# bit_counter_control

bit_counter_control/met2.png
Bar = 10 um.
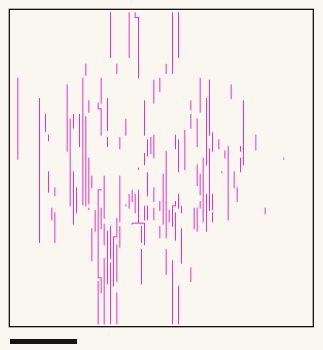

## src/rtl/bit_counter_pkg.sv

```systemverilog
// Shared constants for the bit-counter control FSM and its datapath.
package bit_counter_pkg;

    localparam int unsigned DefaultWidth = 8;
    localparam int unsigned DefaultStepW = 4;

    // Binary-encoded FSM states.
    localparam logic [2:0] StIdle  = 3'd0;
    localparam logic [2:0] StLoad  = 3'd1;
    localparam logic [2:0] StTest  = 3'd2;
    localparam logic [2:0] StClear = 3'd3;
    localparam logic [2:0] StDone  = 3'd4;

endpackage

```

## src/rtl/bit_counter_control.sv

```systemverilog
// Control FSM for the bit-counter datapath: load, shift/count until the operand drains,
// with a four-phase start/done handshake, abort and a drain-fault flag.
module bit_counter_control
    import bit_counter_pkg::*;
#(
    parameter int unsigned WIDTH  = DefaultWidth,
    parameter int unsigned STEP_W = DefaultStepW
) (
    input  logic              clk,
    input  logic              reset,
    input  logic              start,
    input  logic              abort,
    input  logic              A_0,
    input  logic              A_is_zero,
    output logic              ldA,
    output logic              resetA,
    output logic              shiftA,
    output logic              incr_counter,
    output logic              reset_counter,
    output logic              busy,
    output logic              done,
    output logic              error,
    output logic [STEP_W-1:0] steps
);

    localparam logic [STEP_W-1:0] MaxSteps = STEP_W'(WIDTH);

    logic [2:0]        state_q, state_d;
    logic [STEP_W-1:0] steps_q, steps_d;
    logic              error_q, error_d;

    always_comb begin
        state_d       = state_q;
        steps_d       = steps_q;
        error_d       = error_q;
        ldA           = 1'b0;
        resetA        = 1'b0;
        shiftA        = 1'b0;
        incr_counter  = 1'b0;
        reset_counter = 1'b0;
        busy          = 1'b0;
        done          = 1'b0;

        case (state_q)
            StIdle: begin
                if (start) begin
                    state_d = StLoad;
                    steps_d = '0;
                    error_d = 1'b0;
                end
            end
            StLoad: begin
                ldA           = 1'b1;
                reset_counter = 1'b1;
                busy          = 1'b1;
                state_d       = StTest;
            end
            StTest: begin
                busy = 1'b1;
                if (abort) begin
                    state_d = StClear;
                end else if (A_is_zero) begin
                    state_d = StDone;
                    error_d = 1'b0;
                end else if (steps_q == MaxSteps) begin
                    // Operand failed to drain within WIDTH shifts.
                    state_d = StDone;
                    error_d = 1'b1;
                end else begin
                    shiftA       = 1'b1;
                    incr_counter = A_0;
                    steps_d      = steps_q + 1'b1;
                end
            end
            StClear: begin
                resetA        = 1'b1;
                reset_counter = 1'b1;
                busy          = 1'b1;
                state_d       = StIdle;
            end
            StDone: begin
                done = 1'b1;
                if (!start) begin
                    state_d = StIdle;
                end
            end
            default: begin
                state_d = StIdle;
            end
        endcase
    end

    always_ff @(posedge clk) begin
        if (reset) begin
            state_q <= StIdle;
            steps_q <= '0;
            error_q <= 1'b0;
        end else begin
            state_q <= state_d;
            steps_q <= steps_d;
            error_q <= error_d;
        end
    end

    assign steps = steps_q;
    assign error = error_q;

endmodule

```

## config.mk

```make
export PLATFORM = sky130hd
export DESIGN_NAME = bit_counter_control
export DESIGN_NICKNAME = d
export VERILOG_FILES = /design/src/rtl/bit_counter_pkg.sv /design/src/rtl/bit_counter_control.sv
export SDC_FILE = /design/constraint.sdc
export NUM_CORES = 1
export LEC_CHECK = 0
export ABC_AREA = 0
export CORE_AREA = 4 4 41 43
export DETAILED_ROUTE_END_ITERATION = 8
export DIE_AREA = 0 0 45 47
export GPL_TIMING_DRIVEN = 0
export PLACE_DENSITY = 0.73
export SKIP_CTS_REPAIR_TIMING = 1
export SKIP_LAST_GASP = 1
export SYNTH_ARGS = -nofsm -noshare
export SYNTH_HDL_FRONTEND = slang
export SYNTH_SLANG_ARGS = --single-unit
```

## constraint.sdc

```tcl
create_clock -name clk -period 2.1 [get_ports clk]
set_input_delay 0.315 -clock clk [delete_from_list [all_inputs] [get_ports clk]]
set_output_delay 0.315 -clock clk [all_outputs]
set_load 0.1 [all_outputs]
```

# regfile_write_ctrl

<file path="config.mk">
export PLATFORM = sky130hd
export DESIGN_NAME = regfile_write_ctrl
export DESIGN_NICKNAME = d
export VERILOG_FILES = /design/src/rtl/regfile_write_ctrl_pkg.sv /design/src/rtl/regfile_clear_seq.sv /design/src/rtl/regfile_write_ctrl.sv
export SDC_FILE = /design/constraint.sdc
export NUM_CORES = 1
export LEC_CHECK = 0
export ABC_AREA = 1
export CAP_MARGIN = 20
export CELL_PAD_IN_SITES_DETAIL_PLACEMENT = 1
export CELL_PAD_IN_SITES_GLOBAL_PLACEMENT = 1
export CORE_MARGIN = 2
export CORE_UTILIZATION = 30
export DETAILED_ROUTE_END_ITERATION = 16
export PLACE_DENSITY_LB_ADDON = 0.25
export SLEW_MARGIN = 15
export SYNTH_ARGS = -nofsm -noshare
export SYNTH_HDL_FRONTEND = slang
export SYNTH_HIERARCHICAL = 1
export SYNTH_SLANG_ARGS = --single-unit
</file>
<file path="constraint.sdc">
create_clock -name clock -period 2 [get_ports clock]
set_input_delay 0.5 -clock clock [delete_from_list [all_inputs] [get_ports clock]]
set_output_delay 0.5 -clock clock [all_outputs]
set_load 0.02 [all_outputs]
</file>
<file path="src/rtl/regfile_write_ctrl_pkg.sv">
// regfile_write_ctrl_pkg: shared widths, FSM states and write-source encoding for the regfile write controller
package regfile_write_ctrl_pkg;
    localparam int DEF_ADDR_W = 5;
    localparam int DEF_DATA_W = 32;
    localparam int NUM_REGS   = 32;
    typedef enum logic {IDLE, CLEAR} state_e;
    typedef enum logic [1:0] {SRC_NONE, SRC_WB, SRC_HOST, SRC_CLR} src_e;
endpackage

</file>
<file path="src/rtl/regfile_clear_seq.sv">
// regfile_clear_seq: walks r1..r(NUM_REGS-1) one write per cycle after a start pulse
module regfile_clear_seq import regfile_write_ctrl_pkg::*; #(
    parameter int ADDR_W     = DEF_ADDR_W,
    parameter int DATA_W     = DEF_DATA_W,
    parameter int CLEAR_MODE = 1
) (
    input  logic              clock,
    input  logic              reset,
    input  logic              start,
    output logic              busy,
    output logic              done,
    output logic [ADDR_W-1:0] addr,
    output logic [DATA_W-1:0] data
);
    localparam logic [ADDR_W-1:0] LAST = ADDR_W'(NUM_REGS - 1);
    state_e state_q, state_d;
    logic [ADDR_W-1:0] cnt_q, cnt_d;
    always_comb begin
        busy    = state_q == CLEAR;
        done    = busy && cnt_q == LAST;
        addr    = cnt_q;
        data    = CLEAR_MODE != 0 ? DATA_W'(cnt_q) : '0;
        state_d = busy ? (done ? IDLE : CLEAR) : (start ? CLEAR : IDLE);
        cnt_d   = busy ? (done ? '0 : cnt_q + 1'b1) : (start ? ADDR_W'(1) : '0);
    end
    always_ff @(posedge clock or posedge reset) begin
        if (reset) begin
            state_q <= IDLE;
            cnt_q   <= '0;
        end else begin
            state_q <= state_d;
            cnt_q   <= cnt_d;
        end
    end
endmodule

</file>
<file path="src/rtl/regfile_write_ctrl.sv">
// regfile_write_ctrl: arbitrates the regfile write port between writeback, host loader and clear sequencer
module regfile_write_ctrl import regfile_write_ctrl_pkg::*; #(
    parameter int ADDR_W     = DEF_ADDR_W,
    parameter int DATA_W     = DEF_DATA_W,
    parameter int MAX_WAIT   = 8,
    parameter int CLEAR_MODE = 1
) (
    input  logic              clock,
    input  logic              reset,
    input  logic              wb_valid,
    input  logic [ADDR_W-1:0] wb_addr,
    input  logic [DATA_W-1:0] wb_data,
    input  logic              host_valid,
    input  logic [ADDR_W-1:0] host_addr,
    input  logic [DATA_W-1:0] host_data,
    output logic              host_ready,
    input  logic              clear_req,
    output logic              clear_busy,
    output logic              stall_pipe,
    output logic              protocol_err,
    output logic              rf_write_en,
    output logic [ADDR_W-1:0] rf_write_address,
    output logic [DATA_W-1:0] rf_data_in
);
    localparam int WAIT_W = $clog2(MAX_WAIT + 1);
    logic              clr_busy, clr_done, start, denied, force_stall;
    logic [ADDR_W-1:0] clr_addr, wr_addr;
    logic [DATA_W-1:0] clr_data, wr_data;
    src_e              src;
    logic [WAIT_W-1:0] wait_cnt_q, wait_cnt_d;
    logic              rf_write_en_q, rf_write_en_d;
    logic [ADDR_W-1:0] rf_write_address_q, rf_write_address_d;
    logic [DATA_W-1:0] rf_data_in_q, rf_data_in_d;
    logic              stall_pipe_q, stall_pipe_d;
    logic              protocol_err_q, protocol_err_d;
    regfile_clear_seq #(.ADDR_W(ADDR_W), .DATA_W(DATA_W), .CLEAR_MODE(CLEAR_MODE)) u_clear (
        .clock(clock),
        .reset(reset),
        .start(start),
        .busy (clr_busy),
        .done (clr_done),
        .addr (clr_addr),
        .data (clr_data)
    );
    always_comb begin
        host_ready         = !clr_busy && !wb_valid;
        start              = clear_req && !clr_busy;
        denied             = !clr_busy && host_valid && wb_valid;
        force_stall        = denied && wait_cnt_q == WAIT_W'(MAX_WAIT - 1);
        wait_cnt_d         = (!denied || force_stall || start) ? '0 : wait_cnt_q + 1'b1;
        // a wb request during any stall cycle is a contract violation and is dropped
        src                = clr_busy ? SRC_CLR :
                             (wb_valid && !stall_pipe_q) ? SRC_WB :
                             (host_valid && host_ready) ? SRC_HOST : SRC_NONE;
        wr_addr            = src == SRC_CLR ? clr_addr : src == SRC_WB ? wb_addr : host_addr;
        wr_data            = src == SRC_CLR ? clr_data : src == SRC_WB ? wb_data : host_data;
        rf_write_en_d      = src != SRC_NONE && wr_addr != '0;
        rf_write_address_d = rf_write_en_d ? wr_addr : rf_write_address_q;
        rf_data_in_d       = rf_write_en_d ? wr_data : rf_data_in_q;
        stall_pipe_d       = start || (clr_busy && !clr_done) || force_stall;
        protocol_err_d     = protocol_err_q || (wb_valid && stall_pipe_q);
    end
    always_ff @(posedge clock or posedge reset) begin
        if (reset) begin
            wait_cnt_q         <= '0;
            rf_write_en_q      <= 1'b0;
            rf_write_address_q <= '0;
            rf_data_in_q       <= '0;
            stall_pipe_q       <= 1'b0;
            protocol_err_q     <= 1'b0;
        end else begin
            wait_cnt_q         <= wait_cnt_d;
            rf_write_en_q      <= rf_write_en_d;
            rf_write_address_q <= rf_write_address_d;
            rf_data_in_q       <= rf_data_in_d;
            stall_pipe_q       <= stall_pipe_d;
            protocol_err_q     <= protocol_err_d;
        end
    end
    assign clear_busy       = clr_busy;
    assign stall_pipe       = stall_pipe_q;
    assign protocol_err     = protocol_err_q;
    assign rf_write_en      = rf_write_en_q;
    assign rf_write_address = rf_write_address_q;
    assign rf_data_in       = rf_data_in_q;
endmodule

</file>
# fft_frame_loader_flat

**config.mk**
```make
export PLATFORM = sky130hd
export DESIGN_NAME = fft_frame_loader_flat
export DESIGN_NICKNAME = d
export VERILOG_FILES = /design/src/rtl/fft_frame_loader_if.sv /design/src/rtl/fft_frame_loader.sv /design/src/flat_wrapper.sv
export SDC_FILE = /design/constraint.sdc
export NUM_CORES = 1
export LEC_CHECK = 0
export ABC_AREA = 1
export CAP_MARGIN = 20
export CORE_UTILIZATION = 40
export DETAILED_ROUTE_END_ITERATION = 8
export PLACE_DENSITY = 0.76
export SETUP_SLACK_MARGIN = 0.02
export SLEW_MARGIN = 20
export SYNTH_ARGS = -nofsm -noshare
export SYNTH_HDL_FRONTEND = slang
export SYNTH_SLANG_ARGS = --single-unit
```
**constraint.sdc**
```tcl
create_clock -name CLOCK_50 -period 1.7 [get_ports CLOCK_50]
set_clock_uncertainty 0.1 [all_clocks]
set_input_delay 0.17 -clock CLOCK_50 [delete_from_list [all_inputs] [get_ports CLOCK_50]]
set_output_delay 0.17 -clock CLOCK_50 [all_outputs]
set_load 0.02 [all_outputs]
```
**src/rtl/fft_frame_loader_if.sv**
```systemverilog
// Sample stream, RAM write port and frame handoff signals for the FFT frame loader.
// The loader is the slave side; the source/RAM/pipeline environment is the master.
interface fft_frame_loader_if #(
  parameter int DATA_W = 16,
  parameter int LOG2N  = 4
);
  logic [2*DATA_W-1:0] s_data;
  logic                s_valid;
  logic                s_ready;
  logic                bitrev_en;
  logic                wr_en;
  logic                wr_bank;
  logic [LOG2N-1:0]    wr_addr;
  logic [2*DATA_W-1:0] wr_data;
  logic                frame_start;
  logic                frame_bank;
  logic                frame_done;

  modport slave (
    input  s_data, s_valid, bitrev_en, frame_done,
    output s_ready, wr_en, wr_bank, wr_addr, wr_data, frame_start, frame_bank
  );

  modport master (
    output s_data, s_valid, bitrev_en, frame_done,
    input  s_ready, wr_en, wr_bank, wr_addr, wr_data, frame_start, frame_bank
  );
endinterface

```
**src/rtl/fft_frame_loader.sv**
```systemverilog
// Writes a valid/ready sample stream into a ping-pong sample RAM (natural or
// bit-reversed order) and hands completed banks to the FFT pipeline in fill order.
module fft_frame_loader #(
  parameter int DATA_W = 16,
  parameter int LOG2N  = 4
) (
  input  logic                CLOCK_50,
  input  logic                RST,
  fft_frame_loader_if.slave   bus,
  output logic [7:0]          stall_cnt
);

  // state       | meaning
  // PIPE_IDLE   | no frame in flight; issue the next full bank in fill order
  // PIPE_BUSY   | frame_bank owned by the pipeline until frame_done
  typedef enum logic {PIPE_IDLE = 1'b0, PIPE_BUSY = 1'b1} pipe_t;

  pipe_t               pipe_state, pipe_next;
  logic                fill_bank;
  logic                issue_bank;
  logic [LOG2N-1:0]    cnt;
  logic [1:0]          full, full_next;
  logic                brev_mode;
  logic                accept, last_sample, addr_mode;
  logic                issue_now, release_now;
  logic [LOG2N-1:0]    addr;
  logic [2*DATA_W-1:0] sample;

  function automatic logic [LOG2N-1:0] bit_rev(input logic [LOG2N-1:0] v);
    logic [LOG2N-1:0] r;
    for (int k = 0; k < LOG2N; k++) r[k] = v[LOG2N-1-k];
    return r;
  endfunction

  assign bus.s_ready  = !full[fill_bank];
  assign accept       = bus.s_valid && !full[fill_bank];
  assign last_sample  = &cnt;
  assign sample       = bus.s_data;
  // the mode for sample 0 comes straight from the pin; later samples use the latch
  assign addr_mode    = (cnt == '0) ? bus.bitrev_en : brev_mode;
  assign addr         = addr_mode ? bit_rev(cnt) : cnt;

  always_comb begin
    pipe_next   = pipe_state;
    issue_now   = 1'b0;
    release_now = 1'b0;
    case (pipe_state)
      PIPE_IDLE: if (full[issue_bank]) begin
        issue_now = 1'b1;
        pipe_next = PIPE_BUSY;
      end
      PIPE_BUSY: if (bus.frame_done) begin
        release_now = 1'b1;
        pipe_next   = PIPE_IDLE;
      end
    endcase
  end

  always_comb begin
    full_next = full;
    if (release_now) full_next[bus.frame_bank] = 1'b0;
    if (accept && last_sample) full_next[fill_bank] = 1'b1;
  end

  always_ff @(posedge CLOCK_50 or posedge RST) begin
    if (RST) pipe_state <= PIPE_IDLE;
    else     pipe_state <= pipe_next;
  end

  always_ff @(posedge CLOCK_50 or posedge RST) begin
    if (RST) begin
      fill_bank       <= 1'b0;
      issue_bank      <= 1'b0;
      cnt             <= '0;
      full            <= 2'b00;
      brev_mode       <= 1'b0;
      stall_cnt       <= 8'd0;
      bus.wr_en       <= 1'b0;
      bus.wr_bank     <= 1'b0;
      bus.wr_addr     <= '0;
      bus.wr_data     <= '0;
      bus.frame_start <= 1'b0;
      bus.frame_bank  <= 1'b0;
    end else begin
      bus.wr_en       <= accept;
      bus.frame_start <= issue_now;
      full            <= full_next;
      if (accept) begin
        bus.wr_bank <= fill_bank;
        bus.wr_addr <= addr;
        bus.wr_data <= sample;
        cnt         <= cnt + 1'b1;
        if (cnt == '0) brev_mode <= bus.bitrev_en;
        if (last_sample) fill_bank <= ~fill_bank;
      end
      if (issue_now) begin
        bus.frame_bank <= issue_bank;
        issue_bank     <= ~issue_bank;
      end
      if (bus.s_valid && full[fill_bank] && stall_cnt != 8'd255)
        stall_cnt <= stall_cnt + 8'd1;
    end
  end

endmodule
```
**src/flat_wrapper.sv**
```systemverilog
// flat-port wrapper written by rule: the top's interface ports become plain ports
module fft_frame_loader_flat 
#(
  parameter int DATA_W = 16,
  parameter int LOG2N  = 4
)
  (CLOCK_50, RST, stall_cnt, bus_s_data, bus_s_valid, bus_bitrev_en, bus_frame_done, bus_s_ready, bus_wr_en, bus_wr_bank, bus_wr_addr, bus_wr_data, bus_frame_start, bus_frame_bank);
  fft_frame_loader_if #(.DATA_W(DATA_W), .LOG2N(LOG2N)) bus_i ();
  input  logic CLOCK_50;
  input  logic RST;
  output logic [7:0] stall_cnt;
  input wire logic [$bits(bus_i.s_data)-1:0] bus_s_data;
  input wire logic [$bits(bus_i.s_valid)-1:0] bus_s_valid;
  input wire logic [$bits(bus_i.bitrev_en)-1:0] bus_bitrev_en;
  input wire logic [$bits(bus_i.frame_done)-1:0] bus_frame_done;
  output wire logic [$bits(bus_i.s_ready)-1:0] bus_s_ready;
  output wire logic [$bits(bus_i.wr_en)-1:0] bus_wr_en;
  output wire logic [$bits(bus_i.wr_bank)-1:0] bus_wr_bank;
  output wire logic [$bits(bus_i.wr_addr)-1:0] bus_wr_addr;
  output wire logic [$bits(bus_i.wr_data)-1:0] bus_wr_data;
  output wire logic [$bits(bus_i.frame_start)-1:0] bus_frame_start;
  output wire logic [$bits(bus_i.frame_bank)-1:0] bus_frame_bank;
  assign bus_i.s_data = bus_s_data;
  assign bus_i.s_valid = bus_s_valid;
  assign bus_i.bitrev_en = bus_bitrev_en;
  assign bus_i.frame_done = bus_frame_done;
  assign bus_s_ready = bus_i.s_ready;
  assign bus_wr_en = bus_i.wr_en;
  assign bus_wr_bank = bus_i.wr_bank;
  assign bus_wr_addr = bus_i.wr_addr;
  assign bus_wr_data = bus_i.wr_data;
  assign bus_frame_start = bus_i.frame_start;
  assign bus_frame_bank = bus_i.frame_bank;
  fft_frame_loader #(.DATA_W(DATA_W), .LOG2N(LOG2N)) u_core (.CLOCK_50(CLOCK_50), .RST(RST), .bus(bus_i), .stall_cnt(stall_cnt));
endmodule
```
# sample_frontend

<file path="src/rtl/sample_frontend.sv">
// Channel sample front end: per-channel synchronizer, programmable sample-rate divider
// and a one-shot trigger FSM. Optional per-channel glitch filter under `GLITCH_FILTER_EN.
module sample_frontend #(
  parameter int NUM_CH      = 7,
  parameter int DIV_WIDTH   = 16,
  parameter int SYNC_STAGES = 2,
  parameter int POST_WIDTH  = 8
) (
  input  logic                  clk,
  input  logic                  reset,
  input  logic                  ena,
  input  logic [NUM_CH-1:0]     ch_in,
  input  logic [DIV_WIDTH-1:0]  div_value,
  input  logic [NUM_CH-1:0]     trig_mask,
  input  logic [NUM_CH-1:0]     trig_value,
  input  logic [POST_WIDTH-1:0] post_count,
  input  logic                  arm,
  output logic                  sample_valid,
  output logic [NUM_CH-1:0]     sample_data,
  output logic                  trig_flag,
  output logic                  busy,
  output logic                  done
);

  typedef enum logic [1:0] {S_IDLE, S_ARMED, S_POST, S_DONE} state_e;

  state_e                          state_q, state_d;
  logic [SYNC_STAGES-1:0][NUM_CH-1:0] sync_q;
  logic [NUM_CH-1:0]               sync;
  logic [NUM_CH-1:0]               samp;
  logic [DIV_WIDTH-1:0]            div_cnt_q, div_cnt_d;
  logic [POST_WIDTH-1:0]           post_q, post_d;
  logic                            run, tick, match, enter_armed;
  logic                            valid_q, valid_d;
  logic                            trig_q, trig_d;
  logic [NUM_CH-1:0]               data_q, data_d;
  logic                            busy_q, busy_d;
  logic                            done_q, done_d;

  // Synchronizer chain runs every clock regardless of ena or FSM state.
  always_ff @(posedge clk) begin
    if (reset) begin
      sync_q <= '0;
    end else begin
      sync_q <= {sync_q[SYNC_STAGES-2:0], ch_in};
    end
  end

  assign sync = sync_q[SYNC_STAGES-1];

`ifdef GLITCH_FILTER_EN
  logic [NUM_CH-1:0] hist1_q, hist2_q, filt_q, filt_d, agree;

  // A level is accepted once the current sync value and the two previous ones all agree.
  always_comb begin
    agree  = ~(sync ^ hist1_q) & ~(hist1_q ^ hist2_q);
    filt_d = (agree & sync) | (~agree & filt_q);
  end

  always_ff @(posedge clk) begin
    if (reset) begin
      hist1_q <= '0;
      hist2_q <= '0;
      filt_q  <= '0;
    end else begin
      hist1_q <= sync;
      hist2_q <= hist1_q;
      filt_q  <= filt_d;
    end
  end

  assign samp = filt_d;
`else
  assign samp = sync;
`endif

  assign run         = ena && ((state_q == S_ARMED) || (state_q == S_POST));
  assign tick        = run && (div_cnt_q >= div_value);
  assign match       = ((samp & trig_mask) == (trig_value & trig_mask));
  assign enter_armed = ena && arm && ((state_q == S_IDLE) || (state_q == S_DONE));

  always_comb begin
    div_cnt_d = div_cnt_q;
    if (enter_armed) begin
      div_cnt_d = '0;
    end else if (run) begin
      div_cnt_d = tick ? '0 : div_cnt_q + DIV_WIDTH'(1);
    end
  end

  // State and counter registers
  always_ff @(posedge clk) begin
    if (reset) begin
      state_q   <= S_IDLE;
      div_cnt_q <= '0;
      post_q    <= '0;
    end else begin
      state_q   <= state_d;
      div_cnt_q <= div_cnt_d;
      post_q    <= post_d;
    end
  end

  // Next-state logic; ena low freezes the FSM and post counter
  always_comb begin
    state_d = state_q;
    post_d  = post_q;
    if (ena) begin
      unique case (state_q)
        S_IDLE: begin
          if (arm) state_d = S_ARMED;
        end
        S_ARMED: begin
          if (tick && match) begin
            post_d  = post_count;
            state_d = (post_count == '0) ? S_DONE : S_POST;
          end
        end
        S_POST: begin
          if (tick) begin
            post_d = (post_q != '0) ? post_q - POST_WIDTH'(1) : '0;
            if (post_q <= POST_WIDTH'(1)) state_d = S_DONE;
          end
        end
        S_DONE: begin
          if (arm) state_d = S_ARMED;
        end
        default: state_d = S_IDLE;
      endcase
    end
  end

  // Output decode
  always_comb begin
    valid_d = tick;
    trig_d  = tick && (state_q == S_ARMED) && match;
    data_d  = tick ? samp : data_q;
    busy_d  = (state_d == S_ARMED) || (state_d == S_POST);
    done_d  = (state_d == S_DONE);
  end

  always_ff @(posedge clk) begin
    if (reset) begin
      valid_q <= 1'b0;
      trig_q  <= 1'b0;
      data_q  <= '0;
      busy_q  <= 1'b0;
      done_q  <= 1'b0;
    end else begin
      valid_q <= valid_d;
      trig_q  <= trig_d;
      data_q  <= data_d;
      busy_q  <= busy_d;
      done_q  <= done_d;
    end
  end

  assign sample_valid = valid_q;
  assign sample_data  = data_q;
  assign trig_flag    = trig_q;
  assign busy         = busy_q;
  assign done         = done_q;

endmodule

</file>
<file path="config.mk">
export PLATFORM = sky130hd
export DESIGN_NAME = sample_frontend
export DESIGN_NICKNAME = d
export VERILOG_FILES = /design/src/rtl/sample_frontend.sv
export SDC_FILE = /design/constraint.sdc
export NUM_CORES = 1
export LEC_CHECK = 0
export ABC_AREA = 1
export CAP_MARGIN = 10
export CORE_AREA = 2 2 101 103
export CTS_CLUSTER_SIZE = 25
export DETAILED_ROUTE_END_ITERATION = 16
export DIE_AREA = 0 0 103 105
export PLACE_DENSITY = 0.54
export SLEW_MARGIN = 20
export SYNTH_ARGS = -nofsm -noshare
export SYNTH_HDL_FRONTEND = slang
export SYNTH_SLANG_ARGS = --single-unit
</file>
<file path="constraint.sdc">
create_clock -name clk -period 3.7 [get_ports clk]
set_clock_uncertainty 0.2 [all_clocks]
set_input_delay 1.11 -clock clk [delete_from_list [all_inputs] [get_ports clk]]
set_output_delay 1.11 -clock clk [all_outputs]
set_load 0.05 [all_outputs]
</file>
# serial_word_deser

$ cat src/rtl/serial_word_deser.sv
// Serial-to-parallel receiver: collects framed serial bits (MSB- or LSB-first)
// into N-bit words and presents them on a one-entry valid/ready holding register.
module serial_word_deser #(
    parameter int N = 4
) (
    input  logic         clk,
    input  logic         reset_n,
    input  logic         sin_valid,
    input  logic         sin_data,
    input  logic         sin_frame,
    input  logic         dir,
    input  logic         word_ready,
    input  logic         clr_ovf,
    output logic         word_valid,
    output logic [N-1:0] word_data,
    output logic         busy,
    output logic         frame_err,
    output logic         overflow
);

    localparam int CW = $clog2(N + 1);

    typedef enum logic {IDLE, SHIFT} state_t;

    state_t         state, state_nx;
    logic [N-1:0]   sr, sr_nx;
    logic [CW-1:0]  cnt, cnt_nx;
    logic           dir_q, dir_nx;
    logic           word_valid_nx;
    logic [N-1:0]   word_data_nx;
    logic           frame_err_nx;
    logic           overflow_nx;
    logic           start;
    logic           accept;
    logic           eff_dir;
    logic           complete;
    logic [N-1:0]   base;

    always_ff @(posedge clk or negedge reset_n) begin
        if (!reset_n) begin
            state      <= IDLE;
            sr         <= '0;
            cnt        <= '0;
            dir_q      <= 1'b0;
            word_valid <= 1'b0;
            word_data  <= '0;
            frame_err  <= 1'b0;
            overflow   <= 1'b0;
        end else begin
            state      <= state_nx;
            sr         <= sr_nx;
            cnt        <= cnt_nx;
            dir_q      <= dir_nx;
            word_valid <= word_valid_nx;
            word_data  <= word_data_nx;
            frame_err  <= frame_err_nx;
            overflow   <= overflow_nx;
        end
    end

    // A frame-start bit always begins a fresh word from an empty shift register,
    // using the incoming dir; continuation bits use the dir latched at frame start.
    always_comb begin
        state_nx      = state;
        sr_nx         = sr;
        cnt_nx        = cnt;
        dir_nx        = dir_q;
        word_valid_nx = word_valid;
        word_data_nx  = word_data;
        complete      = 1'b0;

        start   = sin_valid & sin_frame;
        accept  = sin_valid & (sin_frame | (state == SHIFT));
        eff_dir = start ? dir : dir_q;
        base    = start ? '0 : sr;

        frame_err_nx = sin_valid & (sin_frame == (state == SHIFT));

        if (accept) begin
            sr_nx  = eff_dir ? {sin_data, base[N-1:1]} : {base[N-2:0], sin_data};
            cnt_nx = start ? CW'(1) : cnt + CW'(1);
            dir_nx = eff_dir;
            if (cnt_nx == CW'(N)) begin
                complete = 1'b1;
                cnt_nx   = '0;
                state_nx = IDLE;
            end else begin
                state_nx = SHIFT;
            end
        end

        // Set beats clear when both land on the same edge.
        overflow_nx = overflow & ~clr_ovf;
        if (complete) begin
            if (!word_valid || word_ready) begin
                word_valid_nx = 1'b1;
                word_data_nx  = sr_nx;
            end else begin
                overflow_nx = 1'b1;
            end
        end else if (word_valid && word_ready) begin
            word_valid_nx = 1'b0;
        end
    end

    assign busy = (state == SHIFT);

endmodule

$ cat config.mk
export PLATFORM = sky130hd
export DESIGN_NAME = serial_word_deser
export DESIGN_NICKNAME = d
export VERILOG_FILES = /design/src/rtl/serial_word_deser.sv
export SDC_FILE = /design/constraint.sdc
export NUM_CORES = 1
export LEC_CHECK = 0
export ABC_AREA = 1
export CAP_MARGIN = 15
export CORE_MARGIN = 2
export CORE_UTILIZATION = 52
export CTS_CLUSTER_DIAMETER = 30
export DETAILED_ROUTE_END_ITERATION = 8
export PLACE_DENSITY = 0.81
export SLEW_MARGIN = 0
export SYNTH_ARGS = -nofsm -noshare
export SYNTH_HDL_FRONTEND = slang
export SYNTH_SLANG_ARGS = --single-unit
$ cat constraint.sdc
create_clock -name clk -period 2.7 [get_ports clk]
set_input_delay 0.27 -clock clk [delete_from_list [all_inputs] [get_ports clk]]
set_output_delay 0.27 -clock clk [all_outputs]
set_load 0.02 [all_outputs]
regfile_write_ctrl/met2.png
Bar = 20 um.
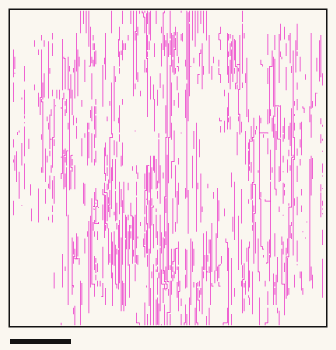
508 nets have wire on it. The longest straight run is 41.7 um.

==> notes.md, regfile_write_ctrl <==
flow finished, numbers: number of placed instances, taps included 658, total buffers and inverters traversed by the critical path 1, flip-flop and latch count 50, part of the total power dissipated in combinational logic 56.1%, antenna violations before repair 0, main logic family after synthesis simple AND/OR/NAND/NOR gates, RSZ-0062 raised after global routing false, met2 usage in global routing 32.4%, simple-gate area share of the yosys netlist a little under two fifths, global-route met3 utilization 3.51%, initial drt markers 104, first-pass GRT wire length 16100 um, non-filler instance count after layout about 670, fraction of standard cell area that is sequential 28.3%, worst reg2reg startpoint stall_pipe, Switching Share 42.1%, power consumed by the clock network roughly 0.00062 W, gate count of the mapped netlist 413, result of the run finished clean, Worst IR Drop VDD 0.396 mV, fraction of area in multi-input gates 32.7%, via count of the first global-routing pass 3245, sequential element share of the synthesized area 41.7%, Vias/cell 4.58, count of warnings emitted by yosys 6, sink count of the clock tree 50, total area of sequential cells 0.00125 mm2
-- regfile_write_ctrl: registers in the layout (all words and copies together) (netlist names) --
signal,cells
rf_write_en,1
rf_data_in,32
stall_pipe,1
u_clear/addr,5
protocol_err,1
u_clear/busy,1
rf_write_address,5
wait_cnt_q,4
-- regfile_write_ctrl: per-layer routing --
metal | up-vias | wire (um)
met1 | 1464 | 4250
met5 | - | 0
met3 | 6 | 437
met2 | 84 | 4890
met4 | 0 | 91
li1 | 1496 | -
-- regfile_write_ctrl: Yosys cell counts --
cell	number
nor2_4	1
o21ai_0	4
a22oi_1	13
nor2_2	2
nand3_1	65
dfrtp_1	50
nor3b_2	1
buf_6	3
nand3_4	1
o22ai_1	1
buf_2	8
nand4_1	3
xor2_1	1
nor3b_1	1
buf_4	32
a21oi_1	1
buf_1	4
nand2_1	172
inv_1	14
conb_1	1
nor3_1	1
clkbuf_1	7
inv_2	3
nand2_2	5
ha_1	3
o21bai_1	1
nor2_1	15
-- regfile_write_ctrl: repair_timing --
| action | in CTS | in global routing |
|---|---|---|
| gates resized | 1 | 5 |
| endpoints found under the setup margin | 1 | 38 |
| buffers inserted | 0 | 0 |
| gates cloned | 0 | 0 |
serial_word_deser/met2.png
Bar = 10 um.
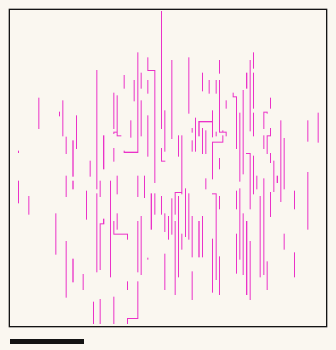
The layer holds 44% of the routed length. 98 nets have wire on it. The longest straight run is 16.0 um. The wires run mostly vertical. The layer carries 623 um of wire.

==> notes.md, serial_word_deser <==
flow finished, numbers: result of the run finished clean, mean routed wirelength per cell 11.4 um, CP max FO 7, cell type contributing the most total cell area after synthesis dfrtp_1, flip-flop and latch count 16, total buffers and inverters traversed by the critical path 2, Ports 16, count of warnings emitted by yosys 0, Worst IR Drop VDD roughly 0.45 mV, type of destination of the critical path register, Tap Cells 15, residual antenna-violating net count after detailed routing 0, core box area between 0.001 and 0.0015 mm2, met2 usage in global routing 27.6%, DRC violations left 0, worst reg2reg startpoint busy
serial_word_deser: power groups by stage:
| stage | Sequential, W | Clock, W | Combinational [W] |
|---|---|---|---|
| after floorplan | 0.000341 | 0 | 0.000109 |
| after global placement | 0.000318 | 0 | 0.000214 |
| after detailed placement | 0.000318 | 0 | 0.000217 |
| after CTS | 0.000314 | 0.000121 | 0.000218 |
| after global routing | 0.000320 | 0.000130 | 0.000239 |
| final | 0.000314 | 0.000118 | 0.000217 |
serial_word_deser: placed cells by master (no fill, tap or decap):
cell type / count
o21ai_1: 3
a22oi_1: 1
inv_2: 2
clkinv_2: 1
nand3_4: 1
nand2_1: 34
nor2_4: 1
clkbuf_4: 3
ha_1: 2
inv_1: 12
dfrtp_1: 16
nand3_1: 5
a22o_1: 1
nor2_2: 1
nor2_8: 1
nor2_1: 2
clkdlybuf4s50_1: 15
or2_2: 1
o21ai_0: 5
nand2_4: 1
o22ai_1: 1
serial_word_deser: flip-flops by register name, indices dropped and copies added (netlist names):
signal and cells:
busy 1, cnt 3, dir_q 1, frame_err 1, overflow 1, sr 4
word_data 4, word_valid 1
fft_frame_loader_flat/metal_stack.png
Bar = 20 um. Two of the layers only.
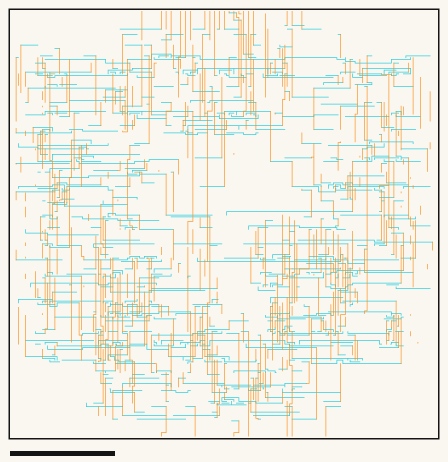
met2: marked orange, wire length 2450 um. met1: marked cyan, wire length 2470 um.
aggregate global-route resource usage: 18.3%
routed via count: 2163

fft_frame_loader_flat/met2.png
Bar = 20 um.
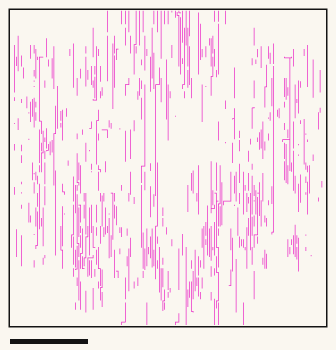
338 nets have wire on it. The layer carries 2450 um of wire. The longest straight run is 42.7 um. The wires run mostly vertical.

==> notes.md, fft_frame_loader_flat <==
flow finished, numbers: TritonCTS clock tree built, number of setup buffers added after CTS 0, cell with the largest stage delay on the worst path clkdlybuf4s50_1, Critical R2R Capture u_core.stall_cnt[5], most used standard cell by instance count after synthesis nand2_1, hold slack 0.0922 ns, termination of the worst setup path stall_cnt[1], core box area 0.00599 mm2, number of core rows 28, total cells reported by yosys after synthesis around 300, Ports approximately 86, class of the tightest hold or removal check in -> async, antenna violations before repair 0, post-synthesis register bit count 58, placed instance area 0.00351 mm2, Critical Path Source Type register, result of the run finished clean, post-synthesis instance area 0.00252 mm2, timing startpoint of the critical path u_core.stall_cnt[1], CTS max path bufs 2, simple-gate area share of the yosys netlist 29.8%, Setup CP Type reg -> out, final core area utilization 61.9%
## fft_frame_loader_flat: report_power, final
part / internal [W] / total (W) / switching, W
sequential: 0.00191 / 0.00231 / 0.000401
clock: 0.000675 / 0.00118 / 0.000509
combinational: 0.00122 / 0.00261 / 0.00139
total: 0.00381 / 0.00610 / 0.00230
## fft_frame_loader_flat: flip-flops by register name, indices dropped and copies added (netlist names)
register / flops
u_core.brev_mode: 1
u_core.issue_bank: 1
u_core.bus.wr_data: 32
u_core.cnt: 4
u_core.bus.frame_bank: 1
u_core.bus.frame_start: 1
u_core.fill_bank: 1
u_core.stall_cnt: 8
u_core.full: 2
u_core.bus.wr_addr: 4
u_core.pipe_state: 1
u_core.bus.wr_en: 1
u_core.bus.wr_bank: 1
## fft_frame_loader_flat: final cells by class
class | count | area, um2
Fill cell | 490 | 2280
Sequential cell | 58 | 1450
Timing Repair Buffer | 92 | 963
Multi-Input combinational cell | 209 | 938
Clock buffer | 13 | 179
Tap cell | 75 | 93.8
Inverter | 19 | 75.1
Clock inverter | 2 | 10.0
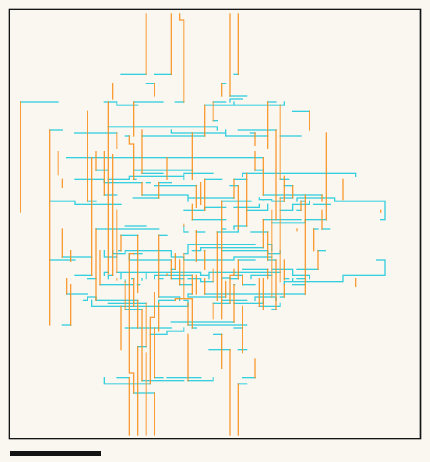
bit_counter_control/metal_stack.png
Bar = 10 um. Two of the layers only.
met2: marked orange, wire length 539 um. met1: marked cyan, wire length 519 um.

bit_counter_control/final_clocks.png
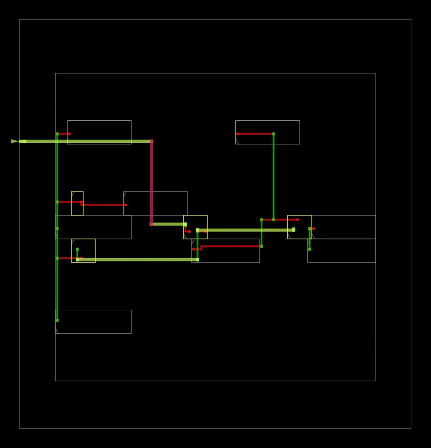
flip-flop and latch count: 8
power consumed by the clock network: 0.000129 W
count of clock buffers in the final design: 4
cts bufs inserted: 3

Notes on bit_counter_control/met2.png above:
The layer holds 46% of the routed length. 76 nets have wire on it. The layer carries 539 um of wire. The longest straight run is 21.4 um. The wires run mostly vertical.
wire length reported by the detailed router: 1170 um
met2 usage in global routing: 17.8%
routed via count: 525

==> notes.md, bit_counter_control <==
flow finished, numbers: pin count of the biggest net entering global routing 11, total global routing overflow 0, fraction of standard cell area that is sequential between 20% and 30%, most frequent cells in the layout dlymetal6s2s_1, clkbuf_2, most frequent logic cell in the layout dlymetal6s2s_1, post-synthesis instance area 509 um2, combinational cell area excluding buffers and inverters 342 um2, sequential element share of the synthesized area roughly a third, gate count of the mapped netlist 60, TritonCTS clock tree built, number of nets in the synthesized netlist between 60 and 70, final core area utilization around 60%, result of the run finished clean, Ports 18, class of the tightest hold or removal check in -> reg, Slew Limit Headroom between 30% and 40%, total cells reported by yosys after synthesis ~60, critical path, cell by cell clkdlybuf4s50_1, fraction of layout cells with a size suffix above 1 39.0%, Critical Path Source Type register, first-pass GRT wire length between 1500 and 2000 um, timing startpoint of the critical path error, fraction of area in multi-input gates roughly 45%
[bit_counter_control: power breakdown]
| group | switching (W) | internal, W | leakage (nW) |
|---|---|---|---|
| Sequential | 0.00000500 | 0.000154 | 0.0675 |
| Clock | 0.0000557 | 0.0000729 | 0.0150 |
| Combinational | 0.0000929 | 0.0000391 | 0.313 |
| Total | 0.000154 | 0.000266 | 0.396 |
[bit_counter_control: worst min-delay path by stage]
stage                 endpoint  cells after the start
floorplan           state_q[0]                      2
global route          steps[0]                      2
finish                steps[1]                      2
CTS                   steps[1]                      2
detailed placement    steps[0]                      1
global placement      steps[0]                      1
[bit_counter_control: stage by stage]
step / cells / total power (W)
2_1_floorplan: 60 / 0.000266
3_3_place_gp: 91 / 0.000297
3_5_place_dp: 91 / 0.000298
4_1_cts: 95 / 0.000429
5_1_grt: 97 / 0.000449
6_report: 97 / 0.000420
[bit_counter_control: metal layers]
layer | wire (um) | track usage, %
met3 | 99 | 6.90
met5 | 0 | 0
met1 | 518 | 16.3
met4 | 9 | 3.51
met2 | 538 | 17.8
[bit_counter_control: kinds of logic after synthesis]
family,synth area share (%)
simple gates,38.8
compound gates,17.0
fa+ha+maj,4.91
mux,2.21
buf+inv,5.65
flops,31.4
sample_frontend/met2.png
Bar = 20 um.
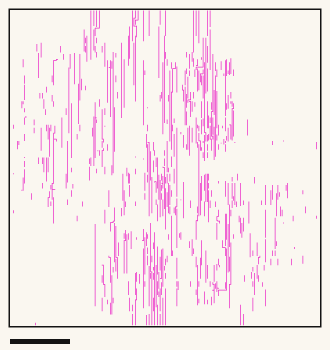
The layer holds 46% of the routed length. 383 nets have wire on it. The wires run mostly vertical.

==> notes.md, sample_frontend <==
flow finished, numbers: clock insertion delay at the later pin of the skew report 0.31 ns, total cells reported by yosys after synthesis 405, top flip-flop cell by instance count after synthesis dfxtp_1, global-route met3 utilization about 2.8%, die area 0.0108 mm2, result of the run finished clean, commonest cells in the netlist nor2_1, nand2_1, inv_1, dfxtp_1, ha_1, fraction of area in multi-input gates 41.4%, H-tree depth 2, CTS max path bufs 2, slack of the worst reg-to-reg path roughly 1.2 ns, total of max-cap violations 0, maximum achievable frequency about 300 MHz, Setup CP Type in -> reg, fraction of the cycle the final worst path needs 87.6%
[sample_frontend: worst reg2reg max path: cells and delay by family (launching register included)]
| kind | cells | cell delay, ns |
|---|---|---|
| flip-flops | 1 | 0.40 |
| XOR/XNOR | 1 | 0.14 |
| adder cells (fa/ha/maj) | 1 | 0.33 |
| buffers and inverters | 2 | 0.26 |
| AND/OR/NAND/NOR | 8 | 1.08 |
[sample_frontend: state kept, by name, summed over array words and instances, names as in the netlist, 2 cells and up]
signal and count:
div_cnt_q 16, post_q 8, samp 7, sample_data 7, state_q 2, sync_q 7
[sample_frontend: cell families (layout without fill, tap and decap cells)]
family,count (synthesis),in the layout,share of synthesized area (%)
buffers and inverters,76,141,10.7
and+or+nand+nor,198,198,31.1
xor gates and xnor gates,10,10,3.07
adders and majority gates,23,23,10.1
DFF,51,51,35.7
AOI/OAI and AO/OA,47,47,9.33
[sample_frontend: metal layers]
| metal | vias up | part of all wire (%) |
|---|---|---|
| met3 | 7 | 4.9 |
| met4 | 0 | 1.4 |
| met2 | 44 | 46 |
| met5 | - | 0 |
| li1 | 1405 | - |
| met1 | 1088 | 48 |

## Gallery

Floorplan with the power grid.
Plate I
Bar = 10 um. Pins as bars on the die edge.
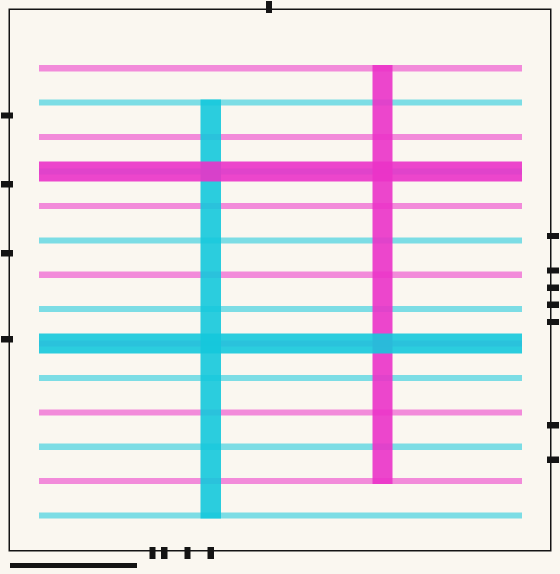
Plate II
Bar = 20 um. Pins as bars on the die edge.
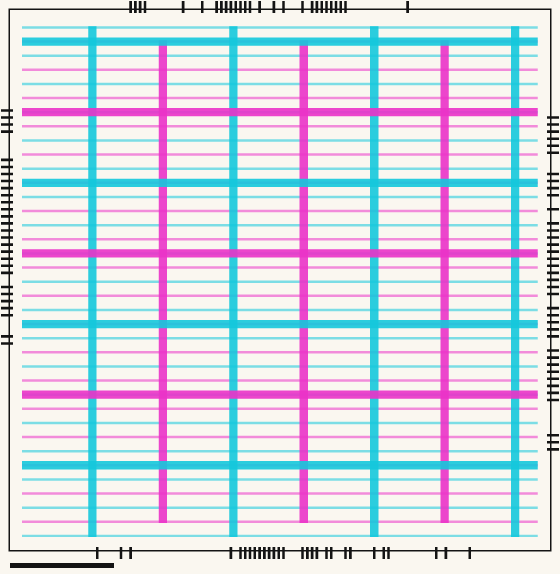
Plate III
Bar = 20 um. Pins as bars on the die edge.
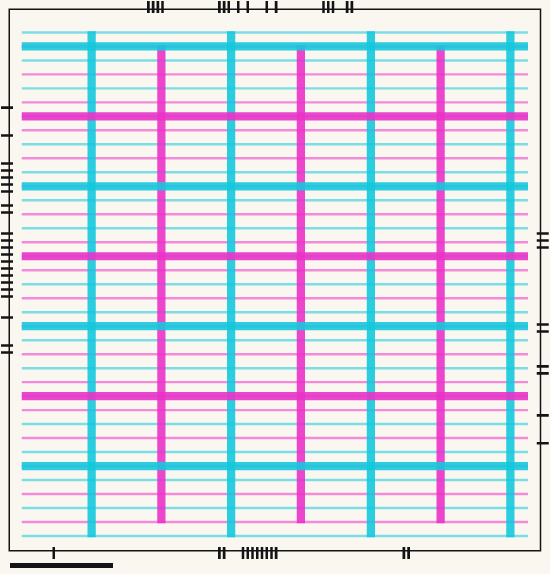
Plate IV
Bar = 20 um. Pins as bars on the die edge.
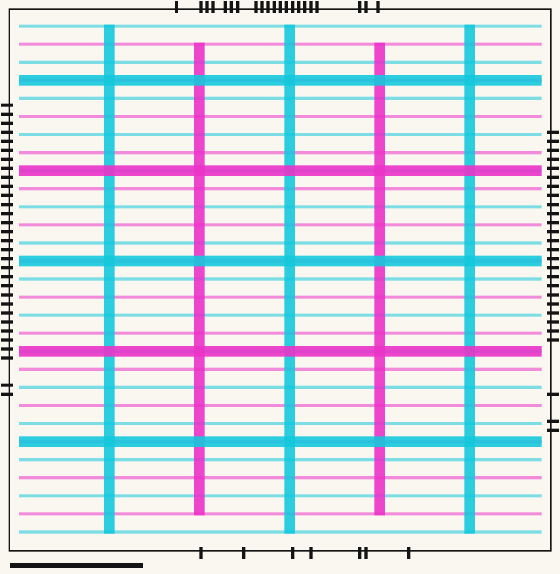
Plate V
Bar = 10 um. Pins as bars on the die edge.
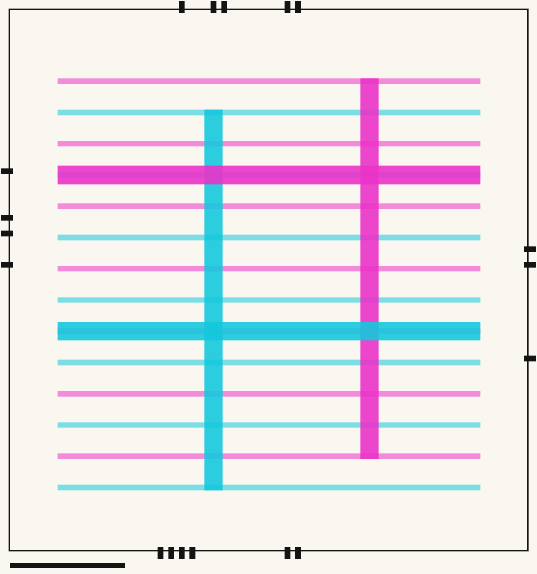
| picture | from |
|---|---|
| Plate I | serial_word_deser |
| Plate II | regfile_write_ctrl |
| Plate IV | fft_frame_loader_flat |
| Plate III | sample_frontend |
| Plate V | bit_counter_control |
- smallest die: Plate I
- most pins: Plate II


# register_writer

register_writer/pdn.png
Bar = 100 um. Pins as bars on the die edge.
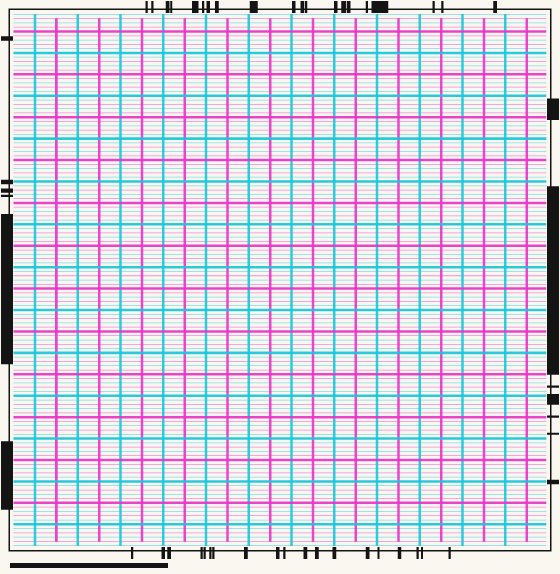

### config.mk
export PLATFORM = sky130hd
export DESIGN_NAME = register_writer
export DESIGN_NICKNAME = d
export VERILOG_FILES = /design/src/rtl/register_writer_pkg.sv /design/src/rtl/register_writer_regfile.sv /design/src/rtl/register_writer.sv
export SDC_FILE = /design/constraint.sdc
export NUM_CORES = 2
export LEC_CHECK = 0
export CORE_MARGIN = 2
export CORE_UTILIZATION = 50
export CTS_BUF_LIST = sky130_fd_sc_hd__clkbuf_8
export CTS_CLUSTER_SIZE = 10
export DETAILED_ROUTE_END_ITERATION = 6
export PLACE_DENSITY = 0.71
export REMOVE_ABC_BUFFERS = 1
export SYNTH_ARGS = -nofsm -noshare
export SYNTH_HDL_FRONTEND = slang
export SYNTH_SLANG_ARGS = --single-unit
export TNS_END_PERCENT = 50
### constraint.sdc
create_clock -name clk -period 3.6 [get_ports clk]
set_clock_uncertainty 0.05 [all_clocks]
set_input_delay 0.9 -clock clk [delete_from_list [all_inputs] [get_ports clk]]
set_output_delay 0.9 -clock clk [all_outputs]
set_load 0.01 [all_outputs]
### src/rtl/register_writer_pkg.sv
// Opcode and load-width constants shared by the core stages, plus the
// writeback source decode and load extraction helpers used by register_writer.
package register_writer_pkg;

    localparam logic [6:0] OPC_LUI    = 7'b0110111;
    localparam logic [6:0] OPC_AUIPC  = 7'b0010111;
    localparam logic [6:0] OPC_JAL    = 7'b1101111;
    localparam logic [6:0] OPC_JALR   = 7'b1100111;
    localparam logic [6:0] OPC_BRANCH = 7'b1100011;
    localparam logic [6:0] OPC_LOAD   = 7'b0000011;
    localparam logic [6:0] OPC_STORE  = 7'b0100011;
    localparam logic [6:0] OPC_OP_IMM = 7'b0010011;
    localparam logic [6:0] OPC_OP     = 7'b0110011;

    localparam logic [2:0] F3_LB  = 3'b000;
    localparam logic [2:0] F3_LH  = 3'b001;
    localparam logic [2:0] F3_LW  = 3'b010;
    localparam logic [2:0] F3_LBU = 3'b100;
    localparam logic [2:0] F3_LHU = 3'b101;

    typedef enum logic [1:0] {
        WB_SRC_NONE,
        WB_SRC_IMM,
        WB_SRC_RES,
        WB_SRC_LOAD
    } wb_src_e;

    function automatic wb_src_e wb_source(input logic [6:0] opcode);
        case (opcode)
            OPC_LUI:                                       return WB_SRC_IMM;
            OPC_OP, OPC_OP_IMM, OPC_JAL, OPC_JALR, OPC_AUIPC: return WB_SRC_RES;
            OPC_LOAD:                                      return WB_SRC_LOAD;
            default:                                       return WB_SRC_NONE;
        endcase
    endfunction

    function automatic logic load_width_ok(input logic [2:0] funct3);
        return (funct3 == F3_LB) || (funct3 == F3_LH) || (funct3 == F3_LW) ||
               (funct3 == F3_LBU) || (funct3 == F3_LHU);
    endfunction

    // Halfword pick ignores addr_lo[0]; misaligned halfwords are not realigned here.
    function automatic logic [31:0] load_extract(input logic [31:0] mem,
                                                 input logic [2:0]  funct3,
                                                 input logic [1:0]  addr_lo);
        logic [7:0]  b;
        logic [15:0] h;
        b = mem[{addr_lo, 3'b000} +: 8];
        h = addr_lo[1] ? mem[31:16] : mem[15:0];
        case (funct3)
            F3_LB:   return {{24{b[7]}}, b};
            F3_LBU:  return {24'd0, b};
            F3_LH:   return {{16{h[15]}}, h};
            F3_LHU:  return {16'd0, h};
            F3_LW:   return mem;
            default: return 32'd0;
        endcase
    endfunction

endpackage

### src/rtl/register_writer_regfile.sv
// 32x32 register array: one synchronous write port, two combinational reads,
// x0 reads as zero and is never written.
module register_writer_regfile (
    input  logic        clk,
    input  logic        rst,
    input  logic        we,
    input  logic [4:0]  waddr,
    input  logic [31:0] wdata,
    input  logic [4:0]  raddr1,
    input  logic [4:0]  raddr2,
    output logic [31:0] rdata1,
    output logic [31:0] rdata2
);

    logic [31:0] regs [32];

    always_ff @(posedge clk) begin
        if (rst) begin
            for (int i = 0; i < 32; i++) begin
                regs[i] <= 32'd0;
            end
        end else if (we && (waddr != 5'd0)) begin
            regs[waddr] <= wdata;
        end
    end

    assign rdata1 = (raddr1 == 5'd0) ? 32'd0 : regs[raddr1];
    assign rdata2 = (raddr2 == 5'd0) ? 32'd0 : regs[raddr2];

endmodule

### src/rtl/register_writer.sv
// Writeback stage: selects/extracts the result, writes the register file with a
// same-cycle read bypass, records the last write and counts retired instructions.
module register_writer
    import register_writer_pkg::*;
(
    input  logic        clk,
    input  logic        rst,
    input  logic        in_noop,
    input  logic [6:0]  in_opcode,
    input  logic [2:0]  in_funct3,
    input  logic [4:0]  in_rd,
    input  logic [31:0] in_imm,
    input  logic [31:0] in_res,
    input  logic [31:0] in_mem_rd,
    input  logic [1:0]  in_addr_lo,
    input  logic [4:0]  rd1_addr,
    input  logic [4:0]  rd2_addr,
    output logic [31:0] reg_rd1_data,
    output logic [31:0] reg_rd2_data,
    output logic        out_wb_valid,
    output logic [4:0]  out_wb_rd,
    output logic [31:0] out_wb_data,
    output logic [63:0] out_instret
);

    wb_src_e     wb_src;
    logic        wr_en;
    logic [31:0] wr_data;
    logic [31:0] rf_rd1;
    logic [31:0] rf_rd2;
    logic [63:0] instret_q;

    always_comb begin
        wb_src  = wb_source(in_opcode);
        wr_data = in_res;
        case (wb_src)
            WB_SRC_IMM:  wr_data = in_imm;
            WB_SRC_LOAD: wr_data = load_extract(in_mem_rd, in_funct3, in_addr_lo);
            default:     wr_data = in_res;
        endcase
        // Reserved load widths still retire but never touch the register file.
        wr_en = !in_noop && !rst && (in_rd != 5'd0) && (wb_src != WB_SRC_NONE) &&
                !((wb_src == WB_SRC_LOAD) && !load_width_ok(in_funct3));
    end

    register_writer_regfile u_regfile (
        .clk    (clk),
        .rst    (rst),
        .we     (wr_en),
        .waddr  (in_rd),
        .wdata  (wr_data),
        .raddr1 (rd1_addr),
        .raddr2 (rd2_addr),
        .rdata1 (rf_rd1),
        .rdata2 (rf_rd2)
    );

    // During reset the array still holds old data until the edge, so reads are masked.
    always_comb begin
        reg_rd1_data = rf_rd1;
        reg_rd2_data = rf_rd2;
        if (rst) begin
            reg_rd1_data = 32'd0;
            reg_rd2_data = 32'd0;
        end else begin
            if (wr_en && (rd1_addr == in_rd)) reg_rd1_data = wr_data;
            if (wr_en && (rd2_addr == in_rd)) reg_rd2_data = wr_data;
        end
    end

    always_ff @(posedge clk) begin
        if (rst) begin
            out_wb_valid <= 1'b0;
            out_wb_rd    <= 5'd0;
            out_wb_data  <= 32'd0;
            instret_q    <= 64'd0;
        end else begin
            out_wb_valid <= wr_en;
            out_wb_rd    <= in_rd;
            out_wb_data  <= wr_data;
            if (!in_noop) instret_q <= instret_q + 64'd1;
        end
    end

    assign out_instret = instret_q;

endmodule

# vga_ctrl

===== config.mk =====
export PLATFORM = sky130hd
export DESIGN_NAME = vga_ctrl
export DESIGN_NICKNAME = d
export VERILOG_FILES = /design/src/rtl/vga_ctrl_pkg.sv /design/src/rtl/vga_axis_counter.sv /design/src/rtl/vga_ctrl.sv
export SDC_FILE = /design/constraint.sdc
export NUM_CORES = 1
export LEC_CHECK = 0
export CAP_MARGIN = 20
export CORE_ASPECT_RATIO = 1.2
export CORE_MARGIN = 2
export CORE_UTILIZATION = 49
export CTS_CLUSTER_DIAMETER = 120
export DETAILED_ROUTE_END_ITERATION = 7
export PLACE_DENSITY = 0.83
export SETUP_SLACK_MARGIN = 0.3
export SYNTH_ARGS = -nofsm -noshare
export SYNTH_HDL_FRONTEND = slang
export SYNTH_SLANG_ARGS = --single-unit

===== constraint.sdc =====
create_clock -name pixelclk -period 6.55 [get_ports pixelclk]
set_input_delay 1.31 -clock pixelclk [delete_from_list [all_inputs] [get_ports pixelclk]]
set_output_delay 1.31 -clock pixelclk [all_outputs]
set_load 0.05 [all_outputs]

===== src/rtl/vga_ctrl_pkg.sv =====
// Shared types for the VGA timing controller: pixel colour, per-stage timing flags
// and a counter-width helper.
package vga_ctrl_pkg;

   typedef struct packed {
      logic [7:0] r;
      logic [7:0] g;
      logic [7:0] b;
   } color_t;

   typedef struct packed {
      logic active;
      logic hsync;
      logic vsync;
   } vga_timing_t;

   localparam vga_timing_t TIMING_IDLE = '{active: 1'b0, hsync: 1'b0, vsync: 1'b0};

   // Keeps single-value ranges at one bit instead of collapsing to zero width.
   function automatic int unsigned cnt_width(input int unsigned n);
      return (n > 1) ? $clog2(n) : 1;
   endfunction

endpackage


===== src/rtl/vga_axis_counter.sv =====
// One timing axis: wrapping position counter with active and sync region decode.
// Region flags are combinational from the count; the count advances only when inc=1.
module vga_axis_counter
   import vga_ctrl_pkg::*;
#(
   parameter int unsigned ACTIVE = 800,
   parameter int unsigned FPORCH = 56,
   parameter int unsigned SYNC   = 120,
   parameter int unsigned BPORCH = 64,
   localparam int unsigned FULL  = ACTIVE + FPORCH + SYNC + BPORCH,
   localparam int unsigned CW    = cnt_width(FULL)
) (
   input  logic          pixelclk,
   input  logic          rst,
   input  logic          inc,
   output logic [CW-1:0] count,
   output logic          wrap,
   output logic          active,
   output logic          sync
);

   if (ACTIVE == 0 || FPORCH == 0 || SYNC == 0 || BPORCH == 0) begin : g_bad_region
      $error("vga_axis_counter: every region length must be non-zero");
   end

   localparam logic [CW-1:0] LAST     = CW'(FULL - 1);
   localparam logic [CW-1:0] ACT_END  = CW'(ACTIVE);
   localparam logic [CW-1:0] SYNC_BEG = CW'(ACTIVE + FPORCH);
   localparam logic [CW-1:0] SYNC_END = CW'(ACTIVE + FPORCH + SYNC - 1);

   always_ff @(posedge pixelclk) begin
      if (rst) begin
         count <= '0;
      end else if (inc) begin
         count <= wrap ? '0 : count + CW'(1);
      end
   end

   assign wrap   = (count == LAST);
   assign active = (count < ACT_END);
   assign sync   = (count >= SYNC_BEG) && (count <= SYNC_END);

endmodule


===== src/rtl/vga_ctrl.sv =====
// VGA timing generator: combinational pixel request from h/v counters, with de, syncs
// and colour delayed LATENCY+1 cycles to line up with the pixel source; en stalls timing.
module vga_ctrl
   import vga_ctrl_pkg::*;
#(
   parameter int unsigned WIDTH       = 800,
   parameter int unsigned HEIGHT      = 600,
   parameter int unsigned HORI_FPORCH = 56,
   parameter int unsigned HORI_SYNC   = 120,
   parameter int unsigned HORI_BPORCH = 64,
   parameter int unsigned VERT_FPORCH = 37,
   parameter int unsigned VERT_SYNC   = 6,
   parameter int unsigned VERT_BPORCH = 23,
   parameter bit          HSYNC_POL   = 1'b1,
   parameter bit          VSYNC_POL   = 1'b1,
   parameter int          LATENCY     = 2,
   localparam int unsigned XW         = cnt_width(WIDTH),
   localparam int unsigned YW         = cnt_width(HEIGHT)
) (
   input  logic          pixelclk,
   input  logic          rst,
   input  logic          en,
   input  color_t        color_in,
   output logic          pix_req,
   output logic [XW-1:0] pix_x,
   output logic [YW-1:0] pix_y,
   output logic          frame_start,
   output logic          line_start,
   output color_t        color_out,
   output logic          de,
   output logic          vga_hsync,
   output logic          vga_vsync
);

   if (LATENCY < 0 || LATENCY > 8) begin : g_bad_latency
      $error("vga_ctrl: LATENCY must be within 0..8");
   end
   if (WIDTH == 0 || HEIGHT == 0) begin : g_bad_size
      $error("vga_ctrl: WIDTH and HEIGHT must be non-zero");
   end

   localparam int unsigned FULL_LINE  = WIDTH + HORI_FPORCH + HORI_SYNC + HORI_BPORCH;
   localparam int unsigned FULL_FRAME = HEIGHT + VERT_FPORCH + VERT_SYNC + VERT_BPORCH;
   localparam int unsigned HW         = cnt_width(FULL_LINE);
   localparam int unsigned VW         = cnt_width(FULL_FRAME);

   logic [HW-1:0] h;
   logic [VW-1:0] v;
   logic          h_wrap, h_active, h_sync;
   logic          v_wrap_unused, v_active, v_sync;
   logic          v_inc;

   vga_timing_t   req_timing;
   vga_timing_t   pipe [LATENCY+1];
   color_t        color_q;

   vga_axis_counter #(
      .ACTIVE (WIDTH),
      .FPORCH (HORI_FPORCH),
      .SYNC   (HORI_SYNC),
      .BPORCH (HORI_BPORCH)
   ) u_hcnt (
      .pixelclk (pixelclk),
      .rst      (rst),
      .inc      (en),
      .count    (h),
      .wrap     (h_wrap),
      .active   (h_active),
      .sync     (h_sync)
   );

   // Vertical steps only on the horizontal wrap, so both axes roll over together.
   assign v_inc = en & h_wrap;

   vga_axis_counter #(
      .ACTIVE (HEIGHT),
      .FPORCH (VERT_FPORCH),
      .SYNC   (VERT_SYNC),
      .BPORCH (VERT_BPORCH)
   ) u_vcnt (
      .pixelclk (pixelclk),
      .rst      (rst),
      .inc      (v_inc),
      .count    (v),
      .wrap     (v_wrap_unused),
      .active   (v_active),
      .sync     (v_sync)
   );

   assign pix_req     = en & h_active & v_active;
   assign pix_x       = pix_req ? h[XW-1:0] : '0;
   assign pix_y       = pix_req ? v[YW-1:0] : '0;
   assign line_start  = en & (h == '0);
   assign frame_start = line_start & (v == '0);

   // A stalled cycle injects idle flags, so the pipe drains to blanking while en=0.
   always_comb begin
      req_timing        = TIMING_IDLE;
      req_timing.active = pix_req;
      req_timing.hsync  = en & h_sync;
      req_timing.vsync  = en & v_sync;
   end

   always_ff @(posedge pixelclk) begin
      if (rst) begin
         for (int i = 0; i <= LATENCY; i++) begin
            pipe[i] <= TIMING_IDLE;
         end
         color_q <= '0;
      end else begin
         pipe[0] <= req_timing;
         for (int i = 1; i <= LATENCY; i++) begin
            pipe[i] <= pipe[i-1];
         end
         color_q <= color_in;
      end
   end

   assign de        = pipe[LATENCY].active;
   assign color_out = de ? color_q : '0;
   assign vga_hsync = pipe[LATENCY].hsync ? HSYNC_POL : ~HSYNC_POL;
   assign vga_vsync = pipe[LATENCY].vsync ? VSYNC_POL : ~VSYNC_POL;

endmodule


# m3_ramp_seq

## src/rtl/m3_pkg.sv

```systemverilog
// Shared types and constants for the M3 motor ramp sequencer.
//   m3State_t      : sequencer state encoding (also driven out on stateO)
//   F_*_DEF/P_*_DEF: default frequency / power code limits
//   satStep        : saturating +/-step of a target on INC/DEC presses
//   stepToward     : single-unit move of a code toward a goal, no overshoot
package m3_pkg;

    localparam int unsigned CODE_W = 8;

    typedef enum logic [2:0] {
        IDLE      = 3'd0,
        RAMP_UP   = 3'd1,
        RUN       = 3'd2,
        RAMP_DOWN = 3'd3,
        REVERSE   = 3'd4
    } m3State_t;

    localparam logic [CODE_W-1:0] F_MIN_DEF = 8'd10;
    localparam logic [CODE_W-1:0] F_DEF_DEF = 8'd20;
    localparam logic [CODE_W-1:0] F_MAX_DEF = 8'd200;
    localparam logic [CODE_W-1:0] P_MIN_DEF = 8'd5;
    localparam logic [CODE_W-1:0] P_DEF_DEF = 8'd8;
    localparam logic [CODE_W-1:0] P_MAX_DEF = 8'd250;

    // INC and DEC together cancel; 9-bit math keeps the saturation free of wrap.
    function automatic logic [CODE_W-1:0] satStep(
        input logic [CODE_W-1:0] v,
        input logic              inc,
        input logic              dec,
        input logic [CODE_W-1:0] step,
        input logic [CODE_W-1:0] lo,
        input logic [CODE_W-1:0] hi
    );
        logic [CODE_W:0] sum;
        logic [CODE_W:0] floorVal;
        sum      = {1'b0, v} + {1'b0, step};
        floorVal = {1'b0, lo} + {1'b0, step};
        satStep  = v;
        if (inc && !dec) begin
            satStep = (sum > {1'b0, hi}) ? hi : sum[CODE_W-1:0];
        end else if (dec && !inc) begin
            satStep = ({1'b0, v} < floorVal) ? lo : (v - step);
        end
    endfunction

    function automatic logic [CODE_W-1:0] stepToward(
        input logic [CODE_W-1:0] v,
        input logic [CODE_W-1:0] goal
    );
        if (v < goal)      stepToward = v + 8'd1;
        else if (v > goal) stepToward = v - 8'd1;
        else               stepToward = v;
    endfunction

endpackage

```

## src/rtl/m3_edge_det.sv

```systemverilog
// Rising-edge detector with registered one-cycle pulse output.
//   clkI   : clock
//   rstI   : synchronous active-high reset
//   sigI   : synchronous level input
//   pulseO : one-cycle pulse, the cycle after sigI rises
// History resets to 1 so a level held high through reset is not a press.
module m3_edge_det (
    input  logic clkI,
    input  logic rstI,
    input  logic sigI,
    output logic pulseO
);

    logic prev;

    always_ff @(posedge clkI) begin
        if (rstI) begin
            prev   <= 1'b1;
            pulseO <= 1'b0;
        end else begin
            prev   <= sigI;
            pulseO <= sigI & ~prev;
        end
    end

endmodule

```

## src/rtl/m3_ramp_seq.sv

```systemverilog
// Three-phase motor start/stop/reverse ramp sequencer.
//   clkI, rstI            : clock, synchronous active-high reset
//   m3startI              : start / stop request (edge detected)
//   m3forceStopI          : level, forces IDLE and blocks start while high
//   m3invRotateI          : reverse request (edge detected)
//   m3freqINCi/DECi       : frequency target +/- STEP (edge detected)
//   m3powerINCi/DECi      : power target +/- STEP (edge detected)
//   freqO, powerO         : commanded frequency / power codes
//   runO, dirO, stateO    : driver enable, rotation direction, state code
module m3_ramp_seq
    import m3_pkg::*;
#(
    parameter int unsigned     TICK_DIV   = 1000,
    parameter logic [7:0]      F_MIN      = F_MIN_DEF,
    parameter logic [7:0]      F_DEF      = F_DEF_DEF,
    parameter logic [7:0]      F_MAX      = F_MAX_DEF,
    parameter logic [7:0]      P_MIN      = P_MIN_DEF,
    parameter logic [7:0]      P_DEF      = P_DEF_DEF,
    parameter logic [7:0]      P_MAX      = P_MAX_DEF,
    parameter logic [7:0]      STEP       = 8'd2,
    parameter int unsigned     DEAD_TICKS = 3
) (
    input  logic       clkI,
    input  logic       rstI,
    input  logic       m3startI,
    input  logic       m3forceStopI,
    input  logic       m3invRotateI,
    input  logic       m3freqINCi,
    input  logic       m3freqDECi,
    input  logic       m3powerINCi,
    input  logic       m3powerDECi,
    output logic [7:0] freqO,
    output logic [7:0] powerO,
    output logic       runO,
    output logic       dirO,
    output logic [2:0] stateO
);

    localparam int unsigned CNT_W  = (TICK_DIV > 2) ? $clog2(TICK_DIV) : 1;
    localparam int unsigned DEAD_W = (DEAD_TICKS > 1) ? $clog2(DEAD_TICKS + 1) : 1;

    // Elaboration-time parameter legality.
    if (!((F_MIN <= F_DEF) && (F_DEF <= F_MAX))) begin : gBadFreq
        $error("m3_ramp_seq: need F_MIN <= F_DEF <= F_MAX");
    end
    if (!((P_MIN <= P_DEF) && (P_DEF <= P_MAX))) begin : gBadPower
        $error("m3_ramp_seq: need P_MIN <= P_DEF <= P_MAX");
    end
    if (TICK_DIV < 2) begin : gBadTick
        $error("m3_ramp_seq: TICK_DIV must be >= 2");
    end
    if (DEAD_TICKS < 1) begin : gBadDead
        $error("m3_ramp_seq: DEAD_TICKS must be >= 1");
    end

    // Press pulses.
    logic startP, invP, fIncP, fDecP, pIncP, pDecP;

    m3_edge_det uStartEd (.clkI(clkI), .rstI(rstI), .sigI(m3startI),     .pulseO(startP));
    m3_edge_det uInvEd   (.clkI(clkI), .rstI(rstI), .sigI(m3invRotateI), .pulseO(invP));
    m3_edge_det uFIncEd  (.clkI(clkI), .rstI(rstI), .sigI(m3freqINCi),   .pulseO(fIncP));
    m3_edge_det uFDecEd  (.clkI(clkI), .rstI(rstI), .sigI(m3freqDECi),   .pulseO(fDecP));
    m3_edge_det uPIncEd  (.clkI(clkI), .rstI(rstI), .sigI(m3powerINCi),  .pulseO(pIncP));
    m3_edge_det uPDecEd  (.clkI(clkI), .rstI(rstI), .sigI(m3powerDECi),  .pulseO(pDecP));

    // Free-running ramp tick.
    logic [CNT_W-1:0] tickCnt;
    logic             tickC;

    assign tickC = (tickCnt == CNT_W'(TICK_DIV - 1));

    always_ff @(posedge clkI) begin
        if (rstI)       tickCnt <= '0;
        else if (tickC) tickCnt <= '0;
        else            tickCnt <= tickCnt + CNT_W'(1);
    end

    // Targets follow presses in every state, forceStop included.
    logic [7:0] fTgt, pTgt;

    always_ff @(posedge clkI) begin
        if (rstI) begin
            fTgt <= F_DEF;
            pTgt <= P_DEF;
        end else begin
            fTgt <= satStep(fTgt, fIncP, fDecP, STEP, F_MIN, F_MAX);
            pTgt <= satStep(pTgt, pIncP, pDecP, STEP, P_MIN, P_MAX);
        end
    end

    // Sequencer state and registered outputs.
    m3State_t          state, stateN;
    logic [7:0]        freqN, powerN;
    logic              runN, dirN;
    logic              revPending, revN;
    logic [DEAD_W-1:0] deadCnt, deadN;

    always_ff @(posedge clkI) begin
        if (rstI) begin
            state      <= IDLE;
            freqO      <= '0;
            powerO     <= '0;
            runO       <= 1'b0;
            dirO       <= 1'b0;
            revPending <= 1'b0;
            deadCnt    <= '0;
        end else begin
            state      <= stateN;
            freqO      <= freqN;
            powerO     <= powerN;
            runO       <= runN;
            dirO       <= dirN;
            revPending <= revN;
            deadCnt    <= deadN;
        end
    end

    assign stateO = state;

    // Next state / next outputs; forceStop outranks start, start outranks invRotate.
    always_comb begin
        stateN = state;
        freqN  = freqO;
        powerN = powerO;
        runN   = runO;
        dirN   = dirO;
        revN   = revPending;
        deadN  = deadCnt;

        if (m3forceStopI) begin
            stateN = IDLE;
            freqN  = '0;
            powerN = '0;
            runN   = 1'b0;
            revN   = 1'b0;
            deadN  = '0;
        end else begin
            case (state)
                IDLE: begin
                    if (startP) begin
                        stateN = RAMP_UP;
                        freqN  = F_MIN;
                        powerN = P_MIN;
                        runN   = 1'b1;
                    end else if (invP) begin
                        dirN = ~dirO;
                    end
                end
                RAMP_UP, RUN: begin
                    if (startP) begin
                        stateN = RAMP_DOWN;
                    end else if (invP) begin
                        revN   = 1'b1;
                        stateN = RAMP_DOWN;
                    end else begin
                        if ((state == RAMP_UP) && (freqO == fTgt) && (powerO == pTgt))
                            stateN = RUN;
                        if (tickC) begin
                            freqN  = stepToward(freqO, fTgt);
                            powerN = stepToward(powerO, pTgt);
                        end
                    end
                end
                RAMP_DOWN: begin
                    if ((freqO == F_MIN) && (powerO == P_MIN)) begin
                        stateN = revPending ? REVERSE : IDLE;
                        freqN  = '0;
                        powerN = '0;
                        runN   = 1'b0;
                        deadN  = '0;
                    end else if (tickC) begin
                        freqN  = stepToward(freqO, F_MIN);
                        powerN = stepToward(powerO, P_MIN);
                    end
                end
                REVERSE: begin
                    // Dead time with the driver off before restarting the other way.
                    if (tickC) begin
                        if (deadCnt == DEAD_W'(DEAD_TICKS - 1)) begin
                            stateN = RAMP_UP;
                            dirN   = ~dirO;
                            revN   = 1'b0;
                            freqN  = F_MIN;
                            powerN = P_MIN;
                            runN   = 1'b1;
                            deadN  = '0;
                        end else begin
                            deadN = deadCnt + DEAD_W'(1);
                        end
                    end
                end
                default: begin
                    stateN = IDLE;
                    freqN  = '0;
                    powerN = '0;
                    runN   = 1'b0;
                    revN   = 1'b0;
                    deadN  = '0;
                end
            endcase
        end
    end

endmodule

```

## config.mk

```make
export PLATFORM = sky130hd
export DESIGN_NAME = m3_ramp_seq
export DESIGN_NICKNAME = d
export VERILOG_FILES = /design/src/rtl/m3_pkg.sv /design/src/rtl/m3_edge_det.sv /design/src/rtl/m3_ramp_seq.sv
export SDC_FILE = /design/constraint.sdc
export NUM_CORES = 1
export LEC_CHECK = 0
export CAP_MARGIN = 20
export CORE_ASPECT_RATIO = 1.4
export CORE_MARGIN = 5
export CORE_UTILIZATION = 60
export DETAILED_ROUTE_END_ITERATION = 6
export GPL_TIMING_DRIVEN = 0
export PLACE_DENSITY = 0.81
export SYNTH_ARGS = -nofsm -noshare
export SYNTH_HDL_FRONTEND = slang
export SYNTH_SLANG_ARGS = --single-unit
```

## constraint.sdc

```tcl
create_clock -name clkI -period 4.2 [get_ports clkI]
set_clock_uncertainty 0.2 [all_clocks]
set_input_delay 0.84 -clock clkI [delete_from_list [all_inputs] [get_ports clkI]]
set_output_delay 0.84 -clock clkI [all_outputs]
set_load 0.01 [all_outputs]
```

m3_ramp_seq/met3.png
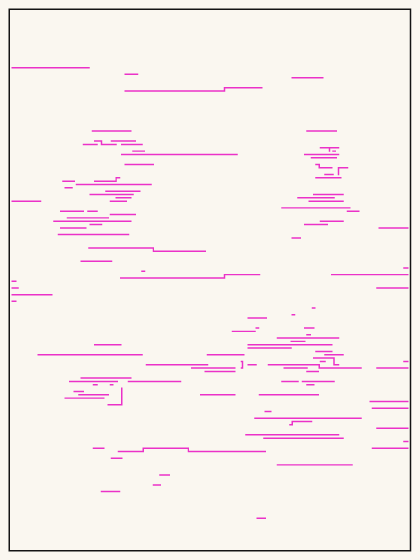
The layer holds 6.8% of the routed length. 89 nets have wire on it. The wires run mostly horizontal.
global-route met3 utilization: 4.31%
wire length reported by the detailed router: 11700 um
routed via count: 4543

==> notes.md, m3_ramp_seq <==
flow finished, numbers: result of the run finished clean, cell-internal power 0.00106 W, gate count of the mapped netlist between 500 and 600, via count of the first global-routing pass about 4200, CP required 4.26 ns, diodes inserted 0, CTS max path bufs 2, class of the tightest hold or removal check reg -> reg, final count of hold timing violations 0, switching component of the power ~0.00038 W, Leak 1.82 nW, power consumed by the clock network about 0.00063 W, Sequential Power Share between 40% and 50%, count of flip-flops with a built-in enable after synthesis 0, clk root buf clkbuf_8, Hold Buf Count CTS 0, pre-CTS setup slack 0.727 ns, chip width 81.4 um, count of warning messages emitted by the tools 33, pin count of the biggest net entering global routing 11, relative contribution of the clock network to total power 43.8%, Reg2Reg Depth 7, most used standard cell by instance count after synthesis dfxtp_1, HPWL reported at the end of detailed placement 8430 um, Clk pin slew, worst setup/hold paths 0.07 ns, main logic family after synthesis AND-OR/OR-AND gates, Final GP Congestion 0.975, met3 routed wirelength 798 um, initial drt markers 412
m3_ramp_seq: path summary, 6_finish.rpt:
kind / startpoint / end / slack, ns
hold / removal: uFDecEd.prev / uFDecEd.pulseO / 0.19
setup / recovery: freqO[4] / stateO[0] / 0.57
hold reg to reg: uFDecEd.prev / uFDecEd.pulseO / 0.19
setup reg to reg: freqO[4] / stateO[0] / 0.57
m3_ramp_seq: layout make-up:
type	instances	area [um2]	share of cell area, %
timing repair buffer	31	303	6.13
inverter	30	113	2.28
tap	95	119	2.41
sequential	61	1220	24.7
multi-input combinational	437	2840	57.4
buffer	28	118	2.38
clock inverter	5	100	2.03
clock buffer	10	128	2.59
m3_ramp_seq: metrics by stage:
step	total power, W	cell area (um2)	instances	hold WS, ns
4_1_cts	0.00144	4930	696	0.195
6_report	0.00144	4940	697	0.193
3_3_place_gp	0.000807	4700	680	0.176
5_1_grt	0.00150	4940	697	0.212
2_1_floorplan	0.000753	4290	556	0.172
3_5_place_dp	0.000812	4700	681	0.185
m3_ramp_seq: flip-flops by register name, summed over array words and instances, names as in the netlist, 2 cells and up:
register	count
deadCnt	2
fTgt	7
freqO	8
pTgt	8
powerO	8
stateO	3
tickCnt	10
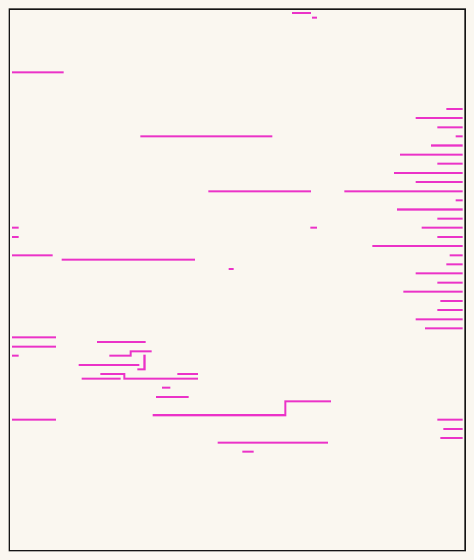
vga_ctrl/met3.png
50 nets have wire on it. The layer carries 342 um of wire. The longest straight run is 19.6 um. The layer holds 6.4% of the routed length. The wires run mostly horizontal.

==> notes.md, vga_ctrl <==
flow finished, numbers: result of the run finished clean, simple-gate area share of the yosys netlist a little over a third, Setup Total Neg Slack 0 ns, Clk pin slew, worst setup/hold paths 0.08 ns, commonest cells in the netlist dfxtp_1, and2_1, nor2b_1, nor2_1, clkbuf_1, residual antenna-violating net count after detailed routing 0, met2 usage in global routing 35.8%, total area of sequential cells 0.00108 mm2, Critical Path Source Type input port, DRC violations left 0, top flip-flop cell by instance count after synthesis dfxtp_1, clock insertion delay at the later pin of the skew report 0.30 ns, CP max FO 15, first drt pass iteration count 4, total cells reported by yosys after synthesis 264, routed via count 2058, pre-CTS setup slack about 1.4 ns, clk root buf clkbuf_8, count of warning messages emitted by the tools 31, nets@finish 370, HPWL reported at the end of detailed placement 3880 um, cts bufs inserted 5, diodes inserted 0, number of core rows 27, Setup CP Type in -> out, most frequent logic cell in the layout clkdlybuf4s50_1, main logic family after synthesis simple AND/OR/NAND/NOR gates, switching component of the power 0.000138 W
## vga_ctrl: critical path, cell delays in order
cell             delay [ns]
clkdlybuf4s50_1        0.66
nor2b_1                0.29
o21ai_0                0.13
a21oi_1                0.30
buf_4                  0.25
and2_1                 0.14
clkdlybuf4s50_1        0.80
## vga_ctrl: through the flow
stage               hold WS, ns  std cells  instance area, um2
finish                    0.445        394                3250
floorplan                 0.414        264                2380
global route              0.461        394                3250
global placement          0.419        387                3170
detailed placement        0.429        387                3170
CTS                       0.450        394                3250
## vga_ctrl: sequential cells by signal, indices dropped and copies added (netlist names)
register,flops
color_q,24
pipe,9
u_hcnt.count,11
u_vcnt.count,10
## vga_ctrl: final timing paths
check / slack (ns) / start / cells after the start / end
worst max-delay path: 1.36 / en / 7 / pix_y[0]
worst min-delay path: 0.45 / pipe[0][4] / 1 / pipe[0][7]
worst max register to register: 4.26 / u_hcnt.count[0] / 5 / u_vcnt.count[9]
worst min register to register: 0.45 / pipe[0][4] / 1 / pipe[0][7]
## vga_ctrl: area by class of cell
class	count	share of cell area, %
flip-flops and latches	54	33.3
multi-input cells	189	37.3
repair buffers	78	23.9
clock buffers	6	2.23
clock inverters	1	0.231
inverters	8	0.924
well taps	58	2.23
register_writer/met3.png
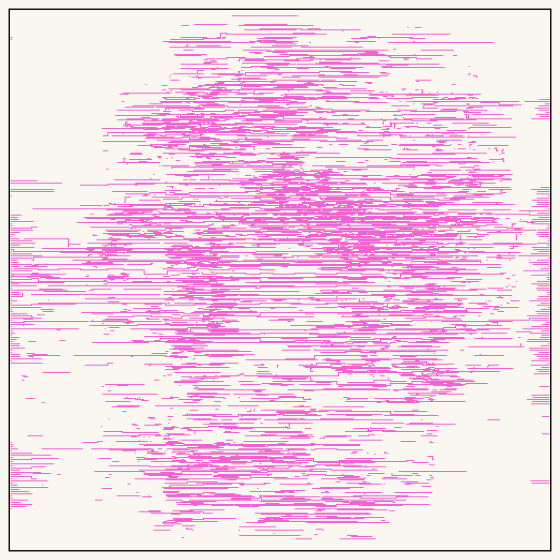
The layer carries 41.9 mm of wire. The longest straight run is 199 um. 1117 nets have wire on it.

register_writer/met2.png
Bar = 100 um.
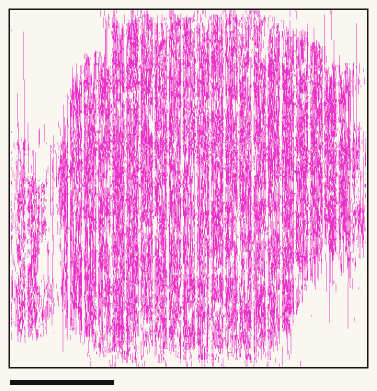
The longest straight run is 130 um. The layer carries 100 mm of wire. The wires run mostly vertical.

Notes on register_writer/pdn.png above:
VDD: marked magenta. VSS: marked cyan.
24 straps on met4. 292 signal pins sit on the boundary. The core has 124 rows. 24 straps on met5. 125 met1 rails follow the rows.
vertical die size: 343 um
core box area: 0.114 mm2

==> notes.md, register_writer <==
flow finished, numbers: global-route met3 utilization 18.3%, H-tree depth 4, minimum setup slack in the final design -0.307 ns, non-filler instance count after layout 6454, commonest cells in the netlist edfxtp_1, nor2_1, mux4_2, nor3_1, o22ai_1, met1 usage 46.2%, result of the run complete, but fails checks, final count of hold timing violations 0, final setup vio count 64, part of the total power dissipated in combinational logic 15.0%, violated checks setup timing, total power divided by cell area 419 mW/mm2, final core area utilization between 60% and 70%, power consumed by the clock network 0.0107 W, relative contribution of the clock network to total power between 30% and 40%, cell-internal power 0.0223 W
register_writer: worst max-delay path by stage:
stage / startpoint / to / slack (ns) / cells past startpoint
after floorplan: in_opcode[2] / reg_rd1_data[31] / -1.42 / 5
final: rd2_addr[0] / reg_rd2_data[26] / -0.31 / 8
after global placement: in_rd[2] / reg_rd2_data[9] / -1.38 / 9
after detailed placement: in_rd[2] / reg_rd2_data[9] / -1.42 / 9
after CTS: in_rd[2] / reg_rd2_data[30] / -0.32 / 12
after global routing: rd2_addr[0] / reg_rd2_data[26] / -0.31 / 8
register_writer: repair_timing:
action                     CTS  global route
cloned                      16             4
gates resized              541           101
buffers inserted            76            33
setup endpoints to repair   64            64
pin swaps                   75            58
register_writer: cells by family (layout without fill, tap and decap cells):
group | after synthesis | after routing | share of synthesized area, %
muxes | 522 | 522 | 20.3
AOI/OAI and AO/OA | 453 | 453 | 5.45
other | 1 | 41 | 0.00654
DFF | 1126 | 1126 | 57.1
and+or+nand+nor | 1478 | 1478 | 12.5
buffers and inverters | 493 | 1277 | 3.89
xor gates and xnor gates | 44 | 44 | 0.672
adders and majority gates | 1 | 1 | 0.0218

# seq_booth_mul

seq_booth_mul/metal_stack.png
Bar = 20 um. Two of the layers only.
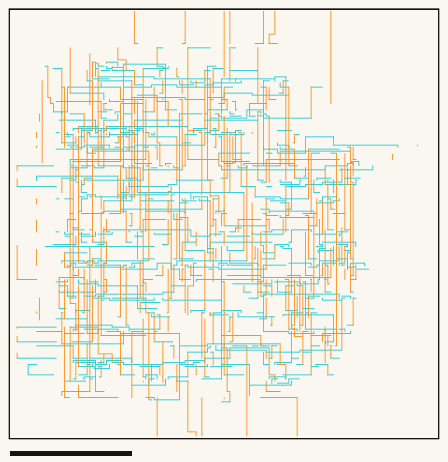

==> src/rtl/seq_booth_mul.sv <==
// rtl/seq_booth_mul.sv - multi-cycle radix-2 Booth signed multiplier with valid/ready handshakes
module seq_booth_mul #(
  parameter int BIT_A = 5,
  parameter int BIT_B = 7
) (
  input  logic                            clk,
  input  logic                            rst_n,
  input  logic                            in_valid,
  output logic                            in_ready,
  input  logic signed [BIT_A-1:0]         inputA,
  input  logic signed [BIT_B-1:0]         inputB,
  output logic                            out_valid,
  input  logic                            out_ready,
  output logic signed [BIT_A+BIT_B-1:0]   P,
  output logic                            busy
);

  localparam int CW = $clog2(BIT_B + 1);

  typedef enum logic [1:0] {IDLE, CALC, DONE} state_t;

  state_t            state;
  state_t            state_nxt;

  logic [BIT_A-1:0]  a_reg;
  logic [BIT_A:0]    acc;
  logic [BIT_B-1:0]  q;
  logic              q_1;
  logic [CW-1:0]     count;

  logic [BIT_A:0]    a_ext;
  logic [BIT_A:0]    acc_sum;
  logic [BIT_A:0]    acc_shf;
  logic [BIT_B-1:0]  q_shf;
  logic              last_step;

  // One Booth step: add/subtract the sign-extended multiplicand, then shift {acc, q, q_1} right arithmetically
  always_comb begin
    a_ext = {a_reg[BIT_A-1], a_reg};
    case ({q[0], q_1})
      2'b01:   acc_sum = acc + a_ext;
      2'b10:   acc_sum = acc - a_ext;
      default: acc_sum = acc;
    endcase
    acc_shf   = {acc_sum[BIT_A], acc_sum[BIT_A:1]};
    q_shf     = {acc_sum[0], q[BIT_B-1:1]};
    last_step = (count == CW'(BIT_B - 1));
  end

  // Next-state and handshake outputs, decoded purely from the current state
  always_comb begin
    state_nxt = state;
    in_ready  = 1'b0;
    out_valid = 1'b0;
    busy      = 1'b0;
    case (state)
      IDLE: begin
        in_ready = 1'b1;
        if (in_valid) state_nxt = CALC;
      end
      CALC: begin
        busy = 1'b1;
        if (last_step) state_nxt = DONE;
      end
      DONE: begin
        busy      = 1'b1;
        out_valid = 1'b1;
        if (out_ready) state_nxt = IDLE;
      end
      default: state_nxt = IDLE;
    endcase
  end

  // State register
  always_ff @(posedge clk) begin
    if (!rst_n) state <= IDLE;
    else        state <= state_nxt;
  end

  // Operand capture, iterative Booth datapath and product register
  always_ff @(posedge clk) begin
    if (!rst_n) begin
      a_reg <= '0;
      acc   <= '0;
      q     <= '0;
      q_1   <= 1'b0;
      count <= '0;
      P     <= '0;
    end else begin
      case (state)
        IDLE: begin
          if (in_valid) begin
            a_reg <= inputA;
            acc   <= '0;
            q     <= inputB;
            q_1   <= 1'b0;
            count <= '0;
          end
        end
        CALC: begin
          acc   <= acc_shf;
          q     <= q_shf;
          q_1   <= q[0];
          count <= count + CW'(1);
          // the top accumulator bit is only a guard bit; the low BIT_A+BIT_B bits are exact
          if (last_step) P <= {acc_shf[BIT_A-1:0], q_shf};
        end
        default: ;
      endcase
    end
  end

endmodule

==> config.mk <==
export PLATFORM = sky130hd
export DESIGN_NAME = seq_booth_mul
export DESIGN_NICKNAME = d
export VERILOG_FILES = /design/src/rtl/seq_booth_mul.sv
export SDC_FILE = /design/constraint.sdc
export NUM_CORES = 1
export LEC_CHECK = 0
export ABC_AREA = 1
export ABC_CLOCK_PERIOD_IN_PS = 5100
export CAP_MARGIN = 10
export CORE_MARGIN = 3
export CORE_UTILIZATION = 45
export DETAILED_ROUTE_END_ITERATION = 7
export PLACE_DENSITY = 0.76
export REMOVE_ABC_BUFFERS = 1
export SYNTH_ARGS = -nofsm -noshare
export SYNTH_HDL_FRONTEND = slang
export SYNTH_SLANG_ARGS = --single-unit
==> constraint.sdc <==
create_clock -name clk -period 5.1 [get_ports clk]
set_input_delay 0.765 -clock clk [delete_from_list [all_inputs] [get_ports clk]]
set_output_delay 0.765 -clock clk [all_outputs]
set_load 0.01 [all_outputs]
# orb_frame_ctrl

==> src/rtl/orb_frame_ctrl.sv <==
// rtl/orb_frame_ctrl.sv - frame sequencer streaming pixel memory into the ORB chip
module orb_frame_ctrl #(
  parameter int WIDTH     = 640,
  parameter int HEIGHT    = 480,
  parameter int ADDR_W    = 19,
  parameter int MEM_LAT   = 1,
  parameter int MAX_KP    = 1023,
  parameter int KP_W      = 10,
  parameter int DRAIN_MAX = 65535,
  parameter int DRAIN_W   = 16
) (
  input  logic              i_clk,
  input  logic              i_rst_n,
  input  logic              i_req,
  input  logic [ADDR_W-1:0] i_base_addr,
  output logic              o_busy,
  output logic              o_done,
  output logic [KP_W-1:0]   o_kp_count,
  output logic              o_overflow,
  output logic              o_timeout,
  output logic              o_mem_rd,
  output logic [ADDR_W-1:0] o_mem_addr,
  input  logic [7:0]        i_mem_data,
  output logic [7:0]        o_pixel,
  output logic              o_chip_start,
  input  logic              i_chip_flag,
  input  logic              i_chip_end,
  output logic              o_kp_accept
);

  localparam int N     = WIDTH * HEIGHT;
  localparam int CNT_W = (N > 1) ? $clog2(N) : 1;

  typedef enum logic [1:0] {IDLE, STREAM, DRAIN, DONE} state_t;

  state_t              state_q, state_d;
  logic [ADDR_W-1:0]   addr_q, addr_d;
  logic [CNT_W-1:0]    rd_cnt_q, rd_cnt_d;
  logic [MEM_LAT-1:0]  vld_q, vld_d;
  logic [MEM_LAT-1:0]  first_q, first_d;
  logic [7:0]          pix_q, pix_d;
  logic                pix_vld_q, pix_vld_d;
  logic                start_q, start_d;
  logic [KP_W-1:0]     kp_q, kp_d;
  logic                ovf_q, ovf_d;
  logic                to_q, to_d;
  logic [DRAIN_W-1:0]  drain_q, drain_d;

  logic active;
  logic rd;
  logic flush;
  logic drain_run;
  logic kp_accept;

  // State register and datapath flops
  always_ff @(posedge i_clk or negedge i_rst_n) begin
    if (!i_rst_n) begin
      state_q   <= IDLE;
      addr_q    <= '0;
      rd_cnt_q  <= '0;
      vld_q     <= '0;
      first_q   <= '0;
      pix_q     <= '0;
      pix_vld_q <= 1'b0;
      start_q   <= 1'b0;
      kp_q      <= '0;
      ovf_q     <= 1'b0;
      to_q      <= 1'b0;
      drain_q   <= '0;
    end else begin
      state_q   <= state_d;
      addr_q    <= addr_d;
      rd_cnt_q  <= rd_cnt_d;
      vld_q     <= vld_d;
      first_q   <= first_d;
      pix_q     <= pix_d;
      pix_vld_q <= pix_vld_d;
      start_q   <= start_d;
      kp_q      <= kp_d;
      ovf_q     <= ovf_d;
      to_q      <= to_d;
      drain_q   <= drain_d;
    end
  end

  // Next-state, read pipeline, drain watchdog and keypoint counting
  always_comb begin
    state_d   = state_q;
    addr_d    = addr_q;
    rd_cnt_d  = rd_cnt_q;
    kp_d      = kp_q;
    ovf_d     = ovf_q;
    to_d      = to_q;
    drain_d   = drain_q;
    vld_d     = '0;
    first_d   = '0;

    active    = (state_q == STREAM) || (state_q == DRAIN);
    rd        = (state_q == STREAM);
    // An end from the chip discards whatever is still in flight.
    flush     = !active || i_chip_end;
    kp_accept = i_chip_flag && active && (kp_q < KP_W'(MAX_KP));

    // Watchdog only runs once the last pixel has left the output register.
    drain_run = (state_q == DRAIN) && (vld_q == '0) && !pix_vld_q;

    if (!flush) begin
      vld_d[0]   = rd;
      first_d[0] = rd && (rd_cnt_q == '0);
      for (int i = 1; i < MEM_LAT; i++) begin
        vld_d[i]   = vld_q[i-1];
        first_d[i] = first_q[i-1];
      end
    end

    pix_vld_d = !flush && vld_q[MEM_LAT-1];
    pix_d     = pix_vld_d ? i_mem_data : 8'h00;
    start_d   = pix_vld_d && first_q[MEM_LAT-1];

    case (state_q)
      IDLE: begin
        if (i_req) begin
          state_d  = STREAM;
          addr_d   = i_base_addr;
          rd_cnt_d = '0;
          kp_d     = '0;
          ovf_d    = 1'b0;
          to_d     = 1'b0;
          drain_d  = '0;
        end
      end
      STREAM: begin
        addr_d   = addr_q + ADDR_W'(1);
        rd_cnt_d = rd_cnt_q + CNT_W'(1);
        if (rd_cnt_q == CNT_W'(N - 1)) begin
          state_d = DRAIN;
        end
      end
      DRAIN: begin
        if (drain_run) begin
          if (drain_q == DRAIN_W'(DRAIN_MAX - 1)) begin
            to_d    = 1'b1;
            state_d = DONE;
          end else begin
            drain_d = drain_q + DRAIN_W'(1);
          end
        end
      end
      DONE: begin
        state_d = IDLE;
      end
      default: begin
        state_d = IDLE;
      end
    endcase

    if (active && i_chip_end) begin
      state_d = DONE;
    end

    // A flag in the end cycle is still counted.
    if (active && i_chip_flag) begin
      if (kp_accept) begin
        kp_d = kp_q + KP_W'(1);
      end else begin
        ovf_d = 1'b1;
      end
    end
  end

  assign o_busy       = (state_q != IDLE);
  assign o_done       = (state_q == DONE);
  assign o_kp_count   = kp_q;
  assign o_overflow   = ovf_q;
  assign o_timeout    = to_q;
  assign o_mem_rd     = rd;
  assign o_mem_addr   = addr_q;
  assign o_pixel      = pix_q;
  assign o_chip_start = start_q;
  assign o_kp_accept  = kp_accept;

endmodule

==> config.mk <==
export PLATFORM = sky130hd
export DESIGN_NAME = orb_frame_ctrl
export DESIGN_NICKNAME = d
export VERILOG_FILES = /design/src/rtl/orb_frame_ctrl.sv
export SDC_FILE = /design/constraint.sdc
export NUM_CORES = 1
export LEC_CHECK = 0
export ABC_CLOCK_PERIOD_IN_PS = 2580
export CAP_MARGIN = 15
export CORE_MARGIN = 2
export CORE_UTILIZATION = 53
export CTS_CLUSTER_DIAMETER = 30
export DETAILED_ROUTE_END_ITERATION = 16
export PLACE_DENSITY = 0.83
export SLEW_MARGIN = 25
export SYNTH_ARGS = -nofsm -noshare
export SYNTH_HDL_FRONTEND = slang
export SYNTH_SLANG_ARGS = --single-unit
==> constraint.sdc <==
create_clock -name i_clk -period 2.58 [get_ports i_clk]
set_input_delay 0.645 -clock i_clk [delete_from_list [all_inputs] [get_ports i_clk]]
set_output_delay 0.645 -clock i_clk [all_outputs]
set_load 0.1 [all_outputs]
# dp_issue_flat

File: config.mk
export PLATFORM = sky130hd
export DESIGN_NAME = dp_issue_flat
export DESIGN_NICKNAME = d
export VERILOG_FILES = /design/src/rtl/dp_issue_if.sv /design/src/rtl/dp_issue.sv /design/src/flat_wrapper.sv
export SDC_FILE = /design/constraint.sdc
export NUM_CORES = 1
export LEC_CHECK = 0
export CORE_ASPECT_RATIO = 1.5
export CORE_MARGIN = 5
export CORE_UTILIZATION = 40
export CTS_CLUSTER_DIAMETER = 200
export DETAILED_ROUTE_END_ITERATION = 10
export PLACE_DENSITY = 0.91
export SYNTH_ARGS = -nofsm -noshare
export SYNTH_HDL_FRONTEND = slang
export SYNTH_SLANG_ARGS = --single-unit
export TNS_END_PERCENT = 1
File: constraint.sdc
create_clock -name clk -period 6.04 [get_ports clk]
set_clock_uncertainty 0.05 [all_clocks]
set_input_delay 1.812 -clock clk [delete_from_list [all_inputs] [get_ports clk]]
set_output_delay 1.812 -clock clk [all_outputs]
set_load 0.02 [all_outputs]
File: src/rtl/dp_issue_if.sv
// Instruction offer channel into the data-processing issue sequencer.
// A word transfers on the cycle where instr_valid and instr_ready are both high.
interface dp_issue_if;
    logic        instr_valid;
    logic [31:0] instr;
    logic        instr_ready;

    modport master (
        output instr_valid,
        output instr,
        input  instr_ready
    );

    modport slave (
        input  instr_valid,
        input  instr,
        output instr_ready
    );
endinterface

File: src/rtl/dp_issue.sv
// Issue sequencer for ARM data-processing words: decode, condition check,
// register read, op-unit drive, write-back and N/Z/C flag ownership.
module dp_issue #(
    parameter int EXEC_LAT = 2
) (
    input  logic        clk,
    input  logic        rst,
    dp_issue_if.slave   ib,
    output logic [3:0]  rf_raddr_n,
    output logic [3:0]  rf_raddr_m,
    input  logic [31:0] rf_rdata_n,
    input  logic [31:0] rf_rdata_m,
    output logic        en_inst,
    output logic [3:0]  op_sel,
    output logic        IMM,
    output logic        S,
    output logic [31:0] Rn,
    output logic [31:0] Rm,
    output logic [11:0] imm_operand,
    output logic [4:0]  imm_shift,
    output logic [1:0]  stype,
    output logic        carry_in,
    output logic        zero_in,
    output logic        neg_in,
    input  logic [31:0] op_result,
    input  logic        op_carry,
    input  logic        op_zero,
    input  logic        op_neg,
    output logic        rf_we,
    output logic [3:0]  rf_waddr,
    output logic [31:0] rf_wdata,
    output logic        done,
    output logic        skipped,
    output logic        illegal
);

    typedef enum logic [2:0] {
        IDLE,
        DECODE,
        READ,
        EXEC,
        WB,
        DONE
    } state_t;

    state_t      state;
    state_t      state_nx;
    logic [31:0] ir;
    logic [3:0]  cnt;
    logic [31:0] res;
    logic        res_c;
    logic        res_z;
    logic        res_n;
    logic        flag_n;
    logic        flag_z;
    logic        flag_c;
    logic        writes;
    logic        cond_known;
    logic        cond_ok;
    logic        legal;
    logic        last;

    // TST/TEQ/CMP/CMN (1000-1011) only set flags
    assign writes = (ir[24:23] != 2'b10);
    assign last   = (cnt == 4'(EXEC_LAT - 1));

    always_comb begin
        cond_known = 1'b1;
        cond_ok    = 1'b0;
        case (ir[31:28])
            4'h0:    cond_ok = flag_z;
            4'h1:    cond_ok = ~flag_z;
            4'h2:    cond_ok = flag_c;
            4'h3:    cond_ok = ~flag_c;
            4'h4:    cond_ok = flag_n;
            4'h5:    cond_ok = ~flag_n;
            4'he:    cond_ok = 1'b1;
            default: cond_known = 1'b0;
        endcase
    end

    assign legal = (ir[27:26] == 2'b00)
                 && !(!ir[25] && ir[4])
                 && cond_known
                 && !(writes && ir[15:12] == 4'hf);

    always_comb begin
        state_nx = state;
        case (state)
            IDLE:    if (ib.instr_valid) state_nx = DECODE;
            DECODE:  state_nx = (legal && cond_ok) ? READ : DONE;
            READ:    state_nx = EXEC;
            EXEC:    if (last) state_nx = WB;
            WB:      state_nx = IDLE;
            DONE:    state_nx = IDLE;
            default: state_nx = IDLE;
        endcase
    end

    always_ff @(posedge clk or posedge rst) begin
        if (rst) begin
            state  <= IDLE;
            ir     <= '0;
            cnt    <= '0;
            Rn     <= '0;
            Rm     <= '0;
            res    <= '0;
            res_c  <= 1'b0;
            res_z  <= 1'b0;
            res_n  <= 1'b0;
            flag_n <= 1'b0;
            flag_z <= 1'b0;
            flag_c <= 1'b0;
        end else begin
            state <= state_nx;
            case (state)
                IDLE: begin
                    if (ib.instr_valid) ir <= ib.instr;
                end
                READ: begin
                    Rn  <= rf_rdata_n;
                    Rm  <= rf_rdata_m;
                    cnt <= '0;
                end
                EXEC: begin
                    cnt <= cnt + 4'd1;
                    if (last) begin
                        res   <= op_result;
                        res_c <= op_carry;
                        res_z <= op_zero;
                        res_n <= op_neg;
                    end
                end
                WB: begin
                    if (ir[20]) begin
                        flag_c <= res_c;
                        flag_z <= res_z;
                        flag_n <= res_n;
                    end
                end
                default: ;
            endcase
        end
    end

    assign ib.instr_ready = (state == IDLE);
    assign rf_raddr_n     = ir[19:16];
    assign rf_raddr_m     = ir[3:0];
    assign en_inst        = (state == EXEC);
    assign op_sel         = ir[24:21];
    assign IMM            = ir[25];
    assign S              = ir[20];
    assign imm_operand    = ir[11:0];
    assign imm_shift      = ir[11:7];
    assign stype          = ir[6:5];
    assign carry_in       = flag_c;
    assign zero_in        = flag_z;
    assign neg_in         = flag_n;
    assign rf_we          = (state == WB) && writes;
    assign rf_waddr       = ir[15:12];
    assign rf_wdata       = res;
    assign done           = (state == WB) || (state == DONE);
    // DONE is only reached when the word is illegal or its condition fails
    assign illegal        = (state == DONE) && !legal;
    assign skipped        = (state == DONE) && legal && !cond_ok;

endmodule
File: src/flat_wrapper.sv
// flat-port wrapper written by rule: the top's interface ports become plain ports
module dp_issue_flat 
#(
    parameter int EXEC_LAT = 2
)
  (clk, rst, rf_raddr_n, rf_raddr_m, rf_rdata_n, rf_rdata_m, en_inst, op_sel, IMM, S, Rn, Rm, imm_operand, imm_shift, stype, carry_in, zero_in, neg_in, op_result, op_carry, op_zero, op_neg, rf_we, rf_waddr, rf_wdata, done, skipped, illegal, ib_instr_valid, ib_instr, ib_instr_ready);
  dp_issue_if ib_i ();
  input  logic clk;
  input  logic rst;
  output logic [3:0] rf_raddr_n;
  output logic [3:0] rf_raddr_m;
  input  logic [31:0] rf_rdata_n;
  input  logic [31:0] rf_rdata_m;
  output logic en_inst;
  output logic [3:0] op_sel;
  output logic IMM;
  output logic S;
  output logic [31:0] Rn;
  output logic [31:0] Rm;
  output logic [11:0] imm_operand;
  output logic [4:0] imm_shift;
  output logic [1:0] stype;
  output logic carry_in;
  output logic zero_in;
  output logic neg_in;
  input  logic [31:0] op_result;
  input  logic op_carry;
  input  logic op_zero;
  input  logic op_neg;
  output logic rf_we;
  output logic [3:0] rf_waddr;
  output logic [31:0] rf_wdata;
  output logic done;
  output logic skipped;
  output logic illegal;
  input wire logic [$bits(ib_i.instr_valid)-1:0] ib_instr_valid;
  input wire logic [$bits(ib_i.instr)-1:0] ib_instr;
  output wire logic [$bits(ib_i.instr_ready)-1:0] ib_instr_ready;
  assign ib_i.instr_valid = ib_instr_valid;
  assign ib_i.instr = ib_instr;
  assign ib_instr_ready = ib_i.instr_ready;
  dp_issue #(.EXEC_LAT(EXEC_LAT)) u_core (.clk(clk), .rst(rst), .ib(ib_i), .rf_raddr_n(rf_raddr_n), .rf_raddr_m(rf_raddr_m), .rf_rdata_n(rf_rdata_n), .rf_rdata_m(rf_rdata_m), .en_inst(en_inst), .op_sel(op_sel), .IMM(IMM), .S(S), .Rn(Rn), .Rm(Rm), .imm_operand(imm_operand), .imm_shift(imm_shift), .stype(stype), .carry_in(carry_in), .zero_in(zero_in), .neg_in(neg_in), .op_result(op_result), .op_carry(op_carry), .op_zero(op_zero), .op_neg(op_neg), .rf_we(rf_we), .rf_waddr(rf_waddr), .rf_wdata(rf_wdata), .done(done), .skipped(skipped), .illegal(illegal));
endmodule
seq_booth_mul/final_clocks.png
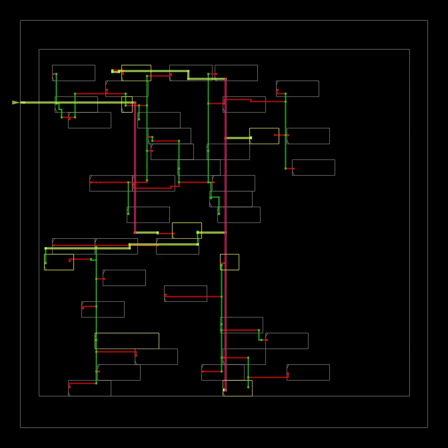
clk_skew: 0.00696 ns
cts bufs inserted: 5

Notes on seq_booth_mul/metal_stack.png above:
met2: marked orange, wire length 1910 um. met1: marked cyan, wire length 1740 um.
routed via count: 1672
aggregate global-route resource usage: 17.3%
mean routed wirelength per cell: 11.8 um

==> notes.md, seq_booth_mul <==
flow finished, numbers: class of the tightest hold or removal check reg -> reg, Final GP Congestion 0.721, most frequent cells in the layout nand2_1, dfxtp_1, inv_1, Worst Max-Slew Pin Slew 0.637 ns, Reg2Reg Depth 15, Syn-to-layout area delta 21.7%, clock period minus final worst setup slack about 2.4 ns, vertical die size roughly 70 um, count of buffers from port buffering 30, Hold Buf Count CTS 0, result of the run finished clean, Critical Path Source Type register, Tap Cells 48, Non-Clock Buffer Area Fraction between 10% and 20%, data arrival at the endpoint of the critical path 1.59 ns, type of destination of the critical path primary output
-- seq_booth_mul: Yosys cell counts, drive strengths merged --
cell type   n  area, um2
nand2      66        248
inv        36        138
dfxtp      35        701
a21oi      29        145
o21ai      28        155
nor2       13       56.3
ha         12        150
a31oi       6       37.5
buf         6       51.3
nand3       5       25.0
clkbuf      4       17.5
nor3        3       26.3
o21bai      3       22.5
xor2        2       17.5
a221oi      1       8.76
fa          1       20.0
nand4       1       6.26
o21a        1       7.51
o221ai      1       8.76
o22a        1       8.76
xnor2       1       8.76
-- seq_booth_mul: power by group --
group	total, W	internal [W]	switching [W]
clock network	0.000252	0.000145	0.000107
registers	0.000363	0.000324	0.0000389
logic	0.000554	0.000209	0.000346
total	0.00117	0.000679	0.000491
-- seq_booth_mul: worst max-delay path by stage --
stage                           to
after detailed placement      q[6]
after global placement        q[6]
after global routing        acc[2]
after floorplan              P[11]
after CTS                 in_ready
final                     in_ready
-- seq_booth_mul: metrics by stage --
stage | power [W] | utilization [%]
after global routing | 0.00128 | 59.2
final | 0.00117 | 59.2
after CTS | 0.00118 | 59.2
after detailed placement | 0.000917 | 56.2
after floorplan | 0.000775 | -
after global placement | 0.000906 | 56.2
dp_issue_flat/final_clocks.png
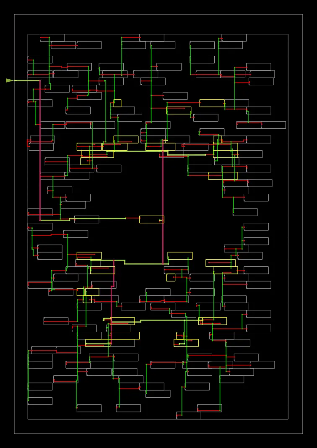
cts bufs inserted: 17
power consumed by the clock network: 0.00112 W
clock insertion delay at the later pin of the skew report: 0.41 ns
flip-flop and latch count: 141
count of clock buffers in the final design: 19

==> notes.md, dp_issue_flat <==
flow finished, numbers: number of nets in the synthesized netlist 524, Switching Share a little over a third, antenna violations before repair 0, number of core rows 53, RSZ-0062 raised after global routing false, Critical Path Source Type register, H-tree depth 4, pin count of the biggest net entering global routing ~120, vertical die size 157 um, worst reg2reg startpoint u_core.state[0], count of flip-flops with a built-in enable after synthesis 0, DRC violations left 0, critical path, cell by cell mux2_4 > a221o_1 > a31o_2 > nor4_2 > clkdlybuf4s50_1, power attributed to combinational cells 0.00220 W, count of warning messages emitted by the tools 29, wire length reported by the detailed router around 16000 um, total cells reported by yosys after synthesis 388, result of the run finished clean, Leak just under 4 nW, pre-CTS setup slack ~1.9 ns
dp_issue_flat: cell usage in the layout (no fill, tap or decap), drive strengths merged, types with 2 or more instances in the layout:
cell type / n
a21oi: 2
a31oi: 2
and2: 2
buf: 3
bufinv: 4
clkbuf: 19
clkdlybuf4s50: 275
clkinvlp: 4
dfrtp: 141
ha: 2
inv: 13
mux2: 132
nand2: 7
nand2b: 2
nand3: 2
nor2: 7
nor3: 2
nor4: 2
o21ai: 6
dp_issue_flat: layout make-up:
cell class,instances,area [um2]
fill,1014,5010
sequential,141,3530
timing repair buffer,278,2780
multi-input combinational,186,1840
clock buffer,19,443
tap,192,240
clock inverter,12,185
inverter,9,38.8
dp_issue_flat: worst paths after layout:
path                                  to  cells after the start  slack (ns)
hold / removal             u_core.Rm[22]                      1        0.44
hold reg to reg            u_core.Rm[22]                      1        0.44
max in group asynchronous  u_core.Rm[22]                      3        3.02
setup / recovery                 skipped                      5        1.39
min in group asynchronous  u_core.Rn[14]                      2        1.96
setup reg to reg            u_core.ir[0]                      4        3.37
dp_issue_flat: worst reg2reg max path, cell delays in order, from the launching register on:
cell and delay (ns):
dfrtp_1 0.51, nor3_1 0.35, and2_1 0.96, buf_4 0.33, mux2_2 0.35
orb_frame_ctrl/met2.png
Bar = 20 um.
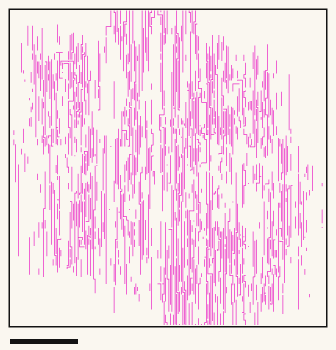
491 nets have wire on it. The layer carries 5360 um of wire. The longest straight run is 43.5 um. The wires run mostly vertical.
routed via count: 3721
wire length reported by the detailed router: 10300 um
met2 usage in global routing: 44.3%

orb_frame_ctrl/pdn.png
Bar = 20 um. Pins as bars on the die edge.
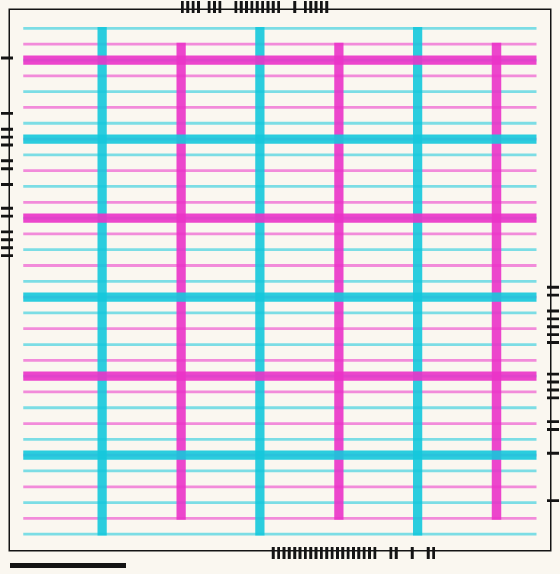
VSS: marked cyan. VDD: marked magenta.
6 straps on met5. The core has 32 rows. 33 met1 rails follow the rows. 6 straps on met4.
vertical die size: 92.9 um
chip width: 92.9 um

==> notes.md, orb_frame_ctrl <==
flow finished, numbers: result of the run finished clean, count of warning messages emitted by the tools 31, Ports 76, commonest cells in the netlist dfrtp_1, nor2_1, nand2_1, o21ai_0, a21oi_1, non-filler instance count after layout 653, DRC violations left 0, Critical R2R Capture drain_q[14], type of destination of the critical path primary output, Vias/cell 5.70, pin count of the biggest net entering global routing 69, Unique masters post-synth 54, Setup Total Neg Slack 0 ns, total power divided by cell area 1250 mW/mm2, total cells reported by yosys after synthesis 455, final setup vio count 0, xor and xnor fraction of the mapped netlist area under 10%, residual antenna-violating net count after detailed routing 0, Worst Max-Slew Pin Slew about 0.85 ns, total of max-cap violations 0, post-CTS resize count 0, termination of the worst setup path o_kp_accept, global-route met3 utilization 4.72%, post-synthesis instance area 0.00419 mm2, Leak 2.36 nW, first-pass GRT wire length ~17000 um, Critical Path Source Type register
## orb_frame_ctrl: where the power goes
| part | internal [W] | switching (W) |
|---|---|---|
| Combinational | 0.00108 | 0.00274 |
| Sequential | 0.00152 | 0.000305 |
| Clock | 0.000544 | 0.000448 |
| Total | 0.00314 | 0.00350 |
## orb_frame_ctrl: state kept, by name, summed over array words and instances, names as in the netlist
| register | flops |
|---|---|
| vld_q | 1 |
| rd_cnt_q | 19 |
| o_timeout | 1 |
| o_pixel | 8 |
| state_q | 2 |
| o_chip_start | 1 |
| drain_q | 16 |
| o_overflow | 1 |
| o_mem_addr | 19 |
| pix_vld_q | 1 |
| first_q | 1 |
| o_kp_count | 10 |
## orb_frame_ctrl: placed cells by master, fill, tap and decap left out, types with 9 or more instances in the layout
cell type	n
clkdlybuf4s50_1	30
nor4_1	11
buf_4	62
nand4_1	9
xnor2_1	21
nand3_1	28
nand2_1	46
a21oi_1	30
dfrtp_1	73
ha_1	9
inv_1	15
clkbuf_8	9
nor3_1	14
o21ai_0	32
nor2_1	47
and2_1	13


==> notes/layouts.md <==
Pictures saved along the way, in no particular order.

Floorplan with the power grid.
Bar = 20 um. Pins as bars on the die edge.
shot_01.png
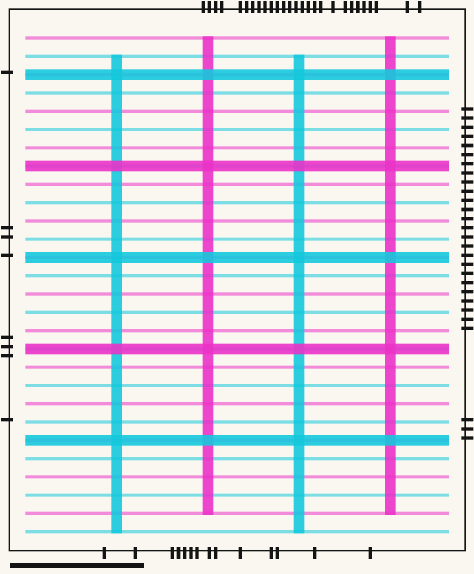
shot_02.png
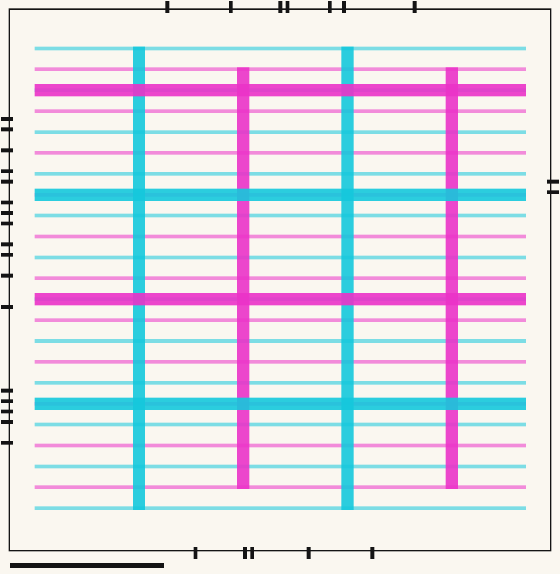
shot_03.png
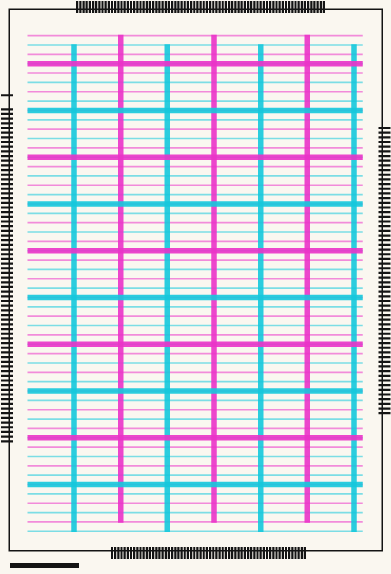
shot_04.png
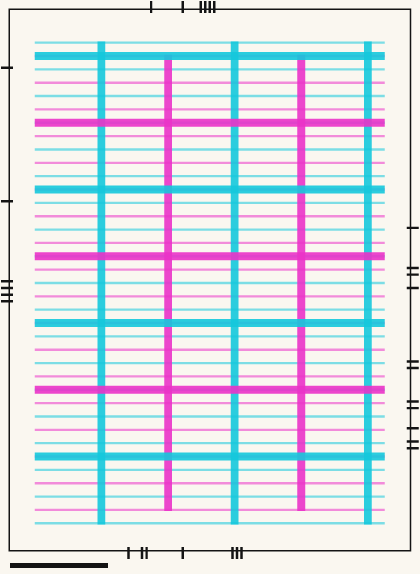
shot_01.png is vga_ctrl.
shot_02.png is seq_booth_mul.
shot_04.png is m3_ramp_seq.
shot_03.png is dp_issue_flat.

Key to shot_04.png:
VDD: marked magenta. VSS: marked cyan.
5 straps on met4. 37 met1 rails follow the rows. The core has 36 rows.


==> layout pictures side by side <==
M2 wires.
Bar = 20 um.
image #1
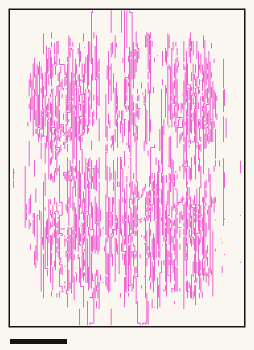
image #2
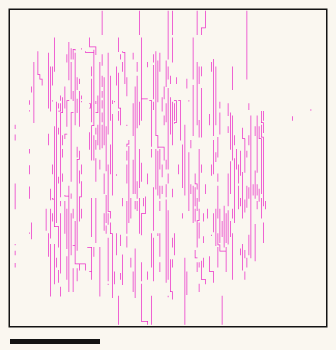
image #3
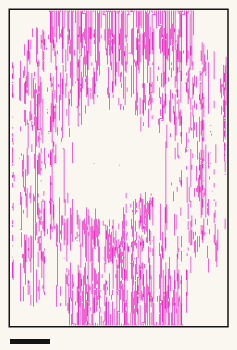
image #4
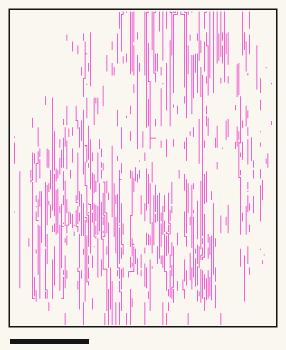
The one with the largest die is image #3.
Image #3 comes from dp_issue_flat.
Image #4 comes from vga_ctrl.
Image #2 comes from seq_booth_mul.
Image #1 comes from m3_ramp_seq.

Key to image #3:
The layer holds 55% of the routed length. The layer carries 8870 um of wire. 729 nets have wire on it.

Power figures rest on the tool's default switching activity, not on a simulated workload.
